######## design 1 ########
==> src/rtl/uart_rx.sv <==
// -----------------------------------------------------------------------------
// uart_rx : 8N1 asynchronous serial receiver.
//
// Deserialises the rx line into bytes and hands them to a downstream consumer
// over a valid/ready handshake. Stop-bit failures and bytes lost because the
// consumer was still holding the previous one are reported as errors.
//
// Parameters
//   CLKS_PER_BIT  clock cycles per bit period (4..65535)
//   SYNC_STAGES   flops in the rx input synchroniser (2..3)
//
// Ports
//   clock        in   system clock, rising edge
//   reset        in   asynchronous active-low reset
//   rx           in   serial line, idles high
//   data[7:0]    out  received byte, stable while valid is high
//   valid        out  byte available
//   ready        in   consumer accepts byte (transfer on valid && ready)
//   busy         out  receiver is inside a frame (FSM not idle)
//   frame_error  out  one-cycle pulse when a stop bit samples low
//   overrun      out  sticky: a byte completed while valid was still high
// -----------------------------------------------------------------------------
module uart_rx #(
    parameter int CLKS_PER_BIT = 104,
    parameter int SYNC_STAGES  = 2
) (
    input  logic       clock,
    input  logic       reset,
    input  logic       rx,
    output logic [7:0] data,
    output logic       valid,
    input  logic       ready,
    output logic       busy,
    output logic       frame_error,
    output logic       overrun
);

    typedef enum logic [2:0] {
        ST_IDLE  = 3'd0,
        ST_START = 3'd1,
        ST_DATA  = 3'd2,
        ST_STOP  = 3'd3,
        ST_BREAK = 3'd4
    } state_t;

    // Half-period load lands the start-bit sample mid-bit; every later sample
    // is one full period after the previous one.
    localparam logic [15:0] HALF_LOAD = 16'(CLKS_PER_BIT / 2 - 1);
    localparam logic [15:0] FULL_LOAD = 16'(CLKS_PER_BIT - 1);

    logic [SYNC_STAGES-1:0] sync_r;
    logic                   rx_s;

    state_t      state_r,       state_nxt_s;
    logic [15:0] cnt_r,         cnt_nxt_s;
    logic [2:0]  bit_idx_r,     bit_idx_nxt_s;
    logic [7:0]  shift_r,       shift_nxt_s;
    logic [7:0]  data_r,        data_nxt_s;
    logic        valid_r,       valid_nxt_s;
    logic        overrun_r,     overrun_nxt_s;
    logic        frame_error_r, frame_error_nxt_s;
    logic        busy_r,        busy_nxt_s;
    logic        handshake_s;

    // Input synchroniser; flops reset to the idle (high) line level.
    always_ff @(posedge clock or negedge reset) begin
        if (!reset) begin
            sync_r <= {SYNC_STAGES{1'b1}};
        end else begin
            sync_r <= {sync_r[SYNC_STAGES-2:0], rx};
        end
    end

    assign rx_s = sync_r[SYNC_STAGES-1];

    // State and datapath registers; all outputs come straight from flops.
    always_ff @(posedge clock or negedge reset) begin
        if (!reset) begin
            state_r       <= ST_IDLE;
            cnt_r         <= 16'd0;
            bit_idx_r     <= 3'd0;
            shift_r       <= 8'h00;
            data_r        <= 8'h00;
            valid_r       <= 1'b0;
            overrun_r     <= 1'b0;
            frame_error_r <= 1'b0;
            busy_r        <= 1'b0;
        end else begin
            state_r       <= state_nxt_s;
            cnt_r         <= cnt_nxt_s;
            bit_idx_r     <= bit_idx_nxt_s;
            shift_r       <= shift_nxt_s;
            data_r        <= data_nxt_s;
            valid_r       <= valid_nxt_s;
            overrun_r     <= overrun_nxt_s;
            frame_error_r <= frame_error_nxt_s;
            busy_r        <= busy_nxt_s;
        end
    end

    assign handshake_s = valid_r & ready;

    // Next-state, bit timing, byte delivery and error flags.
    always_comb begin
        state_nxt_s       = state_r;
        cnt_nxt_s         = cnt_r;
        bit_idx_nxt_s     = bit_idx_r;
        shift_nxt_s       = shift_r;
        data_nxt_s        = data_r;
        valid_nxt_s       = valid_r;
        overrun_nxt_s     = overrun_r;
        frame_error_nxt_s = 1'b0;

        // A completed transfer frees the output register and clears overrun;
        // a byte finishing in this same cycle may refill it below.
        if (handshake_s) begin
            valid_nxt_s   = 1'b0;
            overrun_nxt_s = 1'b0;
        end else begin
            valid_nxt_s   = valid_r;
            overrun_nxt_s = overrun_r;
        end

        case (state_r)
            ST_IDLE: begin
                if (!rx_s) begin
                    cnt_nxt_s   = HALF_LOAD;
                    state_nxt_s = ST_START;
                end else begin
                    state_nxt_s = ST_IDLE;
                end
            end
            ST_START: begin
                if (cnt_r == 16'd0) begin
                    if (!rx_s) begin
                        cnt_nxt_s     = FULL_LOAD;
                        bit_idx_nxt_s = 3'd0;
                        state_nxt_s   = ST_DATA;
                    end else begin
                        // Line is high again at mid start bit: a glitch.
                        state_nxt_s = ST_IDLE;
                    end
                end else begin
                    cnt_nxt_s = cnt_r - 16'd1;
                end
            end
            ST_DATA: begin
                if (cnt_r == 16'd0) begin
                    shift_nxt_s   = {rx_s, shift_r[7:1]};
                    cnt_nxt_s     = FULL_LOAD;
                    bit_idx_nxt_s = bit_idx_r + 3'd1;
                    if (bit_idx_r == 3'd7) begin
                        state_nxt_s = ST_STOP;
                    end else begin
                        state_nxt_s = ST_DATA;
                    end
                end else begin
                    cnt_nxt_s = cnt_r - 16'd1;
                end
            end
            ST_STOP: begin
                if (cnt_r == 16'd0) begin
                    if (rx_s) begin
                        if (!valid_r || handshake_s) begin
                            data_nxt_s  = shift_r;
                            valid_nxt_s = 1'b1;
                        end else begin
                            // Consumer still holds the previous byte.
                            overrun_nxt_s = 1'b1;
                        end
                        state_nxt_s = ST_IDLE;
                    end else begin
                        frame_error_nxt_s = 1'b1;
                        state_nxt_s       = ST_BREAK;
                    end
                end else begin
                    cnt_nxt_s = cnt_r - 16'd1;
                end
            end
            ST_BREAK: begin
                // Wait out a held-low line so a break yields a single error.
                if (rx_s) begin
                    state_nxt_s = ST_IDLE;
                end else begin
                    state_nxt_s = ST_BREAK;
                end
            end
            default: begin
                state_nxt_s = ST_IDLE;
            end
        endcase

        busy_nxt_s = (state_nxt_s != ST_IDLE);
    end

    assign data        = data_r;
    assign valid       = valid_r;
    assign busy        = busy_r;
    assign frame_error = frame_error_r;
    assign overrun     = overrun_r;

endmodule

==> config.mk <==
export PLATFORM = sky130hd
export DESIGN_NAME = uart_rx
export DESIGN_NICKNAME = d
export VERILOG_FILES = /design/src/rtl/uart_rx.sv
export SDC_FILE = /design/constraint.sdc
export NUM_CORES = 1
export LEC_CHECK = 0
export CORE_UTILIZATION = 62
export CTS_BUF_LIST = sky130_fd_sc_hd__clkbuf_16
export DETAILED_ROUTE_END_ITERATION = 10
export MAX_ROUTING_LAYER = met4
export PLACE_DENSITY = 0.85
export SYNTH_ARGS = -nofsm -noshare
export SYNTH_HDL_FRONTEND = slang
export SYNTH_SLANG_ARGS = --single-unit
==> constraint.sdc <==
create_clock -name clock -period 4.4 [get_ports clock]
set_clock_uncertainty 0.1 [all_clocks]
set_input_delay 0.66 -clock clock [delete_from_list [all_inputs] [get_ports clock]]
set_output_delay 0.66 -clock clock [all_outputs]
set_load 0.01 [all_outputs]
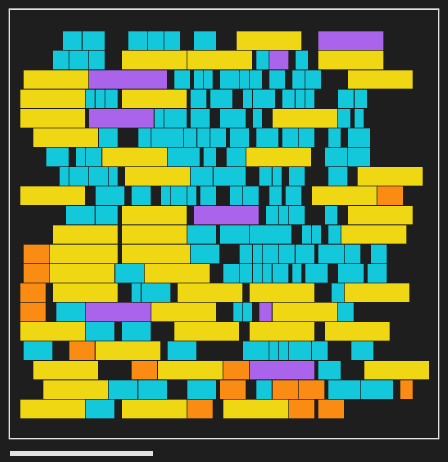
Figure 1: design 1, placement by cell class.
Scale bar: 20 um.
legend:
  orange:
    class: remaining buffers and delay cells
    cells: 15
    share_of_their_area: 6.2%
  purple:
    class: clock drivers and dummy loads
    cells: 8
    share_of_their_area: 7.1%
  cyan:
    class: remaining logic cells
    cells: 135
    share_of_their_area: 40%
  yellow:
    class: registers
    cells: 44
    share_of_their_area: 47%
final design area excluding fillers: 2410 um2
final core occ: 77.0%
total core area: 3130 um2

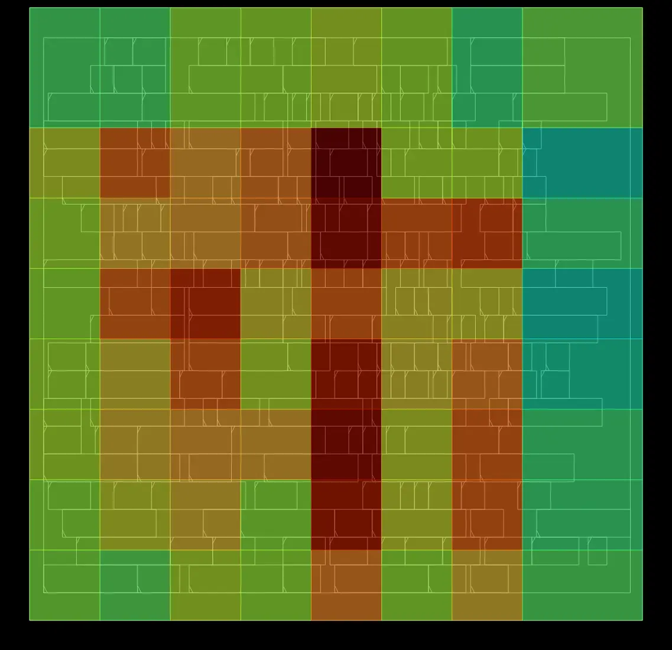
Figure 2: design 1, congestion heat map.
Routed WL per cell: 17.1 um
routing usage on met2: 44.1%
GR Layer Usage met1: 36.9%
GRT Resource Usage Total: 29.0%
met3 global-route usage: 7.79%

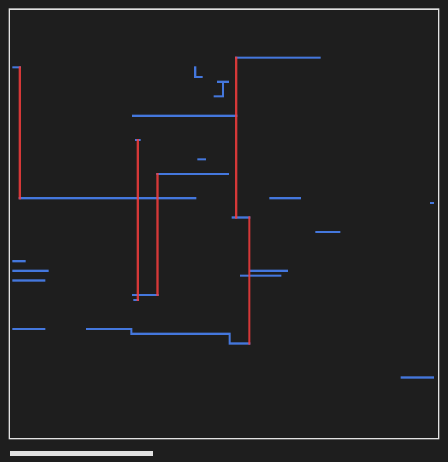
Figure 3: design 1, wiring by layer.
Scale bar: 20 um. Two of the layers only.
legend:
  red:
    layer: M4
    wire_length: 97.9 um
  blue:
    layer: M3
    wire_length: 138 um

==> metrics.yaml <==
run_status:
  status: "complete, no violations"
cells_and_area:
  buf_share_pct: 6.02
  final_cell_mix: "dfrtp_1, clkdlybuf4s50_1, nor2_1, nand2_1, a21oi_1"
  nFlopsAndLatches: 44
  final_cells: 246
detailed_routing:
  viasPerCell: 6.26
  first_pass_iters: 4
run:
  maxCapViolations: 0
global_routing:
  grt_max_degree: 45
  grt_pass1_wl_mm: 7.08
worst_setup_path:
  crit_type: "reg -> reg"
  crit_cells: 5
  cp_data_arrival_time_ps: 3380
  path_max_fanout: 12
cts:
  htree_levels: 2
  cts-resized-gates: 0
placed_design:
  gp_congestion: 0.831
synthesis:
  ys_cells: 189
  area_leaders: "dfrtp_1, mux2_2, a21oi_1"
  synthArstFlopShare_pct: 100
  synth-main-ff-cell: "dfrtp_1"
==> layer usage <==
metal  vias to the layer above  wire, um  share of wire (%)
met5                         -         0                  0
met4                         0        97                2.3
met3                        11       137                3.3
met2                        32      2090                 50
met1                       777      1890                 45
li1                        721         -                  -
==> flip-flops by register name, summed over array words and instances, names as in the netlist <==
register,cells
shift_r,8
state_r,3
bit_idx_r,3
cnt_r,16
data,8
sync_r,2
overrun,1
valid,1
frame_error,1
busy,1
==> power breakdown <==
part	switching [mW]	internal [mW]	total, mW
clock network	0.151	0.266	0.418
registers	0.000856	0.406	0.407
logic	0.00954	0.00336	0.0129
total	0.162	0.676	0.838

######## design 2 ########
===== src/rtl/raccoon_pkg.sv =====
// Raccoon ring packet layout and helpers shared by every ring node.
// Field widths, packet struct, empty slot constant, bridge states.
package raccoon_pkg;

  localparam int PKT_W  = 80;
  localparam int MASK_W = 4;
  localparam int TAG_W  = 9;
  localparam int ADDR_W = 32;
  localparam int DATA_W = 32;

  localparam int VALID_BIT = 79;
  localparam int RESP_BIT  = 78;
  localparam int WE_BIT    = 77;
  localparam int MASK_LSB  = 73;
  localparam int TAG_LSB   = 64;
  localparam int ADDR_LSB  = 32;
  localparam int DATA_LSB  = 0;

  typedef struct packed {
    logic              valid;
    logic              resp;
    logic              we;
    logic [MASK_W-1:0] mask;
    logic [TAG_W-1:0]  tag;
    logic [ADDR_W-1:0] addr;
    logic [DATA_W-1:0] data;
  } racc_pkt_t;

  localparam racc_pkt_t EMPTY_SLOT = '0;

  typedef enum logic [1:0] {
    ST_IDLE,
    ST_ACCESS,
    ST_RDWAIT,
    ST_RESPOND
  } racc_state_t;

  // Turn a captured request into its response packet.
  function automatic racc_pkt_t racc_resp(
    input racc_pkt_t         req,
    input logic [DATA_W-1:0] d
  );
    racc_pkt_t p;
    p       = req;
    p.valid = 1'b1;
    p.resp  = 1'b1;
    p.data  = d;
    return p;
  endfunction

endpackage


===== src/rtl/raccoon2ram_wait.sv =====
// raccoon2ram_wait: Raccoon ring slave bridge onto a RAM port with WAIT.
// Ports: CLK, RST(async low), RaccIn/RaccOut, CS WE ADDR MASK WR_DATA WAIT RD_DATA.
module raccoon2ram_wait
  import raccoon_pkg::*;
#(
  parameter logic [ADDR_W-1:0] ADDR_MASK = 32'hFFFF0000,
  parameter logic [ADDR_W-1:0] ADDR_BASE = 32'hE0000000
) (
  input  logic              CLK,
  input  logic              RST,
  input  logic [PKT_W-1:0]  RaccIn,
  output logic [PKT_W-1:0]  RaccOut,
  output logic              CS,
  input  logic              WAIT,
  output logic              WE,
  output logic [ADDR_W-1:0] ADDR,
  output logic [MASK_W-1:0] MASK,
  output logic [DATA_W-1:0] WR_DATA,
  input  logic [DATA_W-1:0] RD_DATA
);

  racc_state_t       r_state;
  racc_pkt_t         r_req;
  racc_pkt_t         r_out;
  logic              r_cs;
  logic [DATA_W-1:0] r_rdata;

  racc_pkt_t         w_in;
  logic              w_hit;
  logic              w_free;
  logic [DATA_W-1:0] w_rd_now;

  assign w_in   = racc_pkt_t'(RaccIn);
  assign w_free = ~RaccIn[VALID_BIT];
  assign w_hit  = w_in.valid & ~w_in.resp &
                  ((w_in.addr & ADDR_MASK) == ADDR_BASE);

  // Writes echo their own data; reads take the RAM word now valid.
  assign w_rd_now = r_req.we ? r_req.data : RD_DATA;

  assign RaccOut = r_out;
  assign CS      = r_cs;
  assign WE      = r_req.we;
  assign ADDR    = r_req.addr;
  assign MASK    = r_req.mask;
  assign WR_DATA = r_req.data;

  always_ff @(posedge CLK or negedge RST) begin
    if (!RST) begin
      r_state <= ST_IDLE;
      r_req   <= EMPTY_SLOT;
      r_out   <= EMPTY_SLOT;
      r_cs    <= 1'b0;
      r_rdata <= '0;
    end else begin
      r_out <= w_in;
      unique case (r_state)
        ST_IDLE: begin
          if (w_hit) begin
            r_req   <= w_in;
            r_cs    <= 1'b1;
            r_out   <= EMPTY_SLOT;
            r_state <= ST_ACCESS;
          end
        end
        ST_ACCESS: begin
          if (!WAIT) begin
            r_cs    <= 1'b0;
            r_state <= ST_RDWAIT;
          end
        end
        ST_RDWAIT: begin
          r_rdata <= w_rd_now;
          if (w_free) begin
            r_out   <= racc_resp(r_req, w_rd_now);
            r_state <= ST_IDLE;
          end else begin
            r_state <= ST_RESPOND;
          end
        end
        ST_RESPOND: begin
          if (w_free) begin
            r_out   <= racc_resp(r_req, r_rdata);
            r_state <= ST_IDLE;
          end
        end
      endcase
    end
  end

endmodule


===== config.mk =====
export PLATFORM = sky130hd
export DESIGN_NAME = raccoon2ram_wait
export DESIGN_NICKNAME = d
export VERILOG_FILES = /design/src/rtl/raccoon_pkg.sv /design/src/rtl/raccoon2ram_wait.sv
export SDC_FILE = /design/constraint.sdc
export NUM_CORES = 1
export LEC_CHECK = 0
export ABC_AREA = 1
export CORE_ASPECT_RATIO = 1.5
export CORE_UTILIZATION = 43
export CTS_CLUSTER_DIAMETER = 200
export CTS_CLUSTER_SIZE = 8
export DETAILED_ROUTE_END_ITERATION = 10
export GPL_ROUTABILITY_DRIVEN = 0
export PLACE_DENSITY = 0.86
export SLEW_MARGIN = 20
export SYNTH_ARGS = -nofsm -noshare
export SYNTH_HDL_FRONTEND = slang
export SYNTH_SLANG_ARGS = --single-unit

===== constraint.sdc =====
create_clock -name CLK -period 1.4 [get_ports CLK]
set_input_delay 0.28 -clock CLK [delete_from_list [all_inputs] [get_ports CLK]]
set_output_delay 0.28 -clock CLK [all_outputs]
set_load 0.05 [all_outputs]

==> metrics.yaml <==
run_status:
  status: "complete, but fails checks"
  violations: "setup timing"
cts:
  clockRootBuffer: "clkbuf_16"
  cts.reportedPaths.clkPinSlew_ps: 70
  clk_path_buf_depth: 2
  clock_latency_ps: 450
  clkSinkCount: 193
worst_setup_path:
  startpoint: "RaccIn[54]"
  endpoint: "RaccOut[43]$_DFF_PN0_"
  crit_type: "in -> reg"
  endpoint_kind: "flop"
  critical_path.reg2reg.startpoint: "r_state[1]$_DFFE_PN0P_"
  reg2regPathDepth: 7
  cp_data_arrival_time_ps: 1860
floorplanning:
  fp-utilization_pct: 44.1
  dieArea_um2: 21700
detailed_routing:
  vias: 8804
  first_pass_iters: 5
  wl_met3_mm: 2.32
  dr_wl_met2_mm: 16.8
  highest_layer: "met4"
synthesis:
  synth_area_um2: 9080
  synth-seq-area-share_pct: 53.2
  synth.most_common_cell: "nand2_1"
  synthArstFlopShare_pct: 100
  synthXorXnorAreaFrac_pct: 0
  top_logic_kind: "simple AND/OR/NAND/NOR gates"
  largest_area_cell: "dfrtp_1"
  synthesis.nets: 1255
  ys_cells: 1140
  synth-main-ff-cell: "dfrtp_1"
  yosys.area_share.adder_pct: 0
  synthDominantCellAreaShare_pct: 53.2
  ys_area_um2: 9080
  synth_area_per_cell_um2: 7.96
timing:
  clock.fmax_mhz: 651
  slew_viol_final: 0
  hold_viol: 0
  rsz0062_at_grt: "yes"
  postLayoutSetupSlackWorst_ps: -137
  skew_ps: 9.37
  setup_viol: 120
  worst_slew_pin_slew_ps: 530
global_routing:
  grt_pass1_vias: 8877
  grt_busiest_layer: "met2"
  grt.overflow.total: 0
  grt_util_met3_pct: 6.79
cells_and_area:
  final_cells: 1635
  num-multi-input-gates: 726
  clock_area_share_pct: 3.96
  area_delta_synth_final_pct: 61.3
  fin_nets: 1471
  postLayoutCellArea_um2: 14600
  nFillCells: 1292
  clkbuf_count: 19
  diodes: 2
  n_all_buffers: 329
placed_design:
  port_buffers: 264
  place_ws_ps: -589
  hpwl_mm: 19.3
  place_inst: 1582
  dpl_cell_area_um2: 13200
hold_path:
  hold_start: "RaccIn[50]"
  holdPathEnd: "RaccOut[50]$_DFF_PN0_"
run:
  warnings: 28
power_and_ir_drop:
  power_leakage_nw: 7.35
  ir_drop_mv: 0.842
-- power by group --
part	switching, mW	leakage [nW]	internal, mW	total [mW]
clock	2.18	0.275	2.67	4.85
combinational	2.76	4.63	2.26	5.02
sequential	0.545	2.45	6.37	6.92
total	5.48	7.35	11.3	16.8
-- worst max-delay path: stages --
cell             delay [ps]
clkdlybuf4s50_1         450
nor2_1                  210
nand2_2                 120
nor2_4                  140
nand3_4                 110
buf_12                  190
buf_16                  170
nand3_1                  90
nand2_1                  70
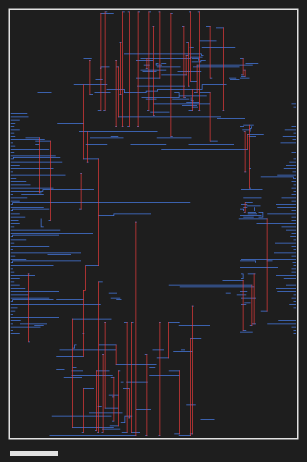
Figure 4: design 2, wiring by layer.
Scale bar: 20 um. Two of the layers only.
legend:
  red:
    layer: M4
    wire_length: 1,770 um
  blue:
    layer: M3
    wire_length: 2,320 um


######## design 3 ########
[src/rtl/mini_alu_pkg.sv]
// Shared types for the mini ALU instruction path: instruction word layout,
// opcode encoding and the sequencer FSM state encoding.
package mini_alu_pkg;

    localparam int INSTR_W = 8;

    typedef enum logic [1:0] {
        LOADL = 2'b00,
        LOADH = 2'b01,
        ADD   = 2'b10,
        SUB   = 2'b11
    } op_e;

    typedef struct packed {
        op_e        op;
        logic [1:0] x;
        logic [1:0] y;
        logic [1:0] z;
    } instr_t;

    typedef enum logic [1:0] {
        ST_IDLE  = 2'b00,
        ST_FETCH = 2'b01,
        ST_OFFER = 2'b10,
        ST_HALT  = 2'b11
    } state_e;

endpackage

[src/rtl/mini_alu_sequencer_btn_debounce.sv]
// Button conditioner: 2-FF synchroniser, stability counter, and a one-cycle
// pulse when a new high level is accepted. Falling levels are accepted
// silently (no pulse).
module btn_debounce #(
    parameter int DEBOUNCE_CYCLES = 120000
) (
    input  logic clk,
    input  logic rst,
    input  logic btn_raw,
    output logic level,
    output logic rise_pulse
);

    localparam int CW = $clog2(DEBOUNCE_CYCLES + 1);
    localparam logic [CW-1:0] CNT_LAST = CW'(DEBOUNCE_CYCLES - 1);

    logic          sync1_q, sync2_q, last_q;
    logic [CW-1:0] cnt_q, cnt_d;
    logic          level_q, level_d;
    logic          rise_q, rise_d;

    // Synchroniser chain plus the previous synced sample for change detection.
    always_ff @(posedge clk or posedge rst) begin
        if (rst) begin
            sync1_q <= 1'b0;
            sync2_q <= 1'b0;
            last_q  <= 1'b0;
        end else begin
            sync1_q <= btn_raw;
            sync2_q <= sync1_q;
            last_q  <= sync2_q;
        end
    end

    // Stability counter restarts on every synced change; saturates at the
    // acceptance threshold so a held level never re-triggers.
    always_comb begin
        cnt_d   = cnt_q;
        level_d = level_q;
        rise_d  = 1'b0;
        if (sync2_q != last_q) begin
            cnt_d = '0;
        end else if (cnt_q != CNT_LAST) begin
            cnt_d = cnt_q + 1'b1;
        end
        if ((sync2_q == last_q) && (cnt_q == CNT_LAST) && (sync2_q != level_q)) begin
            level_d = sync2_q;
            rise_d  = sync2_q;
        end
    end

    // Counter, accepted level and rise pulse registers.
    always_ff @(posedge clk or posedge rst) begin
        if (rst) begin
            cnt_q   <= '0;
            level_q <= 1'b0;
            rise_q  <= 1'b0;
        end else begin
            cnt_q   <= cnt_d;
            level_q <= level_d;
            rise_q  <= rise_d;
        end
    end

    assign level      = level_q;
    assign rise_pulse = rise_q;

endmodule

[src/rtl/mini_alu_sequencer.sv]
// Instruction source for the mini ALU: program RAM walked by a PC, one
// instruction offered per step (button or run-mode tick).
//
// Handshake: instr_valid rises only in OFFER and stays high with instr held
// stable until a clk edge sees instr_valid & instr_ready; instr_valid never
// drops without that transfer except on rst.
module mini_alu_sequencer
    import mini_alu_pkg::*;
#(
    parameter int PROG_LEN        = 16,
    parameter int DEBOUNCE_CYCLES = 120000,
    parameter int RUN_DIV         = 12000000,
    localparam int AW             = $clog2(PROG_LEN)
) (
    input  logic               clk,
    input  logic               rst,
    input  logic               btn_step,
    input  logic               btn_run,
    input  logic               btn_rewind,
    input  logic               prog_we,
    input  logic [AW-1:0]      prog_addr,
    input  logic [INSTR_W-1:0] prog_wdata,
    input  logic [AW:0]        prog_len,
    output logic [INSTR_W-1:0] instr,
    output logic               instr_valid,
    input  logic               instr_ready,
    output logic [AW-1:0]      pc,
    output logic               running,
    output logic               halted,
    output state_e             state_dbg
);

    localparam int RW = $clog2(RUN_DIV);
    localparam logic [RW-1:0] RUN_LAST = RW'(RUN_DIV - 1);

    logic               step_pulse, run_pulse, rew_pulse;
    logic [2:0]         btn_levels_unused;
    logic               run_tick, step_req;

    logic [INSTR_W-1:0] mem_q [PROG_LEN];

    state_e             state_q, state_d;
    logic [AW:0]        pc_q, pc_d;           // one extra bit so pc can reach PROG_LEN
    instr_t             instr_q, instr_d;
    logic               rew_pend_q, rew_pend_d;
    logic               running_q, running_d;
    logic [RW-1:0]      run_cnt_q, run_cnt_d;

    btn_debounce #(.DEBOUNCE_CYCLES(DEBOUNCE_CYCLES)) u_deb_step (
        .clk(clk), .rst(rst), .btn_raw(btn_step),
        .level(btn_levels_unused[0]), .rise_pulse(step_pulse)
    );
    btn_debounce #(.DEBOUNCE_CYCLES(DEBOUNCE_CYCLES)) u_deb_run (
        .clk(clk), .rst(rst), .btn_raw(btn_run),
        .level(btn_levels_unused[1]), .rise_pulse(run_pulse)
    );
    btn_debounce #(.DEBOUNCE_CYCLES(DEBOUNCE_CYCLES)) u_deb_rew (
        .clk(clk), .rst(rst), .btn_raw(btn_rewind),
        .level(btn_levels_unused[2]), .rise_pulse(rew_pulse)
    );

    assign run_tick = running_q && (run_cnt_q == RUN_LAST);
    assign step_req = step_pulse | run_tick;

    // Program RAM write port; contents survive reset.
    always_ff @(posedge clk) begin
        if (prog_we) begin
            mem_q[prog_addr] <= prog_wdata;
        end
    end

    // Next-state logic: FSM, PC, run mode, pending rewind, instruction latch.
    always_comb begin
        state_d    = state_q;
        pc_d       = pc_q;
        instr_d    = instr_q;
        rew_pend_d = rew_pend_q;
        running_d  = running_q;
        run_cnt_d  = run_cnt_q;

        if (!running_q || run_tick || run_pulse) begin
            run_cnt_d = '0;
        end else begin
            run_cnt_d = run_cnt_q + 1'b1;
        end

        if (run_pulse && (state_q != ST_HALT)) begin
            running_d = !running_q;
        end

        case (state_q)
            ST_IDLE: begin
                if (rew_pulse) begin
                    pc_d = '0;
                end else if (step_req) begin
                    state_d = (pc_q >= prog_len) ? ST_HALT : ST_FETCH;
                end
            end
            ST_FETCH: begin
                // Combinational read of the pre-edge array gives read-first behaviour.
                instr_d = instr_t'(mem_q[pc_q[AW-1:0]]);
                state_d = ST_OFFER;
                if (rew_pulse) rew_pend_d = 1'b1;
            end
            ST_OFFER: begin
                if (rew_pulse) rew_pend_d = 1'b1;
                if (instr_ready) begin
                    state_d    = ST_IDLE;
                    rew_pend_d = 1'b0;
                    pc_d       = (rew_pulse || rew_pend_q) ? '0 : pc_q + 1'b1;
                end
            end
            ST_HALT: begin
                if (rew_pulse) begin
                    pc_d    = '0;
                    state_d = ST_IDLE;
                end
            end
            default: state_d = ST_IDLE;
        endcase

        if (state_d == ST_HALT) begin
            running_d = 1'b0;
        end
    end

    // State registers.
    always_ff @(posedge clk or posedge rst) begin
        if (rst) begin
            state_q    <= ST_IDLE;
            pc_q       <= '0;
            instr_q    <= '0;
            rew_pend_q <= 1'b0;
            running_q  <= 1'b0;
            run_cnt_q  <= '0;
        end else begin
            state_q    <= state_d;
            pc_q       <= pc_d;
            instr_q    <= instr_d;
            rew_pend_q <= rew_pend_d;
            running_q  <= running_d;
            run_cnt_q  <= run_cnt_d;
        end
    end

    assign instr       = instr_q;
    assign instr_valid = (state_q == ST_OFFER);
    assign halted      = (state_q == ST_HALT);
    assign running     = running_q;
    assign pc          = pc_q[AW-1:0];
    assign state_dbg   = state_q;

endmodule

[config.mk]
export PLATFORM = sky130hd
export DESIGN_NAME = mini_alu_sequencer
export DESIGN_NICKNAME = d
export VERILOG_FILES = /design/src/rtl/mini_alu_pkg.sv /design/src/rtl/mini_alu_sequencer_btn_debounce.sv /design/src/rtl/mini_alu_sequencer.sv
export SDC_FILE = /design/constraint.sdc
export NUM_CORES = 1
export LEC_CHECK = 0
export CAP_MARGIN = 0
export CORE_ASPECT_RATIO = 1.1
export CORE_MARGIN = 4
export CORE_UTILIZATION = 30
export DETAILED_ROUTE_END_ITERATION = 7
export GPL_TIMING_DRIVEN = 0
export PLACE_DENSITY = 0.48
export SLEW_MARGIN = 10
export SYNTH_ARGS = -nofsm -noshare
export SYNTH_HDL_FRONTEND = slang
export SYNTH_SLANG_ARGS = --single-unit
[constraint.sdc]
create_clock -name clk -period 3.21 [get_ports clk]
set_input_delay 0.642 -clock clk [delete_from_list [all_inputs] [get_ports clk]]
set_output_delay 0.642 -clock clk [all_outputs]
set_load 0.05 [all_outputs]
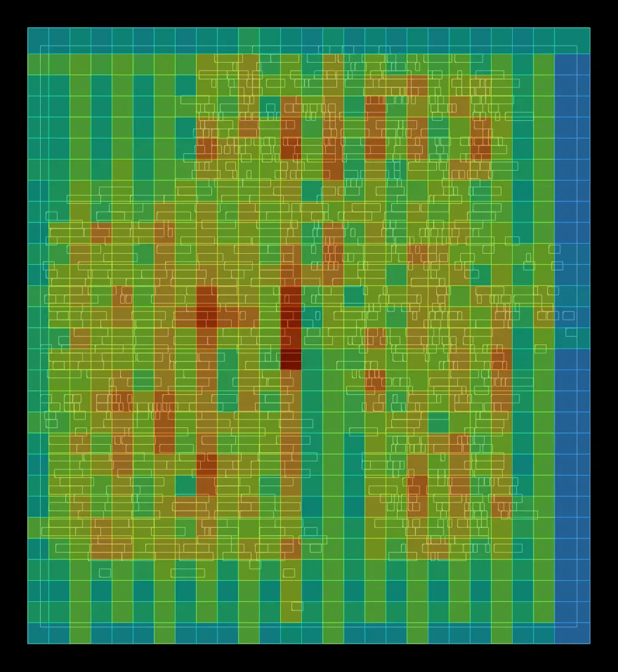
Figure 5: design 3, congestion heat map.
GRT Resource Usage Total: 11.9%
routing usage on met2: 19.2%

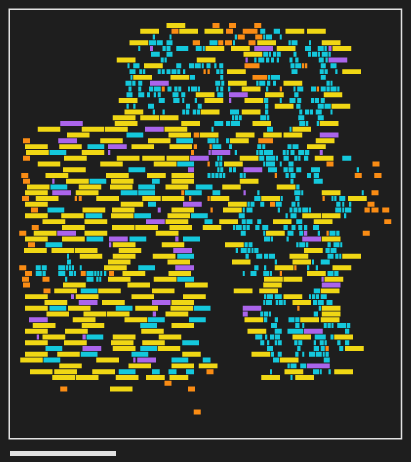
Figure 6: design 3, placement by cell class.
Scale bar: 50 um.
legend:
  cyan:
    class: remaining logic cells
    cells: 471
    share_of_their_area: 31%
  yellow:
    class: registers
    cells: 235
    share_of_their_area: 56%
  purple:
    class: clock drivers and dummy loads
    cells: 50
    share_of_their_area: 7.2%
  orange:
    class: remaining buffers and delay cells
    cells: 74
    share_of_their_area: 5.4%

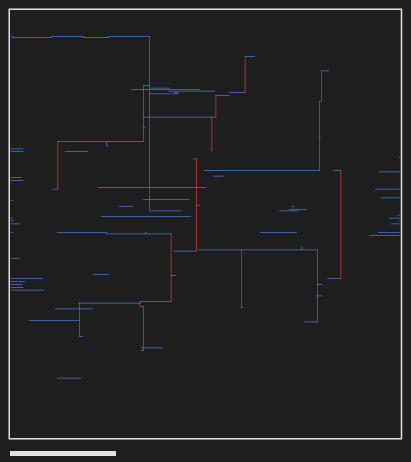
Figure 7: design 3, wiring by layer.
Scale bar: 50 um. Two of the layers only.
legend:
  red:
    layer: M4
    wire_length: 450 um
  blue:
    layer: M3
    wire_length: 905 um

==> metrics.yaml <==
run_status:
  status: "complete, no violations"
power_and_ir_drop:
  powerDensity_nw_per_um2: 527
  ir_drop_mv: 0.349
  comb-power_mw: 0.210
  seqPwrFrac_pct: 51.4
  power_leakage_nw: 4.46
  power_switching_mw: 1.37
worst_setup_path:
  cpLargestDelayFamily: "buffers and inverters"
  crit_path_top_delay_cell: "clkdlybuf4s50_1"
  cp_data_arrival_time_ps: 2180
  startpoint: "state_dbg[0]$_DFF_PP0_"
  r2r-end: "instr[4]$_DFFE_PP0N_"
  crit_chain: "inv_1 -> ha_1 -> clkdlybuf4s50_1"
cells_and_area:
  layout.area.comb_um2: 3530
  postLayoutCellArea_um2: 12100
  regArea_um2: 6520
  final_cell_mix: "edfxtp_1, dfrtp_1, nor2_1"
synthesis:
  synthDominantCellAreaShare_pct: 37.5
  top_logic_kind: "simple AND/OR/NAND/NOR gates"
  edf_count: 128
  largest_area_cell: "edfxtp_1"
  synth-seq-area-share_pct: 63.7
  synthesis.nets: 773
  synthXorXnorAreaFrac_pct: 5.30
  synth-main-ff-cell: "edfxtp_1"
  synth_area_per_cell_um2: 14.0
global_routing:
  grt_pass1_wl_mm: 35.4
  antenna_found_initial: 0
  grt_util_met3_pct: 1.72
  grt_pass1_vias: 6107
cts:
  cts.reportedPaths.clkPinSlew_ps: 60
  clockRootBuffer: "clkbuf_16"
timing:
  holdWs_ps: 349
  rsz0062_at_grt: "no"
  period_used_pct: 88.0
  setup_viol: 0
  skew_ps: 19.8
run:
  maxCapViolations: 0
  warnings: 30
detailed_routing:
  vias: 6001
  post_drt_wl_per_cell_um: 17.5
  routed_wl_mm: 22.1
floorplanning:
  design.core.area_um2: 33500
  num_rows: 70
  dieArea_um2: 37200
  fp-utilization_pct: 30.6
placed_design:
  place_inst: 1212
  dpl_cell_area_um2: 11300
hold_path:
  holdPathEnd: "u_deb_rew.sync2_q$_DFF_PP0_"
[sequential cells by signal (all words and copies together), names as in the netlist, 2 cells and up]
register and flops:
run_cnt_q 24, u_deb_run.cnt_q 17, u_deb_step.cnt_q 17, state_dbg 2, mem_q 128, instr 8, pc_q 5, u_deb_rew.cnt_q 17
[layout make-up]
class	count	area share, %
Buffer	28	1.05
Clock buffer	30	5.66
Clock inverter	20	1.22
Inverter	21	0.681
Multi-Input combinational cell	450	29.1
Sequential cell	235	53.7
Tap cell	432	4.45
Timing Repair Buffer	46	4.08

######## design 4 ########
Figure 8. Register map, names as in the netlist (design 4).
Scale bar: 50 um. Other sequential cells in the stronger gray, the rest of the logic in the fainter gray.
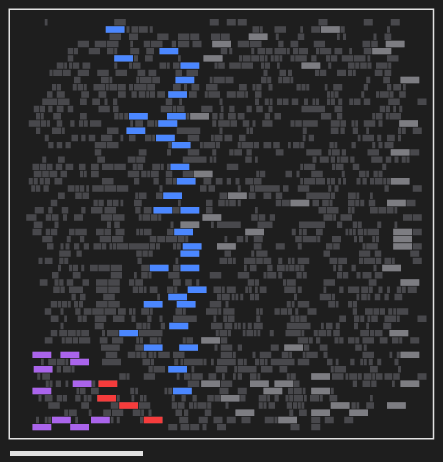
Figure 9. Placement by cell class (design 4).
Scale bar: 50 um.
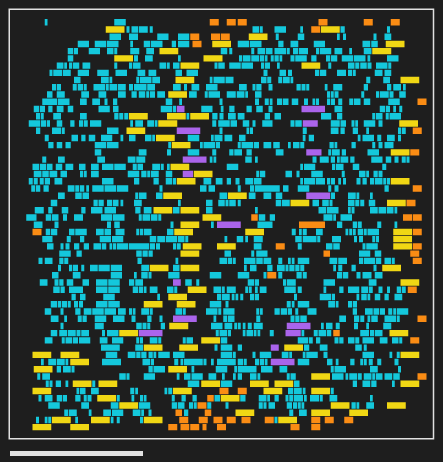
===== config.mk =====
export PLATFORM = sky130hd
export DESIGN_NAME = cajero_transacciones
export DESIGN_NICKNAME = d
export VERILOG_FILES = /design/src/rtl/cajero_pkg.sv /design/src/rtl/cajero_transacciones_acumulador_monto.sv /design/src/rtl/cajero_transacciones.sv
export SDC_FILE = /design/constraint.sdc
export NUM_CORES = 1
export LEC_CHECK = 0
export CAP_MARGIN = 40
export CELL_PAD_IN_SITES_DETAIL_PLACEMENT = 0
export CELL_PAD_IN_SITES_GLOBAL_PLACEMENT = 2
export CORE_AREA = 2 2 157 159
export DETAILED_ROUTE_END_ITERATION = 6
export DIE_AREA = 0 0 159 161
export GPL_ROUTABILITY_DRIVEN = 0
export PLACE_DENSITY_LB_ADDON = 0.1
export SYNTH_ARGS = -nofsm -noshare
export SYNTH_HDL_FRONTEND = slang
export SYNTH_SLANG_ARGS = --single-unit

===== constraint.sdc =====
create_clock -name clock -period 7 [get_ports clock]
set_input_delay 0.7 -clock clock [delete_from_list [all_inputs] [get_ports clock]]
set_output_delay 0.7 -clock clock [all_outputs]
set_load 0.01 [all_outputs]

===== src/rtl/cajero_pkg.sv =====
// Shared definitions for the ATM transaction sequencer: state encoding,
// BCD digit constants, digit cap and transaction type encodings.
package cajero_pkg;

    typedef enum logic [3:0] {
        IDLE      = 4'b0001,
        CAPTURA   = 4'b0010,
        VERIFICAR = 4'b0100,
        RESULTADO = 4'b1000
    } estado_t;

    localparam logic [3:0] CERO   = 4'd0;
    localparam logic [3:0] UNO    = 4'd1;
    localparam logic [3:0] DOS    = 4'd2;
    localparam logic [3:0] TRES   = 4'd3;
    localparam logic [3:0] CUATRO = 4'd4;
    localparam logic [3:0] CINCO  = 4'd5;
    localparam logic [3:0] SEIS   = 4'd6;
    localparam logic [3:0] SIETE  = 4'd7;
    localparam logic [3:0] OCHO   = 4'd8;
    localparam logic [3:0] NUEVE  = 4'd9;
    localparam logic [3:0] VACIO  = 4'hF;

    localparam int MAX_DIGITOS = 8;

    localparam logic DEPOSITO = 1'b0;
    localparam logic RETIRO   = 1'b1;

endpackage


===== src/rtl/cajero_transacciones_acumulador_monto.sv =====
// Decimal amount capture: accumulates BCD digits most significant first,
// discarding non-decimal codes and anything past the eighth digit.
module acumulador_monto
    import cajero_pkg::*;
(
    input  logic        clock,
    input  logic        reset,
    input  logic        i_limpiar,
    input  logic        i_digito_stb,
    input  logic [3:0]  i_digito,
    output logic [31:0] o_monto,
    output logic [3:0]  o_cuenta,
    output logic        o_acepta
);

    logic [31:0] r_monto;
    logic [3:0]  r_cuenta;
    logic        w_acepta;

    assign w_acepta = i_digito_stb && (i_digito <= NUEVE) && (r_cuenta < 4'(MAX_DIGITOS));

    // NOTE: state registers use non-blocking assignments so every flop samples
    // pre-edge values regardless of statement order.
    always_ff @(posedge clock) begin
        if (reset || i_limpiar) begin
            r_monto  <= '0;
            r_cuenta <= '0;
        end else if (w_acepta) begin
            r_monto  <= r_monto * 32'd10 + {28'd0, i_digito};
            r_cuenta <= r_cuenta + 4'd1;
        end
    end

    assign o_monto  = r_monto;
    assign o_cuenta = r_cuenta;
    assign o_acepta = w_acepta;

endmodule


===== src/rtl/cajero_transacciones.sv =====
// ATM transaction sequencer and balance owner. Defining CAJERO_LIMITE_RETIRO_EN
// adds a cumulative withdrawal limit that rejects with limite_excedido.
module cajero_transacciones
    import cajero_pkg::*;
#(
    parameter logic [31:0] BALANCE_INIT   = 32'd10000,
    parameter int          TIMEOUT_CYCLES = 1000,
    parameter logic [31:0] LIMITE_RETIRO  = 32'd5000
) (
    input  logic        clock,
    input  logic        reset,
    input  logic        sesion_inicio,
    input  logic        tipo_trans,
    input  logic        digito_stb,
    input  logic [3:0]  digito,
    input  logic        monto_stb,
    input  logic        cancelar,
    output logic [31:0] balance_actualizado,
    output logic        balance_valido,
    output logic        entregar_dinero,
    output logic        fondos_insuficientes,
    output logic        deposito_rechazado,
    output logic        limite_excedido,
    output logic        ocupado,
    output logic        sesion_fin
);

    localparam int TW = $clog2(TIMEOUT_CYCLES + 1);

    estado_t     r_estado, w_estado_sig;
    logic [TW-1:0] r_timeout, w_timeout_sig;
    logic        r_tipo;
    logic [31:0] r_balance;
    logic        r_valido, r_entregar, r_fondos, r_rechazo, r_ocupado, r_fin;
    logic        w_abort, w_limpiar;

    logic [31:0] w_monto;
    logic [3:0]  w_cuenta;
    logic        w_acepta;
    logic [32:0] w_suma;
    logic        w_verifica, w_limite_excede;
    logic        w_commit_retiro, w_rechazo_fondos, w_commit_dep, w_rechazo_dep;

    acumulador_monto u_acumulador (
        .clock        (clock),
        .reset        (reset),
        .i_limpiar    (w_limpiar),
        .i_digito_stb (digito_stb && (r_estado == CAPTURA)),
        .i_digito     (digito),
        .o_monto      (w_monto),
        .o_cuenta     (w_cuenta),
        .o_acepta     (w_acepta)
    );

    // NOTE: every signal driven here gets a default first so no path can
    // leave it unassigned and infer a latch.
    always_comb begin
        w_estado_sig  = r_estado;
        w_timeout_sig = '0;
        w_abort       = 1'b0;
        w_limpiar     = 1'b0;
        unique case (r_estado)
            IDLE: begin
                if (sesion_inicio) begin
                    w_estado_sig = CAPTURA;
                    w_limpiar    = 1'b1;
                end
            end
            CAPTURA: begin
                if (cancelar) begin
                    w_estado_sig = IDLE;
                    w_abort      = 1'b1;
                end else if (monto_stb && ((w_cuenta != 4'd0) || w_acepta)) begin
                    w_estado_sig = VERIFICAR;
                end else if (digito_stb) begin
                    w_timeout_sig = '0;
                end else if (r_timeout == TW'(TIMEOUT_CYCLES - 1)) begin
                    w_estado_sig = IDLE;
                    w_abort      = 1'b1;
                end else begin
                    w_timeout_sig = r_timeout + 1'b1;
                end
            end
            VERIFICAR: begin
                if (cancelar) begin
                    w_estado_sig = IDLE;
                    w_abort      = 1'b1;
                end else begin
                    w_estado_sig = RESULTADO;
                end
            end
            RESULTADO: w_estado_sig = IDLE;
            default:   w_estado_sig = IDLE;
        endcase
    end

    // Outcome of the check made while in VERIFICAR; the limit has priority.
    assign w_suma           = {1'b0, r_balance} + {1'b0, w_monto};
    assign w_verifica       = (r_estado == VERIFICAR) && !cancelar;
    assign w_rechazo_fondos = w_verifica && (r_tipo == RETIRO) && !w_limite_excede && (w_monto > r_balance);
    assign w_commit_retiro  = w_verifica && (r_tipo == RETIRO) && !w_limite_excede && (w_monto <= r_balance);
    assign w_rechazo_dep    = w_verifica && (r_tipo == DEPOSITO) && w_suma[32];
    assign w_commit_dep     = w_verifica && (r_tipo == DEPOSITO) && !w_suma[32];

    always_ff @(posedge clock) begin
        if (reset) begin
            r_estado   <= IDLE;
            r_timeout  <= '0;
            r_tipo     <= DEPOSITO;
            r_balance  <= BALANCE_INIT;
            r_valido   <= 1'b0;
            r_entregar <= 1'b0;
            r_fondos   <= 1'b0;
            r_rechazo  <= 1'b0;
            r_ocupado  <= 1'b0;
            r_fin      <= 1'b0;
        end else begin
            r_estado   <= w_estado_sig;
            r_timeout  <= w_timeout_sig;
            r_ocupado  <= (w_estado_sig != IDLE);
            r_fin      <= w_abort || w_verifica;
            r_valido   <= w_commit_retiro || w_commit_dep;
            r_entregar <= w_commit_retiro;
            r_fondos   <= w_rechazo_fondos;
            r_rechazo  <= w_rechazo_dep;
            if (r_estado == IDLE && sesion_inicio)
                r_tipo <= tipo_trans;
            if (w_commit_retiro)
                r_balance <= r_balance - w_monto;
            else if (w_commit_dep)
                r_balance <= w_suma[31:0];
        end
    end

`ifdef CAJERO_LIMITE_RETIRO_EN
    logic [31:0] r_total;
    logic [32:0] w_total_sig;
    logic        r_limite;

    assign w_total_sig     = {1'b0, r_total} + {1'b0, w_monto};
    assign w_limite_excede = (w_total_sig > {1'b0, LIMITE_RETIRO});

    always_ff @(posedge clock) begin
        if (reset) begin
            r_total  <= '0;
            r_limite <= 1'b0;
        end else begin
            r_limite <= w_verifica && (r_tipo == RETIRO) && w_limite_excede;
            if (w_commit_retiro)
                r_total <= w_total_sig[31:0];
        end
    end

    assign limite_excedido = r_limite;
`else
    assign w_limite_excede = 1'b0;
    assign limite_excedido = 1'b0;
`endif

    assign balance_actualizado  = r_balance;
    assign balance_valido       = r_valido;
    assign entregar_dinero      = r_entregar;
    assign fondos_insuficientes = r_fondos;
    assign deposito_rechazado   = r_rechazo;
    assign ocupado              = r_ocupado;
    assign sesion_fin           = r_fin;

endmodule


==> metrics.yaml <==
worst_setup_path:
  path_max_fanout: 53
  cp.buffers_inverters: 2
  critPathRequiredTime_ps: 7250
  ff2ff_setup_slack_ps: 2830
  crit_chain: "inv_1 -> ha_1 -> a211oi_1 -> o21ai_0 -> o2111ai_1 -> a22oi_1 -> o2111ai_2 -> and2_2 -> buf_4 -> mux2i_1 -> nor3b_1 -> a31oi_1 -> o311ai_0"
  cpLargestDelayFamily: "AND-OR/OR-AND gates"
  endpoint: "balance_actualizado[17]$_SDFFE_PP0P_"
  crit_path_top_delay_cell: "buf_4"
  critical_path.reg2reg.startpoint: "u_acumulador.o_monto[5]$_SDFFE_PP0P_"
cts:
  htree_levels: 3
  clkSinkCount: 89
  cts-resized-gates: 0
  clock_latency_ps: 370
  clk_path_buf_depth: 2
timing:
  clock.fmax_mhz: 240
  holdWs_ps: 471
  max_slew_margin_pct: 48.0
  skew_ps: 16.4
  hold_viol: 0
  setup_tns_ps: 0
  slew_viol_final: 0
  setup_viol: 0
hold_path:
  whs_path_depth: 1
detailed_routing:
  viasPerCell: 5.57
  drt_iter0_drc: 523
  post_drt_wl_per_cell_um: 17.9
  wl_met3_um: 558
  first_pass_iters: 5
  routed_wl_mm: 28.0
cells_and_area:
  fin_nets: 1370
  regArea_um2: 1780
  layout_top_cell: "nor2_1"
  nFlopsAndLatches: 89
  drive_gt1_share_pct: 5.67
  num-multi-input-gates: 1000
  clock_area_share_pct: 2.99
  combAreaFraction_pct: 68.1
  final_cell_mix: "nor2_1, ha_1, a21oi_1"
  n_all_buffers: 55
  largest_cell_class: "combinational gates"
  final_cells: 1559
  inverters_excl_clock: 75
synthesis:
  synthDominantCellAreaShare_pct: 18.9
  synthesis.nets: 1358
  synth_area_um2: 9430
  ys_cells: 1218
  ys_area_um2: 9430
  synth_area_per_cell_um2: 7.74
  ys_top_cells_by_count: "nor2_1, ha_1, a21oi_1, dfxtp_1, nand2_1"
  synth-main-ff-cell: "dfxtp_1"
  largest_area_cell: "dfxtp_1"
  synthArstFlopShare_pct: 0
global_routing:
  grt_max_degree: 58
  grt_busiest_layer: "met2"
  grt_util_met3_pct: 2.13
floorplanning:
  fp-utilization_pct: 39.3
  dieArea_um2: 25600
power_and_ir_drop:
  powerDensity_nw_per_um2: 107
  p_int_mw: 0.795
  power_leakage_nw: 4.35
  power.total_mw: 1.11
  swShare_pct: 28.5
placed_design:
  place_inst: 1543
  dpl_cell_area_um2: 10100
  place_ws_ps: 2800
run_status:
  status: "complete, no violations"
Notes on Figure 8 above:
legend:
  red:
    netlist_name: u_acumulador.o_cuenta
    placed_flops: 4
    where: bottom left
  purple:
    netlist_name: r_timeout
    placed_flops: 10
    where: bottom left
  blue:
    netlist_name: u_acumulador.o_monto
    placed_flops: 32
    where: a vertical strip down the middle
not colored: 43

Notes on Figure 9 above:
legend:
  purple:
    class: clock drivers and dummy loads
    cells: 16
    share_of_their_area: 3.1%
  cyan:
    class: remaining logic cells
    cells: 1,075
    share_of_their_area: 74%
  orange:
    class: remaining buffers and delay cells
    cells: 55
    share_of_their_area: 5.5%
  yellow:
    class: registers
    cells: 89
    share_of_their_area: 18%
num rows: 57
Seq area share: 17.1%
total core area: 24,000 um2
final core occ: 43.5%
final design area excluding fillers: 10,400 um2

-- logic make-up after synthesis --
family,synth area share [%]
buffers and inverters,5.88
and+or+nand+nor,21.4
other,0.0398
AOI/OAI and AO/OA,27.4
DFF,18.9
adders and majority gates,17.4
xor gates and xnor gates,7.52
muxes,1.38
-- power groups by stage --
stage | clock network (mW) | registers [mW] | logic, mW
after floorplan | 0 | 0.526 | 0.0537
after global placement | 0 | 0.528 | 0.0783
after detailed placement | 0 | 0.528 | 0.0772
after CTS | 0.530 | 0.516 | 0.0776
after global routing | 0.551 | 0.517 | 0.0865
final | 0.518 | 0.516 | 0.0775

######## design 5 ########
$ cat src/rtl/fir_frame_sequencer.sv
// Frame controller for a FIR datapath: clear, stream a frame, optionally flush the tail, drain, done.
// Optional feature macro: FIR_SEQ_FLUSH_EN (zero-flush of NUM_TAPS-1 samples after each frame).

module fir_frame_sequencer #(
  parameter int IN_INTE_WL     = 4,
  parameter int IN_FRAC_WL     = 8,
  parameter int OUT_INTE_WL    = 4,
  parameter int OUT_FRAC_WL    = 8,
  parameter int NUM_TAPS       = 15,
  parameter int MAX_FRAME      = 1024,
  parameter int DRAIN_TIMEOUT  = 64,
  localparam int IN_WL         = IN_INTE_WL + IN_FRAC_WL,
  localparam int OUT_WL        = OUT_INTE_WL + OUT_FRAC_WL,
  localparam int FL_W          = $clog2(MAX_FRAME + 1)
) (
  input  logic              clk_i,
  input  logic              rst_ni,
  input  logic              start_i,
  input  logic [FL_W-1:0]   frame_len_i,
  output logic              busy_o,
  output logic              done_o,
  output logic              error_o,
  input  logic [IN_WL-1:0]  s_data_i,
  input  logic              s_valid_i,
  output logic              s_ready_o,
  output logic              fir_rst_o,
  output logic [IN_WL-1:0]  fir_data_in_o,
  output logic              fir_in_valid_o,
  input  logic [OUT_WL-1:0] fir_data_out_i,
  input  logic              fir_out_valid_i,
  output logic [OUT_WL-1:0] m_data_o,
  output logic              m_valid_o,
  output logic              m_last_o
);

  localparam int CNT_W = $clog2(MAX_FRAME + NUM_TAPS);
  localparam int TMO_W = $clog2(DRAIN_TIMEOUT + 1);
`ifdef FIR_SEQ_FLUSH_EN
  localparam int FLUSH_LEN = NUM_TAPS - 1;
  localparam int FLC_W     = (NUM_TAPS > 2) ? $clog2(NUM_TAPS - 1) : 1;
`else
  localparam int FLUSH_LEN = 0;
`endif

  localparam logic [2:0] S_IDLE   = 3'd0;
  localparam logic [2:0] S_CLEAR  = 3'd1;
  localparam logic [2:0] S_STREAM = 3'd2;
`ifdef FIR_SEQ_FLUSH_EN
  localparam logic [2:0] S_FLUSH  = 3'd3;
`endif
  localparam logic [2:0] S_DRAIN  = 3'd4;
  localparam logic [2:0] S_DONE   = 3'd5;

  logic [2:0]        state_q, state_d;
  logic [FL_W-1:0]   len_q, len_d;
  logic [CNT_W-1:0]  exp_q, exp_d;
  logic [FL_W-1:0]   in_cnt_q, in_cnt_d;
  logic [CNT_W-1:0]  out_cnt_q, out_cnt_d;
  logic [TMO_W-1:0]  tmo_q, tmo_d;
  logic              error_q, error_d;
`ifdef FIR_SEQ_FLUSH_EN
  logic [FLC_W-1:0]  fl_cnt_q, fl_cnt_d;
`endif

  logic              busy_q, done_q, s_ready_q, fir_rst_q;
  logic              fir_in_valid_q, fir_in_valid_d;
  logic [IN_WL-1:0]  fir_data_in_q, fir_data_in_d;
  logic              m_valid_q, m_last_q, m_last_d;
  logic [OUT_WL-1:0] m_data_q, m_data_d;

  logic              hs_s;
  logic              active_s;
  logic              out_acc_s;
  logic [FL_W-1:0]   len_clamp_s;

  assign hs_s        = (state_q == S_STREAM) && s_valid_i;
  assign len_clamp_s = (frame_len_i > FL_W'(MAX_FRAME)) ? FL_W'(MAX_FRAME) : frame_len_i;

  // Results are only counted while the frame owns the FIR and the expected count is not yet met.
  always_comb begin
    active_s = (state_q == S_STREAM) || (state_q == S_DRAIN);
`ifdef FIR_SEQ_FLUSH_EN
    active_s = active_s || (state_q == S_FLUSH);
`endif
    out_acc_s = fir_out_valid_i && active_s && (out_cnt_q != exp_q);
  end

  // Next-state and registered-output decode.
  always_comb begin
    state_d        = state_q;
    len_d          = len_q;
    exp_d          = exp_q;
    in_cnt_d       = in_cnt_q;
    out_cnt_d      = out_acc_s ? (out_cnt_q + CNT_W'(1)) : out_cnt_q;
    tmo_d          = tmo_q;
    error_d        = error_q;
`ifdef FIR_SEQ_FLUSH_EN
    fl_cnt_d       = fl_cnt_q;
`endif
    fir_in_valid_d = 1'b0;
    fir_data_in_d  = {IN_WL{1'b0}};
    m_data_d       = out_acc_s ? fir_data_out_i : m_data_q;
    m_last_d       = out_acc_s && ((out_cnt_q + CNT_W'(1)) == exp_q);

    case (state_q)
      S_IDLE: begin
        if (start_i) begin
          error_d = 1'b0;
          len_d   = len_clamp_s;
          exp_d   = CNT_W'(len_clamp_s) + CNT_W'(FLUSH_LEN);
          if (frame_len_i == {FL_W{1'b0}}) begin
            state_d = S_DONE;
          end else begin
            state_d = S_CLEAR;
          end
        end else begin
          state_d = S_IDLE;
        end
      end
      S_CLEAR: begin
        in_cnt_d  = {FL_W{1'b0}};
        out_cnt_d = {CNT_W{1'b0}};
        tmo_d     = {TMO_W{1'b0}};
        error_d   = 1'b0;
`ifdef FIR_SEQ_FLUSH_EN
        fl_cnt_d  = {FLC_W{1'b0}};
`endif
        state_d   = S_STREAM;
      end
      S_STREAM: begin
        if (hs_s) begin
          fir_in_valid_d = 1'b1;
          fir_data_in_d  = s_data_i;
          in_cnt_d       = in_cnt_q + FL_W'(1);
          if ((in_cnt_q + FL_W'(1)) == len_q) begin
`ifdef FIR_SEQ_FLUSH_EN
            state_d = S_FLUSH;
`else
            state_d = S_DRAIN;
`endif
          end else begin
            state_d = S_STREAM;
          end
        end else begin
          state_d = S_STREAM;
        end
      end
`ifdef FIR_SEQ_FLUSH_EN
      S_FLUSH: begin
        fir_in_valid_d = 1'b1;
        if (fl_cnt_q == FLC_W'(NUM_TAPS - 2)) begin
          state_d = S_DRAIN;
        end else begin
          fl_cnt_d = fl_cnt_q + FLC_W'(1);
        end
      end
`endif
      S_DRAIN: begin
        // The count is checked registered so that done lands one cycle after m_last.
        if (out_cnt_q == exp_q) begin
          state_d = S_DONE;
        end else if (tmo_q == TMO_W'(DRAIN_TIMEOUT - 1)) begin
          error_d = 1'b1;
          state_d = S_DONE;
        end else begin
          tmo_d = tmo_q + TMO_W'(1);
        end
      end
      S_DONE: begin
        state_d = S_IDLE;
      end
      default: begin
        state_d = S_IDLE;
      end
    endcase
  end

  // State, counters and output registers.
  always_ff @(posedge clk_i or negedge rst_ni) begin
    if (!rst_ni) begin
      state_q        <= S_IDLE;
      len_q          <= {FL_W{1'b0}};
      exp_q          <= {CNT_W{1'b0}};
      in_cnt_q       <= {FL_W{1'b0}};
      out_cnt_q      <= {CNT_W{1'b0}};
      tmo_q          <= {TMO_W{1'b0}};
      error_q        <= 1'b0;
`ifdef FIR_SEQ_FLUSH_EN
      fl_cnt_q       <= {FLC_W{1'b0}};
`endif
      busy_q         <= 1'b0;
      done_q         <= 1'b0;
      s_ready_q      <= 1'b0;
      fir_rst_q      <= 1'b1;
      fir_in_valid_q <= 1'b0;
      fir_data_in_q  <= {IN_WL{1'b0}};
      m_valid_q      <= 1'b0;
      m_last_q       <= 1'b0;
      m_data_q       <= {OUT_WL{1'b0}};
    end else begin
      state_q        <= state_d;
      len_q          <= len_d;
      exp_q          <= exp_d;
      in_cnt_q       <= in_cnt_d;
      out_cnt_q      <= out_cnt_d;
      tmo_q          <= tmo_d;
      error_q        <= error_d;
`ifdef FIR_SEQ_FLUSH_EN
      fl_cnt_q       <= fl_cnt_d;
`endif
      busy_q         <= (state_d != S_IDLE);
      done_q         <= (state_d == S_DONE);
      s_ready_q      <= (state_d == S_STREAM);
      fir_rst_q      <= (state_d == S_CLEAR);
      fir_in_valid_q <= fir_in_valid_d;
      fir_data_in_q  <= fir_data_in_d;
      m_valid_q      <= out_acc_s;
      m_last_q       <= m_last_d;
      m_data_q       <= m_data_d;
    end
  end

  assign busy_o         = busy_q;
  assign done_o         = done_q;
  assign error_o        = error_q;
  assign s_ready_o      = s_ready_q;
  assign fir_rst_o      = fir_rst_q;
  assign fir_in_valid_o = fir_in_valid_q;
  assign fir_data_in_o  = fir_data_in_q;
  assign m_valid_o      = m_valid_q;
  assign m_last_o       = m_last_q;
  assign m_data_o       = m_data_q;

endmodule
$ cat config.mk
export PLATFORM = sky130hd
export DESIGN_NAME = fir_frame_sequencer
export DESIGN_NICKNAME = d
export VERILOG_FILES = /design/src/rtl/fir_frame_sequencer.sv
export SDC_FILE = /design/constraint.sdc
export NUM_CORES = 1
export LEC_CHECK = 0
export CORE_UTILIZATION = 48
export CTS_CLUSTER_SIZE = 25
export DETAILED_ROUTE_END_ITERATION = 10
export HOLD_SLACK_MARGIN = 0.03
export PLACE_DENSITY_LB_ADDON = 0.05
export SLEW_MARGIN = 20
export SYNTH_ARGS = -nofsm -noshare
export SYNTH_HDL_FRONTEND = slang
export SYNTH_SLANG_ARGS = --single-unit
$ cat constraint.sdc
create_clock -name clk_i -period 2.2 [get_ports clk_i]
set_clock_uncertainty 0.1 [all_clocks]
set_input_delay 0.33 -clock clk_i [delete_from_list [all_inputs] [get_ports clk_i]]
set_output_delay 0.33 -clock clk_i [all_outputs]
set_load 0.01 [all_outputs]
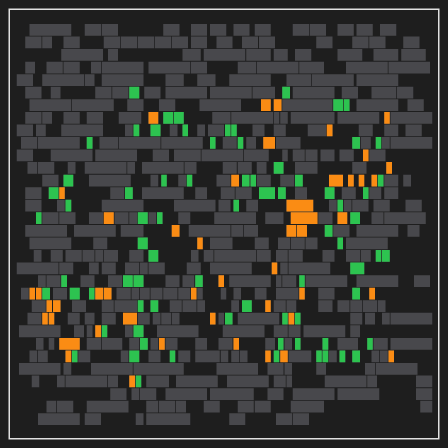
Figure 10: design 5, selected gate families.
legend:
  orange:
    family: nor cells
    cells: 48
  green:
    family: nand cells
    cells: 75
most used logic cell in the final layout: dfrtp_1
logic share of the area: 37.8%
Finished Layout Cells: 595

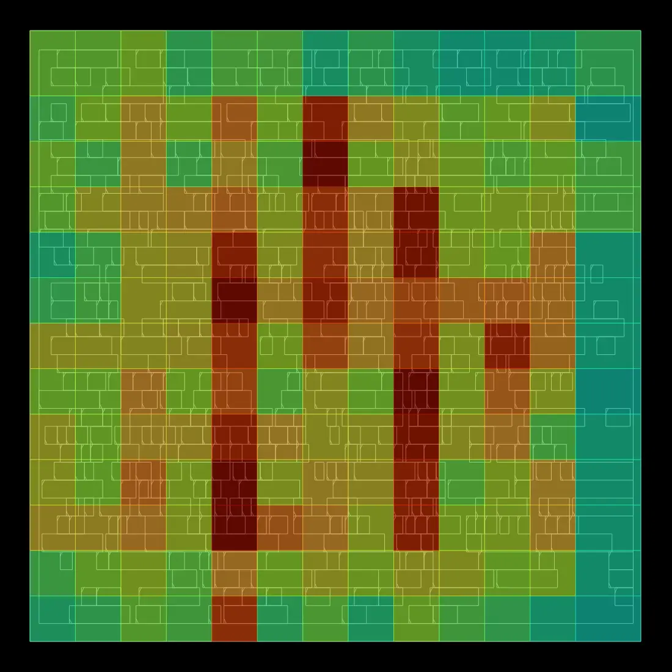
Figure 11: design 5, congestion heat map.
GRT Resource Usage Total: 23.2%
GR Layer Usage met1: 32.2%
final core occ: 65.6%
met3 global-route usage: 3.69%
grt peak-use layer: met2

==> metrics.yaml <==
cells_and_area:
  clock_area_share_pct: 4.01
  inverters_excl_clock: 8
synthesis:
  synth_area_um2: 3950
  synthesis.nets: 442
  synthAoiAreaFrac_pct: 11.9
  edf_count: 0
  synth_area_per_cell_um2: 9.90
worst_setup_path:
  endpoint_kind: "flop"
  startpoint: "out_cnt_q[1]$_DFFE_PN0P_"
  slowest_delay_ps: 560
  critical_path.reg2reg.startpoint: "out_cnt_q[1]$_DFFE_PN0P_"
timing:
  clock.fmax_mhz: 469
  rsz0062_at_grt: "yes"
global_routing:
  grt.overflow.total: 0
run_status:
  status: "complete, no violations"
power_and_ir_drop:
  p_seq_mw: 2.02
  maxPowerGroup: "combinational logic"
placed_design:
  place_inst: 578
detailed_routing:
  post_drt_wl_per_cell_um: 15.5
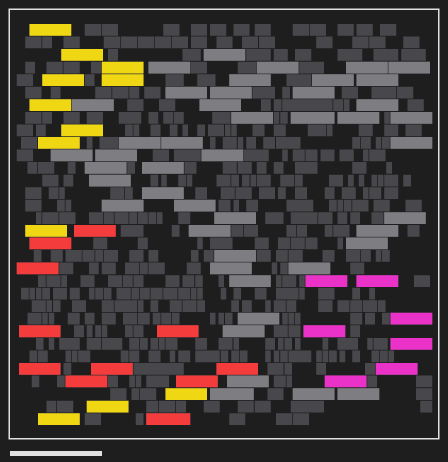
Figure 12: design 5, register map, names as in the netlist.
Scale bar: 20 um. Other sequential cells in the stronger gray, the rest of the logic in the fainter gray.
legend:
  magenta:
    netlist_name: tmo_q
    placed_flops: 7
    where: bottom right
  yellow:
    netlist_name: fir_data_in_o
    placed_flops: 12
  red:
    netlist_name: in_cnt_q
    placed_flops: 11
    where: bottom left

## stage by stage
stage	hold slack (ps)	instance area (um2)	setup TNS (ps)	total power [mW]
2_1_floorplan	-65.6	3950	0	3.43
3_3_place_gp	208	4890	0	4.32
3_5_place_dp	213	4890	0	4.37
4_1_cts	367	5100	0	5.53
5_1_grt	410	5150	-37.7	5.86
6_report	347	5150	0	5.53
## per-layer routing
layer | track usage [%] | part of all wire (%)
met1 | 32.2 | 46
met2 | 36.6 | 49
met3 | 3.69 | 3.9
met4 | 8.97 | 1.6
met5 | 0 | 0

######## design 6 ########
Figure 13. Selected gate families (design 6).
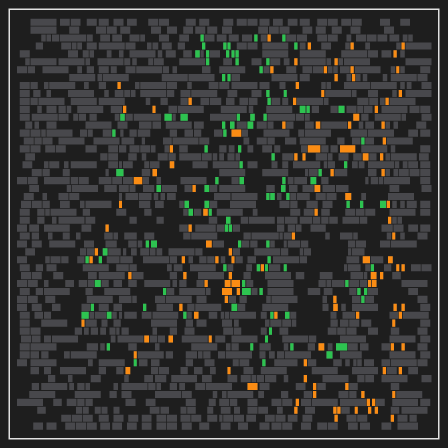
Figure 14. Placement by cell class (design 6).
Scale bar: 50 um.
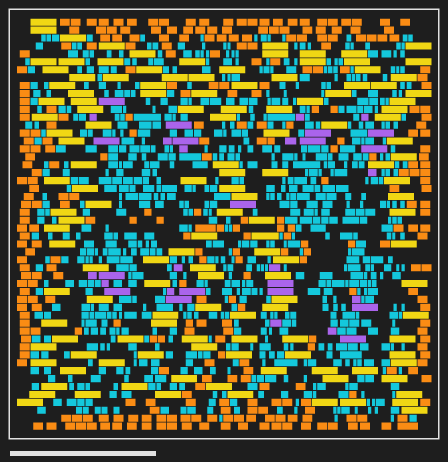
Figure 15. Wiring by layer (design 6).
Scale bar: 50 um. Two of the layers only.
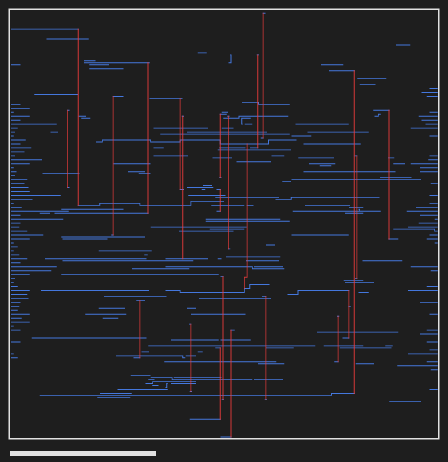
### config.mk
export PLATFORM = sky130hd
export DESIGN_NAME = sbox_layer_ctrl
export DESIGN_NICKNAME = d
export VERILOG_FILES = /design/src/rtl/sbox_layer_ctrl.sv
export SDC_FILE = /design/constraint.sdc
export NUM_CORES = 1
export LEC_CHECK = 0
export CAP_MARGIN = 20
export CORE_MARGIN = 2
export CORE_UTILIZATION = 43
export DETAILED_ROUTE_END_ITERATION = 8
export GPL_ROUTABILITY_DRIVEN = 1
export PLACE_DENSITY_LB_ADDON = 0.1
export SLEW_MARGIN = 20
export SYNTH_ARGS = -nofsm -noshare
export SYNTH_HDL_FRONTEND = slang
export SYNTH_SLANG_ARGS = --single-unit
### constraint.sdc
create_clock -name clk -period 3.9 [get_ports clk]
set_input_delay 0.585 -clock clk [delete_from_list [all_inputs] [get_ports clk]]
set_output_delay 0.585 -clock clk [all_outputs]
set_load 0.03 [all_outputs]
### src/rtl/sbox_layer_ctrl.sv
// Applies the 5-bit sbox to every word of the cipher state.
// LANES sbox instances are time-shared across NWORDS words, with valid/ready on both sides.

module sbox (
    input  logic [4:0] i_x,
    output logic [4:0] o_y
);
    always_comb begin
        o_y = 5'd0;
        case (i_x)
            5'd0:  o_y = 5'd0;
            5'd1:  o_y = 5'd4;
            5'd2:  o_y = 5'd14;
            5'd3:  o_y = 5'd9;
            5'd4:  o_y = 5'd13;
            5'd5:  o_y = 5'd11;
            5'd6:  o_y = 5'd30;
            5'd7:  o_y = 5'd27;
            5'd8:  o_y = 5'd28;
            5'd9:  o_y = 5'd20;
            5'd10: o_y = 5'd19;
            5'd11: o_y = 5'd24;
            5'd12: o_y = 5'd23;
            5'd13: o_y = 5'd29;
            5'd14: o_y = 5'd5;
            5'd15: o_y = 5'd12;
            5'd16: o_y = 5'd15;
            5'd17: o_y = 5'd17;
            5'd18: o_y = 5'd8;
            5'd19: o_y = 5'd21;
            5'd20: o_y = 5'd3;
            5'd21: o_y = 5'd31;
            5'd22: o_y = 5'd25;
            5'd23: o_y = 5'd6;
            5'd24: o_y = 5'd16;
            5'd25: o_y = 5'd2;
            5'd26: o_y = 5'd1;
            5'd27: o_y = 5'd7;
            5'd28: o_y = 5'd10;
            5'd29: o_y = 5'd22;
            5'd30: o_y = 5'd26;
            5'd31: o_y = 5'd18;
            default: o_y = 5'd0;
        endcase
    end
endmodule

module sbox_layer_ctrl #(
    parameter int NWORDS = 26,
    parameter int LANES  = 4
) (
    input  logic                clk,
    input  logic                rst,
    input  logic                in_valid,
    output logic                in_ready,
    input  logic [5*NWORDS-1:0] in_state,
    output logic                out_valid,
    input  logic                out_ready,
    output logic [5*NWORDS-1:0] out_state,
    output logic                busy
);
    localparam int NSTEP = (NWORDS + LANES - 1) / LANES;
    localparam int CW    = (NSTEP > 1) ? $clog2(NSTEP) : 1;
    // Word index must reach NSTEP*LANES-1 so the padding lanes of the last step never alias a real word.
    localparam int IW    = $clog2(NSTEP * LANES + 1);
    localparam logic [CW-1:0] LAST_STEP = CW'(NSTEP - 1);

    typedef enum logic [1:0] {
        ST_IDLE,
        ST_RUN,
        ST_DONE
    } state_t;

    state_t               r_state;
    state_t               w_state_nxt;
    logic [CW-1:0]        r_step;
    logic [CW-1:0]        w_step_nxt;
    logic [5*NWORDS-1:0]  r_work;
    logic [5*NWORDS-1:0]  w_work_nxt;

    logic [IW-1:0]        w_idx     [LANES];
    logic [4:0]           w_lane_res[LANES];

    genvar j;
    generate
        for (j = 0; j < LANES; j++) begin : g_lane
            logic [4:0] w_lane_in;
            logic [4:0] w_lane_out;

            assign w_idx[j] = IW'(r_step) * IW'(LANES) + IW'(j);

            always_comb begin
                w_lane_in = 5'd0;
                for (int w = 0; w < NWORDS; w++) begin
                    if (w_idx[j] == IW'(w)) begin
                        w_lane_in = r_work[5*w +: 5];
                    end
                end
            end

            sbox u_sbox (
                .i_x(w_lane_in),
                .o_y(w_lane_out)
            );

            assign w_lane_res[j] = w_lane_out;
        end
    endgenerate

    always_ff @(posedge clk or posedge rst) begin
        if (rst) begin
            r_state <= ST_IDLE;
            r_step  <= '0;
            r_work  <= '0;
        end else begin
            r_state <= w_state_nxt;
            r_step  <= w_step_nxt;
            r_work  <= w_work_nxt;
        end
    end

    always_comb begin
        w_state_nxt = r_state;
        w_step_nxt  = r_step;
        w_work_nxt  = r_work;
        case (r_state)
            ST_IDLE: begin
                if (in_valid) begin
                    w_work_nxt  = in_state;
                    w_step_nxt  = '0;
                    w_state_nxt = ST_RUN;
                end
            end
            ST_RUN: begin
                for (int l = 0; l < LANES; l++) begin
                    for (int w = 0; w < NWORDS; w++) begin
                        if (w_idx[l] == IW'(w)) begin
                            w_work_nxt[5*w +: 5] = w_lane_res[l];
                        end
                    end
                end
                if (r_step == LAST_STEP) begin
                    w_state_nxt = ST_DONE;
                    w_step_nxt  = '0;
                end else begin
                    w_step_nxt  = r_step + CW'(1);
                end
            end
            ST_DONE: begin
                if (out_ready) begin
                    w_state_nxt = ST_IDLE;
                end
            end
            default: begin
                w_state_nxt = ST_IDLE;
            end
        endcase
    end

    assign in_ready  = (r_state == ST_IDLE);
    assign out_valid = (r_state == ST_DONE);
    assign busy      = (r_state != ST_IDLE);
    assign out_state = r_work;

endmodule

==> metrics.yaml <==
synthesis:
  synth_flops: 135
  synth-seq-area-share_pct: 38.4
  synth_cells: 957
cts:
  cts-resized-gates: 0
  clock_latency_ps: 430
  cts_setup_buffers: 0
  htree_levels: 4
placed_design:
  gp_congestion: 0.943
  port_buffers: 266
cells_and_area:
  postLayoutCellArea_um2: 12400
  combAreaFraction_pct: 40.1
  largest_cell_class: "combinational gates"
run_status:
  status: "complete, no violations"
floorplanning:
  fp-utilization_pct: 43.6
worst_setup_path:
  r2r-end: "out_state[24]$_DFFE_PP0P_"
  crit_type: "reg -> reg"
  cp_data_arrival_time_ps: 3730
timing:
  max_slew_margin_pct: 19.9
  slew_viol_final: 0
About Figure 13:
legend:
  orange:
    family: nor cells
    cells: 120
  green:
    family: nand cells
    cells: 102

About Figure 14:
legend:
  cyan:
    class: remaining logic cells
    cells: 751
    share_of_their_area: 42%
  yellow:
    class: registers
    cells: 135
    share_of_their_area: 28%
  orange:
    class: remaining buffers and delay cells
    cells: 315
    share_of_their_area: 25%
  purple:
    class: clock drivers and dummy loads
    cells: 32
    share_of_their_area: 4.6%

About Figure 15:
legend:
  red:
    layer: M4
    wire_length: 877 um
  blue:
    layer: M3
    wire_length: 2,700 um
Routed WL per cell: 23.8 um
final WL: 35.8 mm
GRT Resource Usage Total: 32.5%
vias: 9,087

-- metal layers --
metal,GRT usage (%),vias up
li1,-,4106
met1,43.6,4495
met2,53.8,438
met3,5.87,48
met4,10.3,0
met5,0,-
-- state kept, by name, indices dropped and copies added, names as in the netlist --
signal     cells
r_state        2
r_step         3
out_state    130

######## design 7 ########
Figure 16. Selected gate families (design 7).
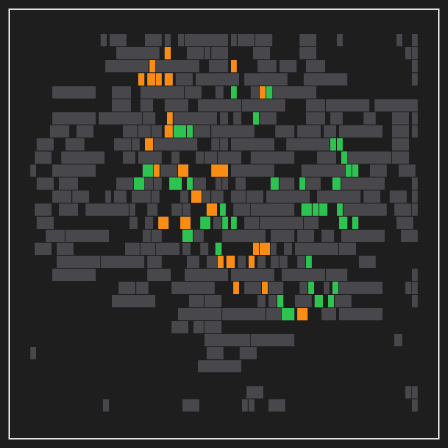
Figure 17. Congestion heat map (design 7).
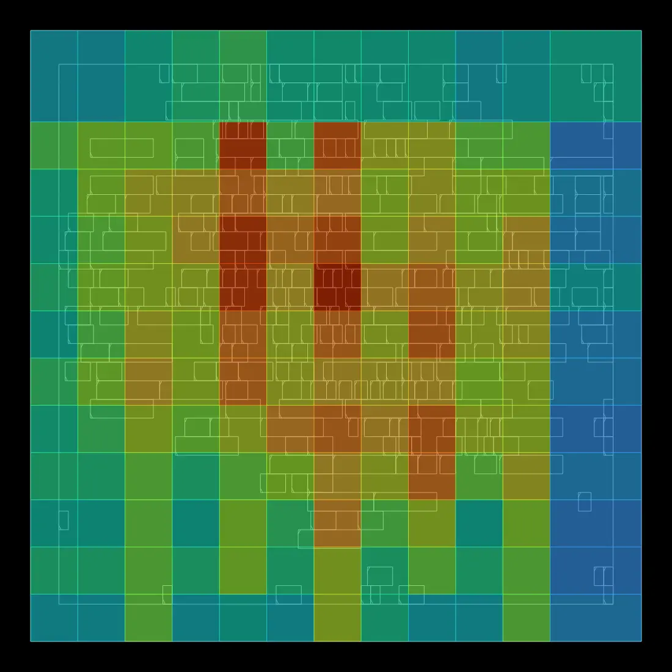
$ cat config.mk
export PLATFORM = sky130hd
export DESIGN_NAME = iwdg_wb_master
export DESIGN_NICKNAME = d
export VERILOG_FILES = /design/src/rtl/iwdg_wb_master.sv
export SDC_FILE = /design/constraint.sdc
export NUM_CORES = 1
export LEC_CHECK = 0
export CORE_MARGIN = 4
export CORE_UTILIZATION = 40
export CTS_CLUSTER_DIAMETER = 200
export DETAILED_ROUTE_END_ITERATION = 8
export GPL_ROUTABILITY_DRIVEN = 1
export PLACE_DENSITY = 0.79
export SKIP_CTS_REPAIR_TIMING = 1
export SYNTH_ARGS = -nofsm -noshare
export SYNTH_HDL_FRONTEND = slang
export SYNTH_SLANG_ARGS = --single-unit
$ cat constraint.sdc
create_clock -name clk_m2s -period 3.75 [get_ports clk_m2s]
set_input_delay 0.75 -clock clk_m2s [delete_from_list [all_inputs] [get_ports clk_m2s]]
set_output_delay 0.75 -clock clk_m2s [all_outputs]
set_load 0.005 [all_outputs]
$ cat src/rtl/iwdg_wb_master.sv
// Wishbone master that runs the IWDG bring-up sequence and single-write refresh kicks.
// Optional ST polling between the PR write and the reload key: define IWDG_MASTER_STATUS_POLL_EN.
module iwdg_wb_master #(
    parameter int          IWDG_KR_SIZE  = 16,
    parameter int          IWDG_PR_SIZE  = 3,
    parameter int          IWDG_RLR_SIZE = 12,
    parameter int          IWDG_ST_SIZE  = 2,
    parameter logic [31:0] BASE_ADR      = 32'h0100_0000,
    parameter int          ACK_TIMEOUT   = 16,
    parameter int          POLL_MAX      = 8
) (
    input  logic                     clk_m2s,
    input  logic                     rst_m2s,
    input  logic                     start,
    input  logic                     kick,
    input  logic [IWDG_PR_SIZE-1:0]  cfg_pr,
    input  logic [IWDG_RLR_SIZE-1:0] cfg_rlr,
    output logic [31:0]              adr_m2s,
    output logic [IWDG_KR_SIZE-1:0]  dat_m2s,
    output logic                     we_m2s,
    output logic                     cyc_m2s,
    output logic                     stb_m2s,
    input  logic [IWDG_KR_SIZE-1:0]  dat_s2m,
    input  logic                     ack_s2m,
    output logic                     busy,
    output logic                     done,
    output logic                     running,
    output logic                     err
);

    localparam logic [31:0] IWDG_KR_ADR  = BASE_ADR + 32'h0;
    localparam logic [31:0] IWDG_PR_ADR  = BASE_ADR + 32'h4;
    localparam logic [31:0] IWDG_RLR_ADR = BASE_ADR + 32'h8;
    localparam logic [31:0] IWDG_ST_ADR  = BASE_ADR + 32'hC;
    localparam int          TO_W         = $clog2(ACK_TIMEOUT + 1);

    localparam logic [IWDG_KR_SIZE-1:0] KEY_UNLOCK = IWDG_KR_SIZE'(16'h5555);
    localparam logic [IWDG_KR_SIZE-1:0] KEY_RELOAD = IWDG_KR_SIZE'(16'hAAAA);
    localparam logic [IWDG_KR_SIZE-1:0] KEY_START  = IWDG_KR_SIZE'(16'hCCCC);

    typedef enum logic [3:0] {
        S_IDLE, S_UNLOCK, S_WR_RLR, S_WR_PR, S_POLL_ST,
        S_RELOAD, S_STARTK, S_KICK, S_GAP
    } t_state;

    t_state                   r_state;
    t_state                   r_next;
    logic [31:0]              r_adr;
    logic [IWDG_KR_SIZE-1:0]  r_dat;
    logic                     r_we;
    logic                     r_cyc;
    logic                     r_busy;
    logic                     r_done;
    logic                     r_running;
    logic                     r_err;
    logic                     r_pend;
    logic [IWDG_PR_SIZE-1:0]  r_pr;
    logic [IWDG_RLR_SIZE-1:0] r_rlr;
    logic [TO_W-1:0]          r_to;

    logic                     w_go;
    t_state                   w_go_st;
    logic [TO_W-1:0]          w_to_nxt;
    logic                     w_unused_dat;

`ifdef IWDG_MASTER_STATUS_POLL_EN
    localparam int     PL_W    = $clog2(POLL_MAX + 1);
    localparam t_state PR_NEXT = S_POLL_ST;
    logic [PL_W-1:0]   r_poll;
    logic [PL_W-1:0]   w_poll_nxt;
    assign w_poll_nxt = r_poll + PL_W'(1);
`else
    localparam t_state PR_NEXT = S_RELOAD;
    localparam int     unused_poll_cfg = POLL_MAX + IWDG_ST_SIZE;
`endif

    assign w_to_nxt     = r_to + TO_W'(1);
    assign w_unused_dat = ^dat_s2m;

    assign adr_m2s = r_adr;
    assign dat_m2s = r_dat;
    assign we_m2s  = r_we;
    assign cyc_m2s = r_cyc;
    assign stb_m2s = r_cyc;
    assign busy    = r_busy;
    assign done    = r_done;
    assign running = r_running;
    assign err     = r_err;

    function automatic logic [31:0] f_adr(input t_state s);
        case (s)
            S_WR_RLR:  return IWDG_RLR_ADR;
            S_WR_PR:   return IWDG_PR_ADR;
            S_POLL_ST: return IWDG_ST_ADR;
            default:   return IWDG_KR_ADR;
        endcase
    endfunction

    // RLR/PR are zero-extended onto the KR-wide data bus; ST reads drive zero.
    function automatic logic [IWDG_KR_SIZE-1:0] f_dat(input t_state s,
                                                      input logic [IWDG_PR_SIZE-1:0] pr,
                                                      input logic [IWDG_RLR_SIZE-1:0] rlr);
        case (s)
            S_UNLOCK:         return KEY_UNLOCK;
            S_WR_RLR:         return IWDG_KR_SIZE'(rlr);
            S_WR_PR:          return IWDG_KR_SIZE'(pr);
            S_STARTK:         return KEY_START;
            S_RELOAD, S_KICK: return KEY_RELOAD;
            default:          return '0;
        endcase
    endfunction

    // Decide whether a new transfer launches at the coming edge, and which one.
    always_comb begin
        w_go    = 1'b0;
        w_go_st = S_KICK;
        case (r_state)
            S_IDLE: begin
                if (start) begin
                    w_go    = 1'b1;
                    w_go_st = S_UNLOCK;
                end else if (kick && r_running) begin
                    w_go    = 1'b1;
                    w_go_st = S_KICK;
                end
            end
            S_GAP: begin
                if (r_next != S_IDLE) begin
                    w_go    = 1'b1;
                    w_go_st = r_next;
                end else if (r_pend || kick) begin
                    w_go    = 1'b1;
                    w_go_st = S_KICK;
                end
            end
            default: ;
        endcase
    end

    always_ff @(posedge clk_m2s or negedge rst_m2s) begin
        if (!rst_m2s) begin
            r_state   <= S_IDLE;
            r_next    <= S_IDLE;
            r_adr     <= '0;
            r_dat     <= '0;
            r_we      <= 1'b0;
            r_cyc     <= 1'b0;
            r_busy    <= 1'b0;
            r_done    <= 1'b0;
            r_running <= 1'b0;
            r_err     <= 1'b0;
            r_pend    <= 1'b0;
            r_pr      <= '0;
            r_rlr     <= '0;
            r_to      <= '0;
`ifdef IWDG_MASTER_STATUS_POLL_EN
            r_poll    <= '0;
`endif
        end else begin
            r_done <= 1'b0;
            if (w_go) begin
                r_state <= w_go_st;
                r_adr   <= f_adr(w_go_st);
                r_dat   <= f_dat(w_go_st, r_pr, r_rlr);
                r_we    <= (w_go_st != S_POLL_ST);
                r_cyc   <= 1'b1;
                r_busy  <= 1'b1;
                r_to    <= '0;
            end
            case (r_state)
                S_IDLE: begin
                    if (start) begin
                        r_err  <= 1'b0;
                        r_pr   <= cfg_pr;
                        r_rlr  <= cfg_rlr;
                        r_pend <= kick;
`ifdef IWDG_MASTER_STATUS_POLL_EN
                        r_poll <= '0;
`endif
                    end
                end
                S_GAP: begin
                    if (r_next == S_IDLE && !w_go) begin
                        r_state <= S_IDLE;
                        r_busy  <= 1'b0;
                    end else if (r_next == S_IDLE) begin
                        r_pend <= 1'b0;
                    end else if (kick) begin
                        r_pend <= 1'b1;
                    end
                end
                default: begin
                    if (kick)
                        r_pend <= 1'b1;
                    if (ack_s2m) begin
                        r_cyc   <= 1'b0;
                        r_state <= S_GAP;
                        case (r_state)
                            S_UNLOCK: r_next <= S_WR_RLR;
                            S_WR_RLR: r_next <= S_WR_PR;
                            S_WR_PR:  r_next <= PR_NEXT;
                            S_RELOAD: r_next <= S_STARTK;
                            S_STARTK: begin
                                r_next    <= S_IDLE;
                                r_done    <= 1'b1;
                                r_running <= 1'b1;
                            end
`ifdef IWDG_MASTER_STATUS_POLL_EN
                            S_POLL_ST: begin
                                if (dat_s2m[IWDG_ST_SIZE-1:0] == '0) begin
                                    r_next <= S_RELOAD;
                                end else if (w_poll_nxt == PL_W'(POLL_MAX)) begin
                                    r_state <= S_IDLE;
                                    r_busy  <= 1'b0;
                                    r_err   <= 1'b1;
                                    r_pend  <= 1'b0;
                                end else begin
                                    r_poll <= w_poll_nxt;
                                    r_next <= S_POLL_ST;
                                end
                            end
`endif
                            default:  r_next <= S_IDLE;
                        endcase
                    end else if (w_to_nxt == TO_W'(ACK_TIMEOUT)) begin
                        // Slave never answered: abandon the whole operation.
                        r_cyc   <= 1'b0;
                        r_state <= S_IDLE;
                        r_busy  <= 1'b0;
                        r_err   <= 1'b1;
                        r_pend  <= 1'b0;
                    end else begin
                        r_to <= w_to_nxt;
                    end
                end
            endcase
        end
    end

endmodule

==> metrics.yaml <==
synthesis:
  synth_cells: 251
  edf_count: 0
worst_setup_path:
  cp_data_arrival_time_ps: 2590
  critPathRequiredTime_ps: 3940
  reg2regPathDepth: 3
run:
  warnings: 42
  maxCapViolations: 0
power_and_ir_drop:
  maxPowerGroup: "combinational logic"
global_routing:
  grt_busiest_layer: "met2"
  grt_pass1_wl_mm: 9.24
  grt.overflow.total: 0
  grt_pass1_vias: 1827
cells_and_area:
  area_delta_synth_final_pct: 18.4
detailed_routing:
  drc: 0
  final_antenna_net_count: 0
timing:
  hold_viol: 0
  holdWs_ps: 472
run_status:
  status: "complete, no violations"
About Figure 16:
legend:
  orange:
    family: nor cells
    cells: 26
  green:
    family: nand cells
    cells: 36

About Figure 17:
routing usage on met2: 23.0%
GR Layer Usage met1: 20.4%
GRT Resource Usage Total: 15.0%
final core occ: 49.0%

## state kept, by name, indices dropped and copies added (netlist names)
signal and flops:
r_next 3, adr_m2s 3, done 1, err 1, cyc_m2s 1, running 1, r_rlr 12, r_pr 3
r_state 4, r_to 5, r_pend 1, we_m2s 1, dat_m2s 16, busy 1
## critical path, cell delays in order
cell and delay, ps:
clkdlybuf4s50_1 520, nor2b_1 350, nand2_1 510, mux2_2 450
## per-stage QoR
stage                     setup slack (ps)  util, %
final                                 1350     49.0
after global routing                  1260     49.0
after CTS                             1370     49.0
after global placement                1050     47.5
after detailed placement              1030     47.5
after floorplan                       1820        -

######## design 8 ########
Figure 18. Register map, names as in the netlist (design 8).
Scale bar: 20 um. Other sequential cells in the stronger gray, the rest of the logic in the fainter gray.
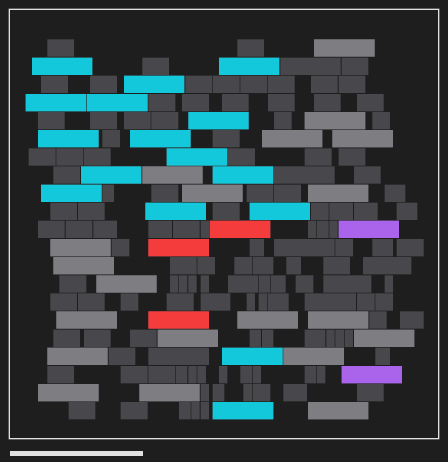
Figure 19. Wiring by layer (design 8).
Scale bar: 20 um. Two of the layers only.
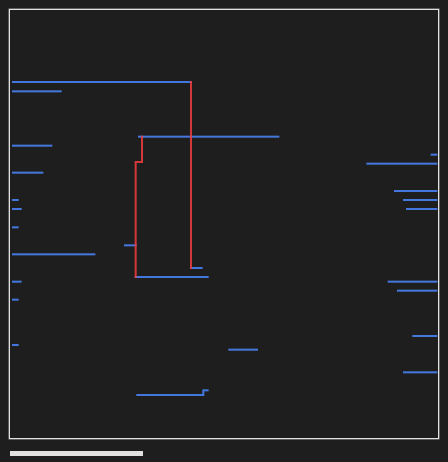
==> src/rtl/seq_magnitude_comparator.sv <==
// Multi-cycle magnitude comparator: scans two captured operands MSB-first,
// DIGIT bits per clock, stopping at the first differing digit.
module seq_magnitude_comparator #(
    parameter int unsigned WIDTH = 16,
    parameter int unsigned DIGIT = 2
) (
    input  logic             clk,
    input  logic             reset_n,
    input  logic             start,
    input  logic             signed_mode,
    input  logic [WIDTH-1:0] a,
    input  logic [WIDTH-1:0] b,
    output logic             ready,
    output logic             done,
    output logic             eq,
    output logic             gt,
    output logic             lt
);

    localparam int unsigned NDIG = WIDTH / DIGIT;
    localparam int unsigned CW   = (NDIG > 1) ? $clog2(NDIG) : 1;
    localparam logic [CW-1:0]    CNT_LOAD = CW'(NDIG - 1);
    localparam logic [WIDTH-1:0] SIGN_BIT = {1'b1, {(WIDTH-1){1'b0}}};

    typedef enum logic [1:0] {
        IDLE,
        SCAN,
        DONE
    } state_t;

    state_t           r_state;
    logic [WIDTH-1:0] r_a;
    logic [WIDTH-1:0] r_b;
    logic [CW-1:0]    r_cnt;
    logic             r_done;
    logic             r_eq;
    logic             r_gt;
    logic             r_lt;

    logic [WIDTH-1:0] w_sign;
    logic [DIGIT-1:0] w_da;
    logic [DIGIT-1:0] w_db;

    // Flipping the sign bit maps two's complement onto offset binary,
    // so the unsigned digit scan yields the signed ordering.
    assign w_sign = signed_mode ? SIGN_BIT : '0;
    assign w_da   = r_a[WIDTH-1 -: DIGIT];
    assign w_db   = r_b[WIDTH-1 -: DIGIT];

    always_ff @(posedge clk or negedge reset_n) begin
        if (!reset_n) begin
            r_state <= IDLE;
            r_a     <= '0;
            r_b     <= '0;
            r_cnt   <= '0;
            r_done  <= 1'b0;
            r_eq    <= 1'b0;
            r_gt    <= 1'b0;
            r_lt    <= 1'b0;
        end else begin
            r_done <= 1'b0;
            case (r_state)
                IDLE: begin
                    if (start) begin
                        r_a     <= a ^ w_sign;
                        r_b     <= b ^ w_sign;
                        r_cnt   <= CNT_LOAD;
                        r_eq    <= 1'b0;
                        r_gt    <= 1'b0;
                        r_lt    <= 1'b0;
                        r_state <= SCAN;
                    end
                end
                SCAN: begin
                    if (w_da != w_db) begin
                        r_gt    <= (w_da > w_db);
                        r_lt    <= (w_da < w_db);
                        r_done  <= 1'b1;
                        r_state <= DONE;
                    end else if (r_cnt == '0) begin
                        r_eq    <= 1'b1;
                        r_done  <= 1'b1;
                        r_state <= DONE;
                    end else begin
                        r_a   <= r_a << DIGIT;
                        r_b   <= r_b << DIGIT;
                        r_cnt <= r_cnt - CW'(1);
                    end
                end
                DONE: r_state <= IDLE;
                default: r_state <= IDLE;
            endcase
        end
    end

    assign ready = (r_state == IDLE);
    assign done  = r_done;
    assign eq    = r_eq;
    assign gt    = r_gt;
    assign lt    = r_lt;

endmodule

==> config.mk <==
export PLATFORM = sky130hd
export DESIGN_NAME = seq_magnitude_comparator
export DESIGN_NICKNAME = d
export VERILOG_FILES = /design/src/rtl/seq_magnitude_comparator.sv
export SDC_FILE = /design/constraint.sdc
export NUM_CORES = 1
export LEC_CHECK = 0
export CORE_MARGIN = 2
export CORE_UTILIZATION = 56
export DETAILED_ROUTE_END_ITERATION = 10
export DONT_BUFFER_PORTS = 1
export PLACE_DENSITY_LB_ADDON = 0.1
export SYNTH_ARGS = -nofsm -noshare
export SYNTH_HDL_FRONTEND = slang
export SYNTH_SLANG_ARGS = --single-unit
==> constraint.sdc <==
create_clock -name clk -period 1.9 [get_ports clk]
set_input_delay 0.285 -clock clk [delete_from_list [all_inputs] [get_ports clk]]
set_output_delay 0.285 -clock clk [all_outputs]
set_load 0.02 [all_outputs]
==> metrics.yaml <==
cells_and_area:
  layout.area.comb_um2: 962
  drive_gt1_share_pct: 36.1
  diodes: 0
  regArea_um2: 1030
  postLayoutCellArea_um2: 2290
detailed_routing:
  viasPerCell: 5.60
  drc: 0
  m1WireLength_mm: 1.63
cts:
  cts.reportedPaths.clkPinSlew_ps: 130
  cts_tree: "yes"
worst_setup_path:
  startpoint_type: "flop"
  crit_type: "reg -> reg"
  critical_path.reg2reg.startpoint: "r_a[15]$_DFFE_PN0P_"
  slowest_delay_ps: 440
  cp.buffers_inverters: 2
  endpoint_kind: "flop"
run_status:
  status: "complete, no violations"
synthesis:
  synth_cells: 156
  synthDominantCellAreaShare_pct: 50.6
  edf_count: 0
  synth_area_per_cell_um2: 13.0
  synthXorXnorAreaFrac_pct: 0.863
  synth-main-ff-cell: "dfrtp_1"
  ys_area_um2: 2030
  area_leaders: "dfrtp_1, mux2_2, mux2_1"
floorplanning:
  die_w_um: 64.2
  die_y_um: 64.2
timing:
  hold_viol: 0
  clock.fmax_mhz: 544
  setup_tns_ps: 0
  period_used_pct: 96.8
  slew_viol_final: 0
power_and_ir_drop:
  p_seq_mw: 1.56
  pg_clk_mw: 0.426
  power.share.combinational_pct: 49.8
  clkPwrFrac_pct: 10.8
  powerDensity_nw_per_um2: 1730
global_routing:
  grt_util_met3_pct: 6.16
  grt_pass1_wl_mm: 6.02
run:
  warnings: 27
Notes on Figure 18 above:
legend:
  purple:
    netlist_name: r_state
    placed_flops: 2
  red:
    netlist_name: r_cnt
    placed_flops: 3
  cyan:
    netlist_name: r_a
    placed_flops: 16

Notes on Figure 19 above:
legend:
  blue:
    layer: M3
    wire_length: 159 um
  red:
    layer: M4
    wire_length: 49.9 um
GRT Resource Usage Total: 19.2%
Routed WL per cell: 17.1 um
final WL: 3.68 mm
vias: 1,204

==> final timing paths <==
kind	depth (start not counted)	endpoint
max	6	r_b[7]$_DFFE_PN0P_
min	2	r_a[0]$_DFFE_PN0P_
max reg2reg	6	r_b[7]$_DFFE_PN0P_
min reg2reg	1	r_b[2]$_DFFE_PN0P_
max in group asynchronous	2	r_cnt[0]$_DFFE_PN0P_
min in group asynchronous	2	r_state[0]$_DFFE_PN0P_

######## design 9 ########
Figure 20. Placement by cell class (design 9).
Scale bar: 20 um.
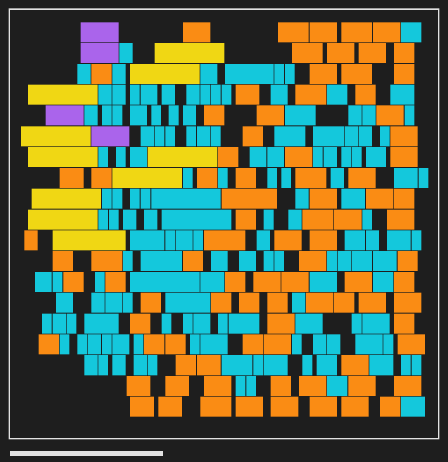
Figure 21. Wiring by layer (design 9).
Scale bar: 20 um. Two of the layers only.
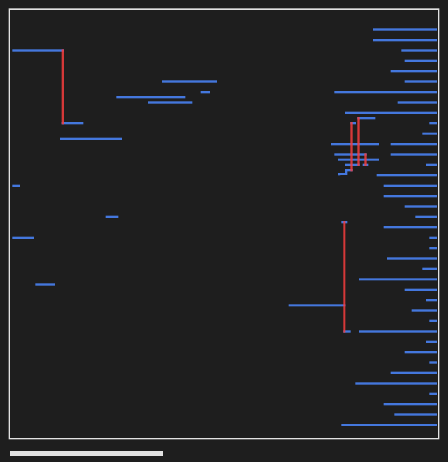
Figure 22. Register map, names as in the netlist (design 9).
Scale bar: 20 um. Other sequential cells in the stronger gray, the rest of the logic in the fainter gray.
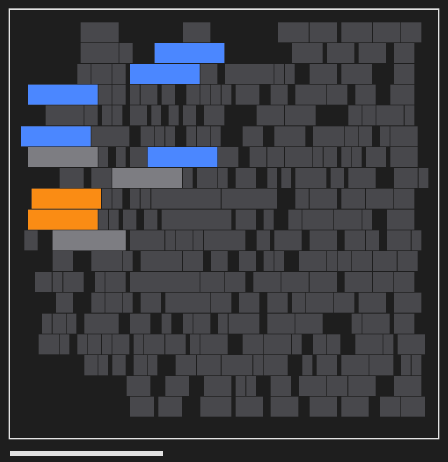
<file path="src/rtl/uart_pkg.sv">
// Shared UART definitions: arbiter FSM state, default datapath sizes and an index-width helper.
package uart_pkg;

  localparam int unsigned UartDataW = 8;
  localparam int unsigned UartNReq  = 4;

  typedef enum logic [0:0] {
    StIdle  = 1'b0,
    StGrant = 1'b1
  } arb_state_e;

  // Index width for n items, never narrower than one bit.
  function automatic int unsigned idx_width(input int unsigned n);
    return (n > 1) ? $clog2(n) : 1;
  endfunction

endpackage

</file>
<file path="src/rtl/rr_pick.sv">
// Combinational round-robin picker: first set request at or after the pointer, wrapping to 0.
module rr_pick
  import uart_pkg::*;
#(
  parameter int unsigned N   = UartNReq,
  parameter int unsigned IdW = idx_width(N)
) (
  input  logic [N-1:0]   i_req,
  input  logic [IdW-1:0] i_ptr,
  output logic [IdW-1:0] o_idx,
  output logic           o_any
);

  assign o_any = |i_req;

  // Descending scan so the closest request to the pointer is written last and wins.
  always_comb begin
    o_idx = '0;
    for (int j = 0; j < N; j++) begin
      if (i_ptr == IdW'(j)) begin
        for (int k = N - 1; k >= 0; k--) begin
          if (i_req[(j + k) % N]) begin
            o_idx = IdW'((j + k) % N);
          end
        end
      end
    end
  end

endmodule

</file>
<file path="src/rtl/uart_tx_arbiter.sv">
// Round-robin arbiter giving N_REQ byte sources message-level access to one UART transmitter.
module uart_tx_arbiter
  import uart_pkg::*;
#(
  parameter int unsigned N_REQ     = UartNReq,
  parameter int unsigned DATA_W    = UartDataW,
  parameter int unsigned MAX_BURST = 16,
  localparam int unsigned IdW      = idx_width(N_REQ)
) (
  input  logic                    clk,
  input  logic                    rst_n,
  input  logic [N_REQ-1:0]        req_valid,
  input  logic [N_REQ*DATA_W-1:0] req_data,
  input  logic [N_REQ-1:0]        req_last,
  output logic [N_REQ-1:0]        req_ready,
  output logic                    tx_valid,
  output logic [DATA_W-1:0]       tx_data,
  input  logic                    tx_ready,
  output logic [IdW-1:0]          grant_id,
  output logic                    busy
);

  localparam int unsigned CntW = $clog2(MAX_BURST + 1);

  arb_state_e      r_state, w_state_next;
  logic [IdW-1:0]  r_rr_ptr, w_rr_ptr_next;
  logic [IdW-1:0]  r_grant, w_grant_next;
  logic [CntW-1:0] r_burst_cnt, w_burst_cnt_next;

  logic [IdW-1:0]    w_pick_idx;
  logic              w_pick_any;
  logic              w_gvalid;
  logic              w_glast;
  logic [DATA_W-1:0] w_gdata;
  logic              w_in_grant;
  logic              w_hs;
  logic [CntW-1:0]   w_cnt_inc;
  logic              w_burst_max;
  logic              w_release;
  logic [IdW-1:0]    w_grant_succ;

  rr_pick #(
    .N   (N_REQ),
    .IdW (IdW)
  ) u_rr_pick (
    .i_req (req_valid),
    .i_ptr (r_rr_ptr),
    .o_idx (w_pick_idx),
    .o_any (w_pick_any)
  );

  // Mux the granted requester's lane out of the flat request bus.
  always_comb begin
    w_gvalid = 1'b0;
    w_glast  = 1'b0;
    w_gdata  = '0;
    for (int i = 0; i < N_REQ; i++) begin
      if (r_grant == IdW'(i)) begin
        w_gvalid = req_valid[i];
        w_glast  = req_last[i];
        w_gdata  = req_data[i*DATA_W +: DATA_W];
      end
    end
  end

  assign w_in_grant   = (r_state == StGrant);
  assign w_hs         = w_in_grant & w_gvalid & tx_ready;
  assign w_cnt_inc    = r_burst_cnt + 1'b1;
  assign w_burst_max  = (w_cnt_inc == CntW'(MAX_BURST));
  assign w_release    = w_hs & (w_glast | w_burst_max);
  assign w_grant_succ = (r_grant == IdW'(N_REQ - 1)) ? '0 : r_grant + 1'b1;

  always_comb begin
    w_state_next     = r_state;
    w_rr_ptr_next    = r_rr_ptr;
    w_grant_next     = r_grant;
    w_burst_cnt_next = r_burst_cnt;
    unique case (r_state)
      StIdle: begin
        if (w_pick_any) begin
          w_grant_next     = w_pick_idx;
          w_burst_cnt_next = '0;
          w_state_next     = StGrant;
        end
      end
      StGrant: begin
        if (w_hs) begin
          w_burst_cnt_next = w_cnt_inc;
        end
        if (w_release) begin
          w_state_next  = StIdle;
          w_rr_ptr_next = w_grant_succ;
        end
      end
      default: w_state_next = StIdle;
    endcase
  end

  always_ff @(posedge clk or negedge rst_n) begin
    if (!rst_n) begin
      r_state     <= StIdle;
      r_rr_ptr    <= '0;
      r_grant     <= '0;
      r_burst_cnt <= '0;
    end else begin
      r_state     <= w_state_next;
      r_rr_ptr    <= w_rr_ptr_next;
      r_grant     <= w_grant_next;
      r_burst_cnt <= w_burst_cnt_next;
    end
  end

  // Ready mirrors tx_ready on the granted lane even while that requester is stalled.
  always_comb begin
    req_ready = '0;
    for (int i = 0; i < N_REQ; i++) begin
      req_ready[i] = w_in_grant & tx_ready & (r_grant == IdW'(i));
    end
  end

  assign tx_valid = w_in_grant & w_gvalid;
  assign tx_data  = tx_valid ? w_gdata : '0;
  assign grant_id = r_grant;
  assign busy     = w_in_grant;

endmodule

</file>
<file path="config.mk">
export PLATFORM = sky130hd
export DESIGN_NAME = uart_tx_arbiter
export DESIGN_NICKNAME = d
export VERILOG_FILES = /design/src/rtl/uart_pkg.sv /design/src/rtl/rr_pick.sv /design/src/rtl/uart_tx_arbiter.sv
export SDC_FILE = /design/constraint.sdc
export NUM_CORES = 1
export LEC_CHECK = 0
export ABC_AREA = 1
export CAP_MARGIN = 20
export CORE_UTILIZATION = 35
export CTS_BUF_LIST = sky130_fd_sc_hd__clkbuf_8
export CTS_CLUSTER_SIZE = 40
export DETAILED_ROUTE_END_ITERATION = 12
export PLACE_DENSITY = 0.78
export REMOVE_ABC_BUFFERS = 1
export SLEW_MARGIN = 10
export SYNTH_ARGS = -nofsm -noshare
export SYNTH_HDL_FRONTEND = slang
export SYNTH_SLANG_ARGS = --single-unit
</file>
<file path="constraint.sdc">
create_clock -name clk -period 1.8 [get_ports clk]
set_input_delay 0.54 -clock clk [delete_from_list [all_inputs] [get_ports clk]]
set_output_delay 0.54 -clock clk [all_outputs]
set_load 0.02 [all_outputs]
</file>
==> metrics.yaml <==
run_status:
  status: "complete, but fails checks"
  violations: "setup timing"
detailed_routing:
  wl_met3_um: 272
  drc: 0
  m1WireLength_mm: 1.75
worst_setup_path:
  startpoint: "grant_id[1]$_DFFE_PN0P_"
  critPathRequiredTime_ps: 1260
  endpoint_kind: "output port"
cts:
  clock_latency_ps: 230
  htree_levels: 1
  cts_setup_buffers: 3
  cts_tree: "yes"
  clockRootBuffer: "clkbuf_8"
cells_and_area:
  final_cells: 282
  postLayoutCellArea_um2: 2060
  n_all_buffers: 89
  nFlopsAndLatches: 10
  largest-register: "r_burst_cnt"
  nFillCells: 210
timing:
  setup_viol: 13
  postLayoutSetupSlackWorst_ps: -421
  rsz0062_at_grt: "yes"
synthesis:
  synth_area_per_cell_um2: 6.29
  area_leaders: "dfrtp_1, nand2_1, nand3_1"
  synth_area_um2: 1020
  synth.area.mux_share_pct: 0
  top_logic_kind: "simple AND/OR/NAND/NOR gates"
power_and_ir_drop:
  swShare_pct: 49.4
  powerDensity_nw_per_um2: 1680
  ir_drop_mv: 1.23
  power_leakage_nw: 0.954
placed_design:
  gp_congestion: 0.777
  port_buffers: 58
  dpl_cell_area_um2: 1780
global_routing:
  grt_pass1_wl_mm: 6.16
  antenna_found_initial: 0
Notes on Figure 20 above:
legend:
  cyan:
    class: remaining logic cells
    cells: 148
    share_of_their_area: 44%
  yellow:
    class: registers
    cells: 10
    share_of_their_area: 12%
  purple:
    class: clock drivers and dummy loads
    cells: 4
    share_of_their_area: 2.7%
  orange:
    class: remaining buffers and delay cells
    cells: 89
    share_of_their_area: 41%
final core occ: 74.8%
Seq area share: 12.2%
num rows: 19
total core area: 2760 um2

Notes on Figure 21 above:
legend:
  blue:
    layer: M3
    wire_length: 272 um
  red:
    layer: M4
    wire_length: 37.4 um
Routed WL per cell: 14.3 um
GRT Resource Usage Total: 24.6%
final WL: 4.02 mm

Notes on Figure 22 above:
legend:
  blue:
    netlist_name: r_burst_cnt
    placed_flops: 5
  orange:
    netlist_name: r_rr_ptr
    placed_flops: 2
not colored: 3

[final timing paths]
check / endpoint / depth (start not counted)
max in group asynchronous: grant_id[0]$_DFFE_PN0P_ / 1
hold / removal: r_rr_ptr[0]$_DFFE_PN0P_ / 2
setup reg to reg: r_rr_ptr[0]$_DFFE_PN0P_ / 9
hold reg to reg: r_rr_ptr[0]$_DFFE_PN0P_ / 2
setup / recovery: tx_data[3] / 9
min in group asynchronous: r_burst_cnt[2]$_DFFE_PN0P_ / 1
[tightest hold or removal path: stages (launching register included)]
cell,delay (ps)
dfrtp_1,390
nand2_1,70
nand2_1,50

######## design 10 ########
===== config.mk =====
export PLATFORM = sky130hd
export DESIGN_NAME = seq_mul_ctrl
export DESIGN_NICKNAME = d
export VERILOG_FILES = /design/src/rtl/alu_pkg.sv /design/src/rtl/mul_datapath.sv /design/src/rtl/seq_mul_ctrl.sv
export SDC_FILE = /design/constraint.sdc
export NUM_CORES = 1
export LEC_CHECK = 0
export CAP_MARGIN = 10
export CORE_UTILIZATION = 50
export CTS_CLUSTER_DIAMETER = 100
export DETAILED_ROUTE_END_ITERATION = 16
export PLACE_DENSITY = 0.77
export REMOVE_ABC_BUFFERS = 1
export SLEW_MARGIN = 20
export SYNTH_ARGS = -nofsm -noshare
export SYNTH_HDL_FRONTEND = slang
export SYNTH_HIERARCHICAL = 1
export SYNTH_SLANG_ARGS = --single-unit

===== constraint.sdc =====
create_clock -name CLK -period 5.1 [get_ports CLK]
set_input_delay 0.765 -clock CLK [delete_from_list [all_inputs] [get_ports CLK]]
set_output_delay 0.765 -clock CLK [all_outputs]
set_load 0.03 [all_outputs]

===== src/rtl/alu_pkg.sv =====
// Shared types and sizing for the ALU sequential multiplier.
package alu_pkg;

  typedef enum logic [1:0] {
    IDLE = 2'b00,
    LOAD = 2'b01,
    ITER = 2'b10,
    DONE = 2'b11
  } mul_state_e;

  localparam int MUL_WIDTH = 8;
  localparam int MUL_CNT_W = 3;
  localparam int MUL_ITERS = 8;

endpackage


===== src/rtl/mul_datapath.sv =====
// Multiplier datapath: M/ACC/Q registers, ripple-carry adder and right shifter.
// SEQ_MUL_SIGNED_EN selects radix-2 Booth (signed) instead of unsigned shift-add.
module mul_datapath
  import alu_pkg::*;
#(
  parameter int WIDTH = MUL_WIDTH
) (
  input  logic                 clk,
  input  logic                 rst,
  input  logic                 load,
  input  logic                 step,
  input  logic                 latch,
  input  logic [WIDTH-1:0]     a_in,
  input  logic [WIDTH-1:0]     b_in,
  output logic [2*WIDTH-1:0]   product
);

  logic [WIDTH-1:0]   m_q, m_d;
  logic [WIDTH-1:0]   acc_q, acc_d;
  logic [WIDTH-1:0]   q_q, q_d;
  logic [2*WIDTH-1:0] product_q, product_d;
`ifdef SEQ_MUL_SIGNED_EN
  logic               qm1_q, qm1_d;
`endif

  // One bit wider than ACC: holds the carry (unsigned) or the true sign (Booth)
  logic [WIDTH:0]     acc_x;
  logic [WIDTH:0]     addend;
  logic               cin;
  logic [WIDTH:0]     sum;
  logic [WIDTH-1:0]   acc_shift;
  logic [WIDTH-1:0]   q_shift;

  always_comb begin
    addend = '0;
    cin    = 1'b0;
`ifdef SEQ_MUL_SIGNED_EN
    acc_x = {acc_q[WIDTH-1], acc_q};
    case ({q_q[0], qm1_q})
      2'b01:   addend = {m_q[WIDTH-1], m_q};
      2'b10: begin
        addend = ~{m_q[WIDTH-1], m_q};
        cin    = 1'b1;
      end
      default: addend = '0;
    endcase
`else
    acc_x = {1'b0, acc_q};
    if (q_q[0]) addend = {1'b0, m_q};
`endif
  end

  always_comb begin
    logic c;
    sum = '0;
    c   = cin;
    for (int i = 0; i <= WIDTH; i++) begin
      sum[i] = acc_x[i] ^ addend[i] ^ c;
      c      = (acc_x[i] & addend[i]) | (c & (acc_x[i] ^ addend[i]));
    end
    acc_shift = sum[WIDTH:1];
    q_shift   = {sum[0], q_q[WIDTH-1:1]};
  end

  always_comb begin
    m_d       = m_q;
    acc_d     = acc_q;
    q_d       = q_q;
    product_d = product_q;
`ifdef SEQ_MUL_SIGNED_EN
    qm1_d     = qm1_q;
`endif
    if (load) begin
      m_d   = a_in;
      q_d   = b_in;
      acc_d = '0;
`ifdef SEQ_MUL_SIGNED_EN
      qm1_d = 1'b0;
`endif
    end else if (step) begin
      acc_d = acc_shift;
      q_d   = q_shift;
`ifdef SEQ_MUL_SIGNED_EN
      qm1_d = q_q[0];
`endif
    end
    if (latch) product_d = {acc_shift, q_shift};
  end

  always_ff @(posedge clk) begin
    if (rst) begin
      m_q       <= '0;
      acc_q     <= '0;
      q_q       <= '0;
      product_q <= '0;
`ifdef SEQ_MUL_SIGNED_EN
      qm1_q     <= 1'b0;
`endif
    end else begin
      m_q       <= m_d;
      acc_q     <= acc_d;
      q_q       <= q_d;
      product_q <= product_d;
`ifdef SEQ_MUL_SIGNED_EN
      qm1_q     <= qm1_d;
`endif
    end
  end

  assign product = product_q;

endmodule


===== src/rtl/seq_mul_ctrl.sv =====
// Sequential multiplier controller: start/ready handshake, drives the external
// 3-bit iteration counter. Optional signed Booth mode via SEQ_MUL_SIGNED_EN.
//
// state | meaning
// IDLE  | waiting for start; operands latched on accept
// LOAD  | clear iteration counter, one cycle
// ITER  | one add/shift per clock until counter reports done
// DONE  | ready pulse, product valid
module seq_mul_ctrl
  import alu_pkg::*;
#(
  parameter int WIDTH = MUL_WIDTH,
  parameter int CNT_W = MUL_CNT_W
) (
  input  logic                 CLK,
  input  logic                 RST,
  input  logic                 start,
  input  logic [WIDTH-1:0]     a_in,
  input  logic [WIDTH-1:0]     b_in,
  input  logic [CNT_W-1:0]     iter_count,
  input  logic                 iter_done,
  output logic                 cnt_en,
  output logic                 cnt_clr,
  output logic                 busy,
  output logic                 ready,
  output logic [2*WIDTH-1:0]   product
);

  mul_state_e state_q, state_d;
  logic       load, step, latch;

  always_ff @(posedge CLK) begin
    if (RST) state_q <= IDLE;
    else     state_q <= state_d;
  end

  always_comb begin
    state_d = state_q;
    load    = 1'b0;
    step    = 1'b0;
    latch   = 1'b0;
    case (state_q)
      IDLE: begin
        if (start) begin
          load    = 1'b1;
          state_d = LOAD;
        end
      end
      LOAD: state_d = ITER;
      ITER: begin
        step = 1'b1;
        if (iter_done) begin
          latch   = 1'b1;
          state_d = DONE;
        end
      end
      DONE:    state_d = IDLE;
      default: state_d = IDLE;
    endcase
  end

  // The counter saturates at 7, so it must be cleared in LOAD and held clear during reset
  assign cnt_clr = (state_q == LOAD) | RST;
  assign cnt_en  = (state_q == ITER);
  assign busy    = (state_q == LOAD) | (state_q == ITER);
  assign ready   = (state_q == DONE);

  mul_datapath #(.WIDTH(WIDTH)) u_datapath (
    .clk     (CLK),
    .rst     (RST),
    .load    (load),
    .step    (step),
    .latch   (latch),
    .a_in    (a_in),
    .b_in    (b_in),
    .product (product)
  );

  a_done_at_last_count : assert property (@(posedge CLK) disable iff (RST)
    (state_q == ITER && iter_done) |-> (iter_count == CNT_W'(MUL_ITERS - 1)));

endmodule


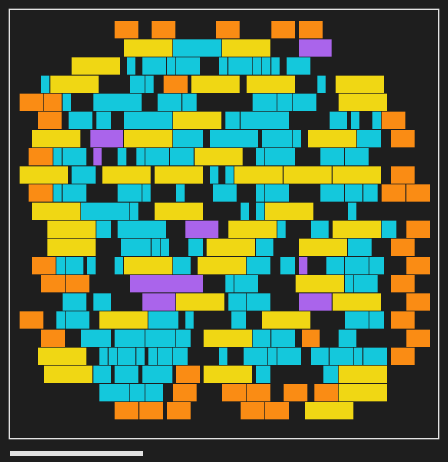
Figure 23: design 10, placement by cell class.
Scale bar: 20 um.
legend:
  cyan:
    class: remaining logic cells
    cells: 130
    share_of_their_area: 43%
  orange:
    class: remaining buffers and delay cells
    cells: 41
    share_of_their_area: 17%
  purple:
    class: clock drivers and dummy loads
    cells: 8
    share_of_their_area: 4.5%
  yellow:
    class: registers
    cells: 42
    share_of_their_area: 36%
total core area: 3690 um2
final design area excluding fillers: 2420 um2
num rows: 22
Seq area share: 34.7%
final core occ: 65.7%

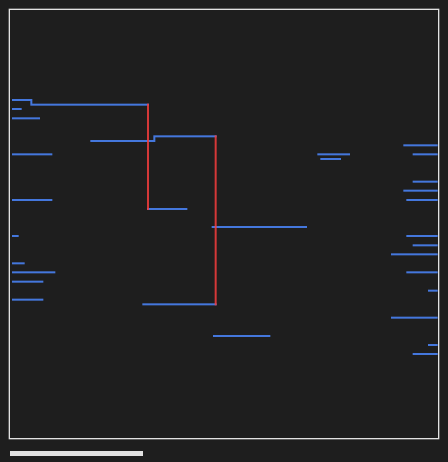
Figure 24: design 10, wiring by layer.
Scale bar: 20 um. Two of the layers only.
legend:
  blue:
    layer: M3
    wire_length: 172 um
  red:
    layer: M4
    wire_length: 40.8 um

==> metrics.yaml <==
run_status:
  status: "complete, no violations"
synthesis:
  synth_cells: 183
  synthAoiAreaFrac_pct: 6.99
  synth.most_common_cell: "dfxtp_1"
  yosys.area_share.adder_pct: 11.8
  top_logic_kind: "multiplexers"
  synth.area.mux_share_pct: 17.6
  ys_cells: 183
  edf_count: 0
  largest_area_cell: "dfxtp_1"
  synthXorXnorAreaFrac_pct: 0
  synthArstFlopShare_pct: 0
cells_and_area:
  drive_gt1_share_pct: 5.88
  final_cells: 269
  layout_top_cell: "dfxtp_1"
  final_cell_mix: "dfxtp_1, clkdlybuf4s50_1, nor2_1, mux2i_1, a211oi_1"
  area_delta_synth_final_pct: 25.5
placed_design:
  place_inst: 261
  port_buffers: 39
  gp_congestion: 0.759
cts:
  clk_path_buf_depth: 2
  clockRootBuffer: "clkbuf_8"
  clock_latency_ps: 300
  cts-resized-gates: 0
  cts.reportedPaths.clkPinSlew_ps: 70
detailed_routing:
  post_drt_wl_per_cell_um: 13.6
  drc: 0
  highest_layer: "met4"
  vias: 1359
  routed_wl_mm: 3.67
  first_pass_iters: 4
  drt_iter0_drc: 47
  wl_met3_um: 172
  final_antenna_net_count: 0
global_routing:
  use_met1_pct: 25.6
  grt_util_met3_pct: 6.43
  grt_use_total_pct: 20.8
  grt_pass1_vias: 1364
  grt_busiest_layer: "met2"
  antenna_found_initial: 0
worst_setup_path:
  cpLargestDelayFamily: "adder cells"
  reg2regPathDepth: 13
  endpoint: "u_datapath/product[14]$_SDFFE_PP0P_"
  endpoint_kind: "flop"
  crit_chain: "and2_1 -> ha_1 -> inv_1 -> fa_1 -> inv_1 -> fa_1 -> fa_1 -> fa_1 -> fa_1 -> fa_1 -> inv_1 -> fa_1 -> a211oi_1"
  critical_path.most_common_cell: "fa_1"
  startpoint_type: "flop"
  path_max_fanout: 9
  startpoint: "u_datapath/q_q[0]$_SDFFE_PP0P_"
  slowest_delay_ps: 450
power_and_ir_drop:
  p_seq_mw: 0.425
  powerDensity_nw_per_um2: 438
  power_leakage_nw: 0.895
  comb-power_mw: 0.383
  seqPwrFrac_pct: 40.0
  ir_drop_mv: 0.255
timing:
  period_used_pct: 75.9
  rsz0062_at_grt: "no"
  max_slew_margin_pct: 31.6
  slew_viol_final: 0
  setup_tns_ps: 0
  hold_viol: 0
hold_path:
  hold_class: "reg -> reg"
  hold_start: "u_datapath/m_q[4]$_SDFFE_PP0P_"
run:
  warnings: 33
floorplanning:
  dieArea_um2: 4120
  die_w_um: 64.2
  io_pins: 43
==> registers in the layout, summed over array words and instances (netlist names) <==
| register | flops |
|---|---|
| u_datapath/product | 16 |
| state_q | 2 |
| u_datapath/q_q | 8 |
| u_datapath/acc_q | 8 |
| u_datapath/m_q | 8 |
==> area by class of cell <==
class / count / area [um2] / share of cell area (%)
Clock inverter: 1 / 30.0 / 1.24
Tap cell: 48 / 60.1 / 2.48
Clock buffer: 7 / 76.3 / 3.15
Inverter: 8 / 30.0 / 1.24
Timing Repair Buffer: 41 / 405 / 16.7
Sequential cell: 42 / 841 / 34.7
Multi-Input combinational cell: 122 / 982 / 40.5

######## design 11 ########
<file path="config.mk">
export PLATFORM = sky130hd
export DESIGN_NAME = cram_arbiter_flat
export DESIGN_NICKNAME = d
export VERILOG_FILES = /design/src/rtl/cram_arbiter_if.sv /design/src/rtl/cram_arbiter.sv /design/src/flat_wrapper.sv
export SDC_FILE = /design/constraint.sdc
export NUM_CORES = 1
export LEC_CHECK = 0
export CAP_MARGIN = 0
export CORE_MARGIN = 2
export CORE_UTILIZATION = 43
export CTS_CLUSTER_DIAMETER = 50
export DETAILED_ROUTE_END_ITERATION = 10
export DONT_BUFFER_PORTS = 1
export PLACE_DENSITY = 0.58
export SYNTH_ARGS = -nofsm -noshare
export SYNTH_HDL_FRONTEND = slang
export SYNTH_SLANG_ARGS = --single-unit
</file>
<file path="constraint.sdc">
create_clock -name i_w_clk -period 2.4 [get_ports i_w_clk]
set_input_delay 0.72 -clock i_w_clk [delete_from_list [all_inputs] [get_ports i_w_clk]]
set_output_delay 0.72 -clock i_w_clk [all_outputs]
set_load 0.01 [all_outputs]
</file>
<file path="src/rtl/cram_arbiter_if.sv">
// Bundles the two requester ports and the RAM-side port of the cram arbiter.
// The slave modport is seen by the arbiter; master is the requester/RAM side.
interface cram_arbiter_if #(
    parameter int unsigned p_data_width    = 16,
    parameter int unsigned p_address_width = 10
);
    logic                       req_0;
    logic                       req_1;
    logic                       we_0;
    logic                       we_1;
    logic [p_address_width-1:0] address_0;
    logic [p_address_width-1:0] address_1;
    logic [p_data_width-1:0]    in_0;
    logic [p_data_width-1:0]    in_1;
    logic                       ack_0;
    logic                       ack_1;
    logic [p_data_width-1:0]    out_0;
    logic [p_data_width-1:0]    out_1;

    logic [p_address_width-1:0] ram_address;
    logic [p_data_width-1:0]    ram_in;
    logic                       ram_we;
    logic                       ram_oe;
    logic [p_data_width-1:0]    ram_out;

    modport slave (
        input  req_0, req_1, we_0, we_1, address_0, address_1, in_0, in_1,
        output ack_0, ack_1, out_0, out_1,
        output ram_address, ram_in, ram_we, ram_oe,
        input  ram_out
    );

    modport master (
        output req_0, req_1, we_0, we_1, address_0, address_1, in_0, in_1,
        input  ack_0, ack_1, out_0, out_1,
        input  ram_address, ram_in, ram_we, ram_oe,
        output ram_out
    );
endinterface

</file>
<file path="src/rtl/cram_arbiter.sv">
// Round-robin arbiter sharing the single-port CPU RAM between the CPU datapath
// (port 0) and the debug/loader (port 1); handles the RAM's 1-cycle read latency.
module cram_arbiter #(
    parameter int unsigned p_data_width    = 16,
    parameter int unsigned p_address_width = 10
) (
    input  logic          i_w_clk,
    input  logic          i_w_rst_n,
    cram_arbiter_if.slave bus
);

    typedef enum logic [1:0] {
        IDLE,
        ACCESS,
        RDATA,
        DONE
    } state_t;

    state_t                     state;
    logic                       last;
    logic                       winner;
    logic                       cmd_we;
    logic [p_address_width-1:0] cmd_address;
    logic [p_data_width-1:0]    cmd_in;
    logic                       ack_0;
    logic                       ack_1;
    logic [p_data_width-1:0]    out_0;
    logic [p_data_width-1:0]    out_1;
    logic                       ram_we_q;
    logic                       ram_oe_q;

    logic                       pending;
    logic                       grant_1;
    logic                       sel_we;
    logic [p_address_width-1:0] sel_address;
    logic [p_data_width-1:0]    sel_in;

    // Under contention the port that did not win last time gets the grant.
    always_comb begin
        pending     = bus.req_0 | bus.req_1;
        grant_1     = bus.req_1 & (~bus.req_0 | ~last);
        sel_we      = grant_1 ? bus.we_1      : bus.we_0;
        sel_address = grant_1 ? bus.address_1 : bus.address_0;
        sel_in      = grant_1 ? bus.in_1      : bus.in_0;
    end

    always_ff @(posedge i_w_clk) begin
        if (!i_w_rst_n) begin
            state       <= IDLE;
            last        <= 1'b1;
            winner      <= 1'b0;
            cmd_we      <= 1'b0;
            cmd_address <= '0;
            cmd_in      <= '0;
            ack_0       <= 1'b0;
            ack_1       <= 1'b0;
            out_0       <= '0;
            out_1       <= '0;
            ram_we_q    <= 1'b0;
            ram_oe_q    <= 1'b0;
        end else begin
            ack_0 <= 1'b0;
            ack_1 <= 1'b0;
            case (state)
                IDLE: begin
                    if (pending) begin
                        winner      <= grant_1;
                        last        <= grant_1;
                        cmd_we      <= sel_we;
                        cmd_address <= sel_address;
                        cmd_in      <= sel_in;
                        ram_we_q    <= sel_we;
                        ram_oe_q    <= ~sel_we;
                        state       <= ACCESS;
                    end
                end
                ACCESS: begin
                    ram_we_q <= 1'b0;
                    if (cmd_we) begin
                        ram_oe_q <= 1'b0;
                        ack_0    <= ~winner;
                        ack_1    <= winner;
                        state    <= DONE;
                    end else begin
                        ram_oe_q <= 1'b1;
                        state    <= RDATA;
                    end
                end
                RDATA: begin
                    // RAM output register now holds the word addressed in ACCESS.
                    if (winner) begin
                        out_1 <= bus.ram_out;
                    end else begin
                        out_0 <= bus.ram_out;
                    end
                    ack_0    <= ~winner;
                    ack_1    <= winner;
                    ram_oe_q <= 1'b0;
                    state    <= DONE;
                end
                DONE: begin
                    state <= IDLE;
                end
                default: begin
                    state <= IDLE;
                end
            endcase
        end
    end

    assign bus.ack_0       = ack_0;
    assign bus.ack_1       = ack_1;
    assign bus.out_0       = out_0;
    assign bus.out_1       = out_1;
    assign bus.ram_address = cmd_address;
    assign bus.ram_in      = cmd_in;
    // Reset low must block a RAM write even in the cycle it is first asserted.
    assign bus.ram_we      = ram_we_q & i_w_rst_n;
    assign bus.ram_oe      = ram_oe_q;

endmodule

</file>
<file path="src/flat_wrapper.sv">
// flat-port wrapper written by rule: the top's interface ports become plain ports
module cram_arbiter_flat 
#(
    parameter int unsigned p_data_width    = 16,
    parameter int unsigned p_address_width = 10
)
  (i_w_clk, i_w_rst_n, bus_req_0, bus_req_1, bus_we_0, bus_we_1, bus_address_0, bus_address_1, bus_in_0, bus_in_1, bus_ack_0, bus_ack_1, bus_out_0, bus_out_1, bus_ram_address, bus_ram_in, bus_ram_we, bus_ram_oe, bus_ram_out);
  cram_arbiter_if #(.p_data_width(p_data_width), .p_address_width(p_address_width)) bus_i ();
  input  logic i_w_clk;
  input  logic i_w_rst_n;
  input wire logic [$bits(bus_i.req_0)-1:0] bus_req_0;
  input wire logic [$bits(bus_i.req_1)-1:0] bus_req_1;
  input wire logic [$bits(bus_i.we_0)-1:0] bus_we_0;
  input wire logic [$bits(bus_i.we_1)-1:0] bus_we_1;
  input wire logic [$bits(bus_i.address_0)-1:0] bus_address_0;
  input wire logic [$bits(bus_i.address_1)-1:0] bus_address_1;
  input wire logic [$bits(bus_i.in_0)-1:0] bus_in_0;
  input wire logic [$bits(bus_i.in_1)-1:0] bus_in_1;
  output wire logic [$bits(bus_i.ack_0)-1:0] bus_ack_0;
  output wire logic [$bits(bus_i.ack_1)-1:0] bus_ack_1;
  output wire logic [$bits(bus_i.out_0)-1:0] bus_out_0;
  output wire logic [$bits(bus_i.out_1)-1:0] bus_out_1;
  output wire logic [$bits(bus_i.ram_address)-1:0] bus_ram_address;
  output wire logic [$bits(bus_i.ram_in)-1:0] bus_ram_in;
  output wire logic [$bits(bus_i.ram_we)-1:0] bus_ram_we;
  output wire logic [$bits(bus_i.ram_oe)-1:0] bus_ram_oe;
  input wire logic [$bits(bus_i.ram_out)-1:0] bus_ram_out;
  assign bus_i.req_0 = bus_req_0;
  assign bus_i.req_1 = bus_req_1;
  assign bus_i.we_0 = bus_we_0;
  assign bus_i.we_1 = bus_we_1;
  assign bus_i.address_0 = bus_address_0;
  assign bus_i.address_1 = bus_address_1;
  assign bus_i.in_0 = bus_in_0;
  assign bus_i.in_1 = bus_in_1;
  assign bus_ack_0 = bus_i.ack_0;
  assign bus_ack_1 = bus_i.ack_1;
  assign bus_out_0 = bus_i.out_0;
  assign bus_out_1 = bus_i.out_1;
  assign bus_ram_address = bus_i.ram_address;
  assign bus_ram_in = bus_i.ram_in;
  assign bus_ram_we = bus_i.ram_we;
  assign bus_ram_oe = bus_i.ram_oe;
  assign bus_i.ram_out = bus_ram_out;
  cram_arbiter #(.p_data_width(p_data_width), .p_address_width(p_address_width)) u_core (.i_w_clk(i_w_clk), .i_w_rst_n(i_w_rst_n), .bus(bus_i));
endmodule
</file>
==> metrics.yaml <==
run_status:
  status: "complete, no violations"
global_routing:
  grt.overflow.total: 0
  grt_use_total_pct: 16.2
  grt_pass1_vias: 1953
  antenna_found_initial: 0
power_and_ir_drop:
  power_leakage_nw: 1.09
  maxPowerGroup: "registers"
  comb-power_mw: 0.772
  power_switching_mw: 1.16
  swShare_pct: 34.1
  p_int_mw: 2.24
  power.total_mw: 3.40
synthesis:
  synth_cells: 310
  yosys.area_share.adder_pct: 2.66
  synth_flops: 67
  synth.area.mux_share_pct: 10.3
  ys_types: 31
  synthesis.nets: 390
  yosys.area_share.simple_pct: 12.1
  synthAoiAreaFrac_pct: 21.5
  ys_top_cells_by_count: "dfxtp_1, nand2_1, a21oi_1, mux2i_1, o21ai_0"
  edf_count: 0
  top_logic_kind: "AND-OR/OR-AND gates"
  synth.most_common_cell: "dfxtp_1"
  synthArstFlopShare_pct: 0
  area_leaders: "dfxtp_1, mux2i_1, nand2_1"
cts:
  cts.reportedPaths.clkPinSlew_ps: 70
  clkSinkCount: 67
  clock_latency_ps: 330
  cts_tree: "yes"
  htree_levels: 3
  cts_setup_buffers: 0
  cts-buffers-inserted: 9
  cts-resized-gates: 0
cells_and_area:
  postLayoutCellArea_um2: 3010
  final_cells: 383
  fin_nets: 381
  drive_gt1_share_pct: 7.19
floorplanning:
  design.core.area_um2: 6350
  num_rows: 29
timing:
  hold_viol: 0
  worst_slew_pin_slew_ps: 645
  setup_viol: 0
  period_used_pct: 71.6
  postLayoutSetupSlackWorst_ps: 682
  rsz0062_at_grt: "no"
  setup_tns_ps: 0
  min_period_ps: 1720
  clock.fmax_mhz: 582
detailed_routing:
  vias: 2055
  first_pass_iters: 4
  final_antenna_net_count: 0
  viasPerCell: 5.37
  drc: 0
placed_design:
  hpwl_mm: 3.95
  gp_congestion: 0.736
  port_buffers: 0
worst_setup_path:
  path_max_fanout: 55
  cp_data_arrival_time_ps: 1990
  crit_type: "reg -> reg"
  startpoint: "u_core.state[0]$_SDFFE_PN0P_"
  r2r-end: "u_core.bus.ram_address[4]$_SDFFE_PN0P_"
hold_path:
  hold_class: "in -> reg"
  whs_path_depth: 1
run:
  warnings: 31
-- worst max-delay path, stage by stage, from the launching register on --
cell     delay (ps)
dfxtp_1         340
inv_1           140
ha_1            290
o21a_1          150
buf_4           410
o21ai_0         170
a21oi_1         130
-- layer usage --
layer / GRT usage [%] / share of wire, %
met3: 6.23 / 12
met2: 24.6 / 43
met4: 8.23 / 1.8
met1: 20.1 / 43
met5: 0 / 0
-- final cells by class --
type	instances	area [um2]
clock inverters	3	45.0
inverters	4	15.0
well taps	77	96.3
flip-flops and latches	67	1340
repair buffers	3	22.5
multi-input cells	216	1320
fillers	647	3340
clock buffers	13	169
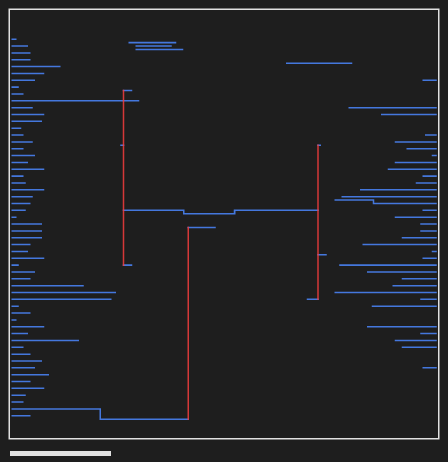
Figure 25: design 11, wiring by layer.
Scale bar: 20 um. Two of the layers only.
legend:
  red:
    layer: M4
    wire_length: 103 um
  blue:
    layer: M3
    wire_length: 691 um



==> notes/layouts.md <==
Pictures saved along the way, in no particular order.

Selected gate families.
panel A
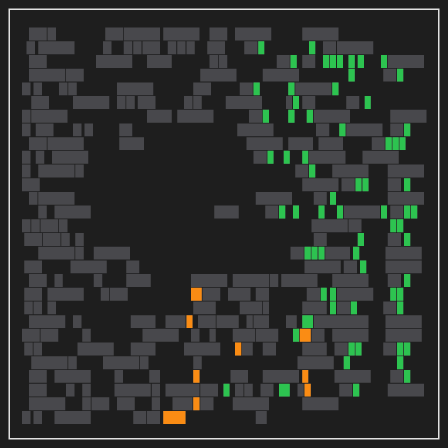
panel B
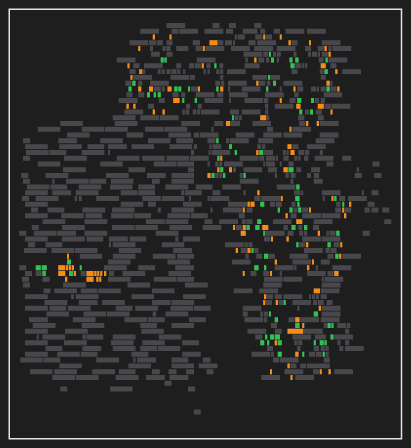
panel C
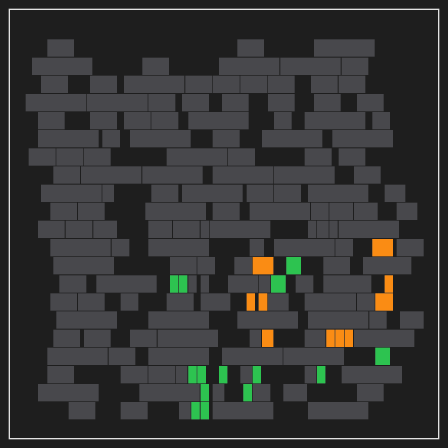
panel D
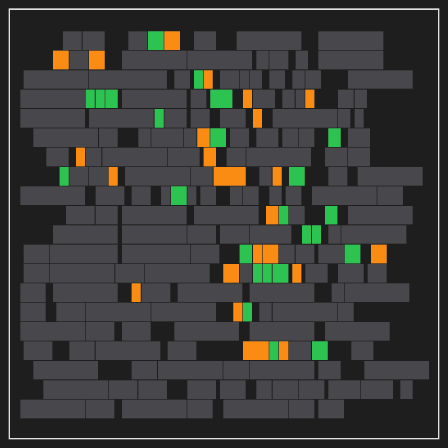
panel E
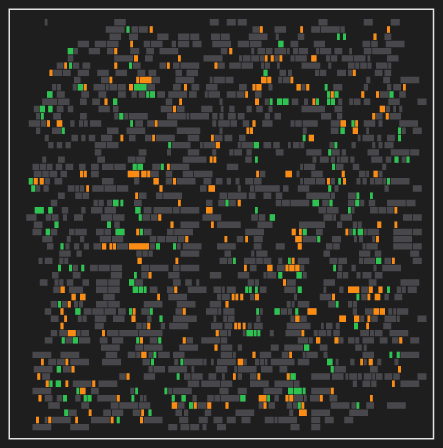
panel F
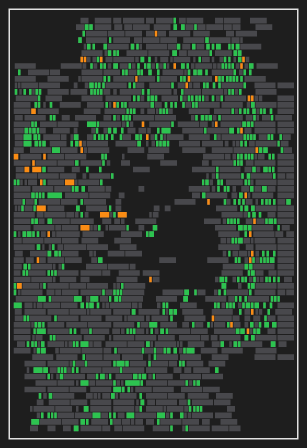
design 8 -> panel C
design 3 -> panel B
design 1 -> panel D
design 11 -> panel A
design 2 -> panel F
design 4 -> panel E


==> screenshots <==
Congestion heat map.
image #1
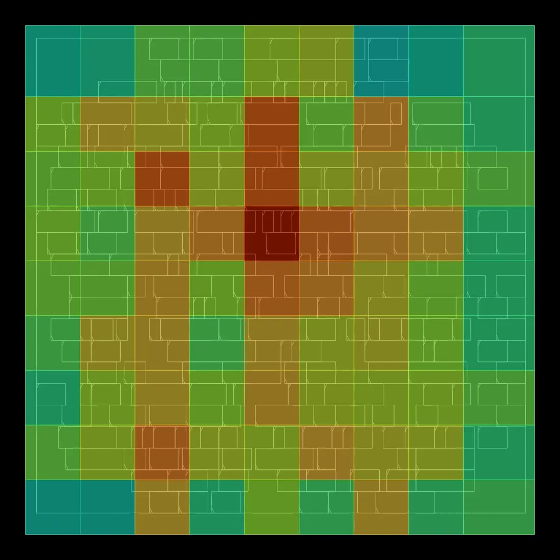
image #2
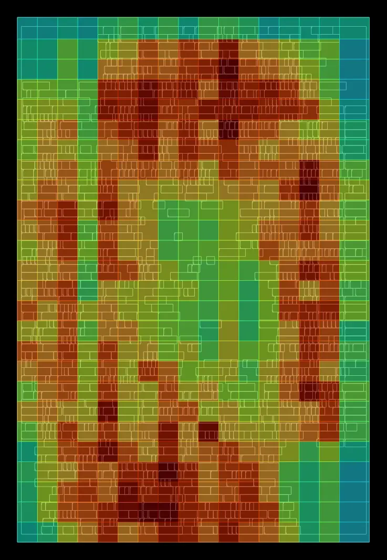
image #3
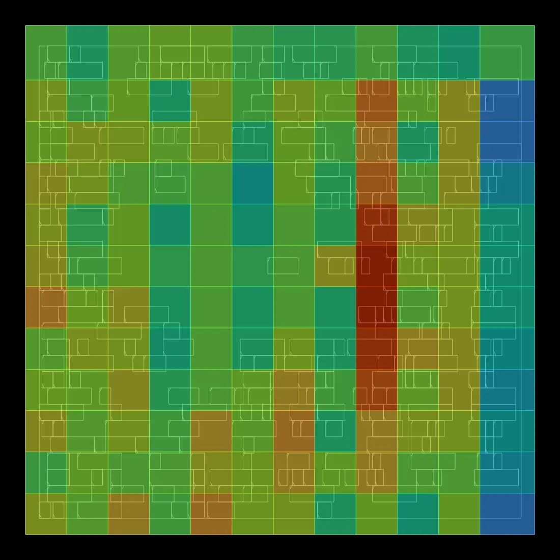
image #4
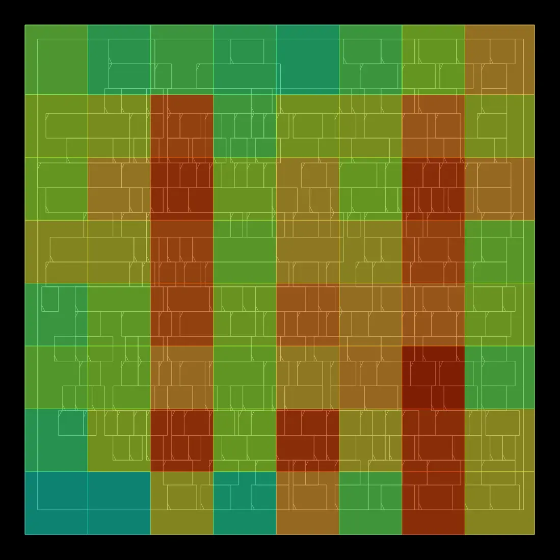
image #5
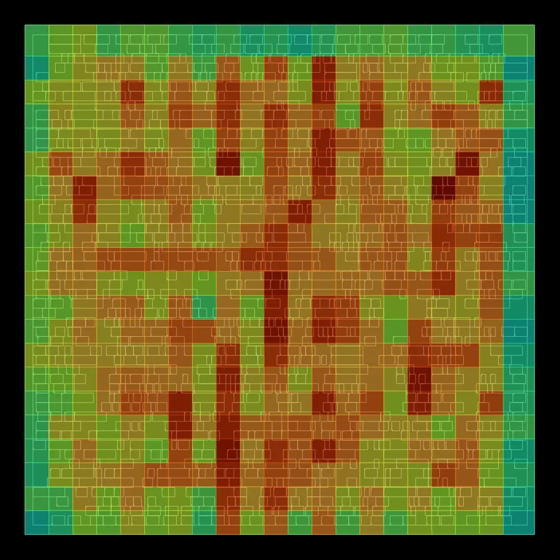
image #6
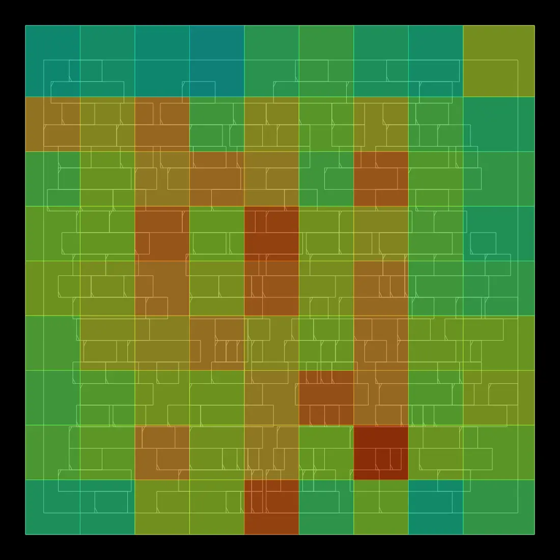
Of these, highest track usage: image #5
image #2 -> design 2
image #6 -> design 8
image #5 -> design 6
image #4 -> design 9
image #1 -> design 10
image #3 -> design 11

Power is estimated from default activity; no workload was simulated.
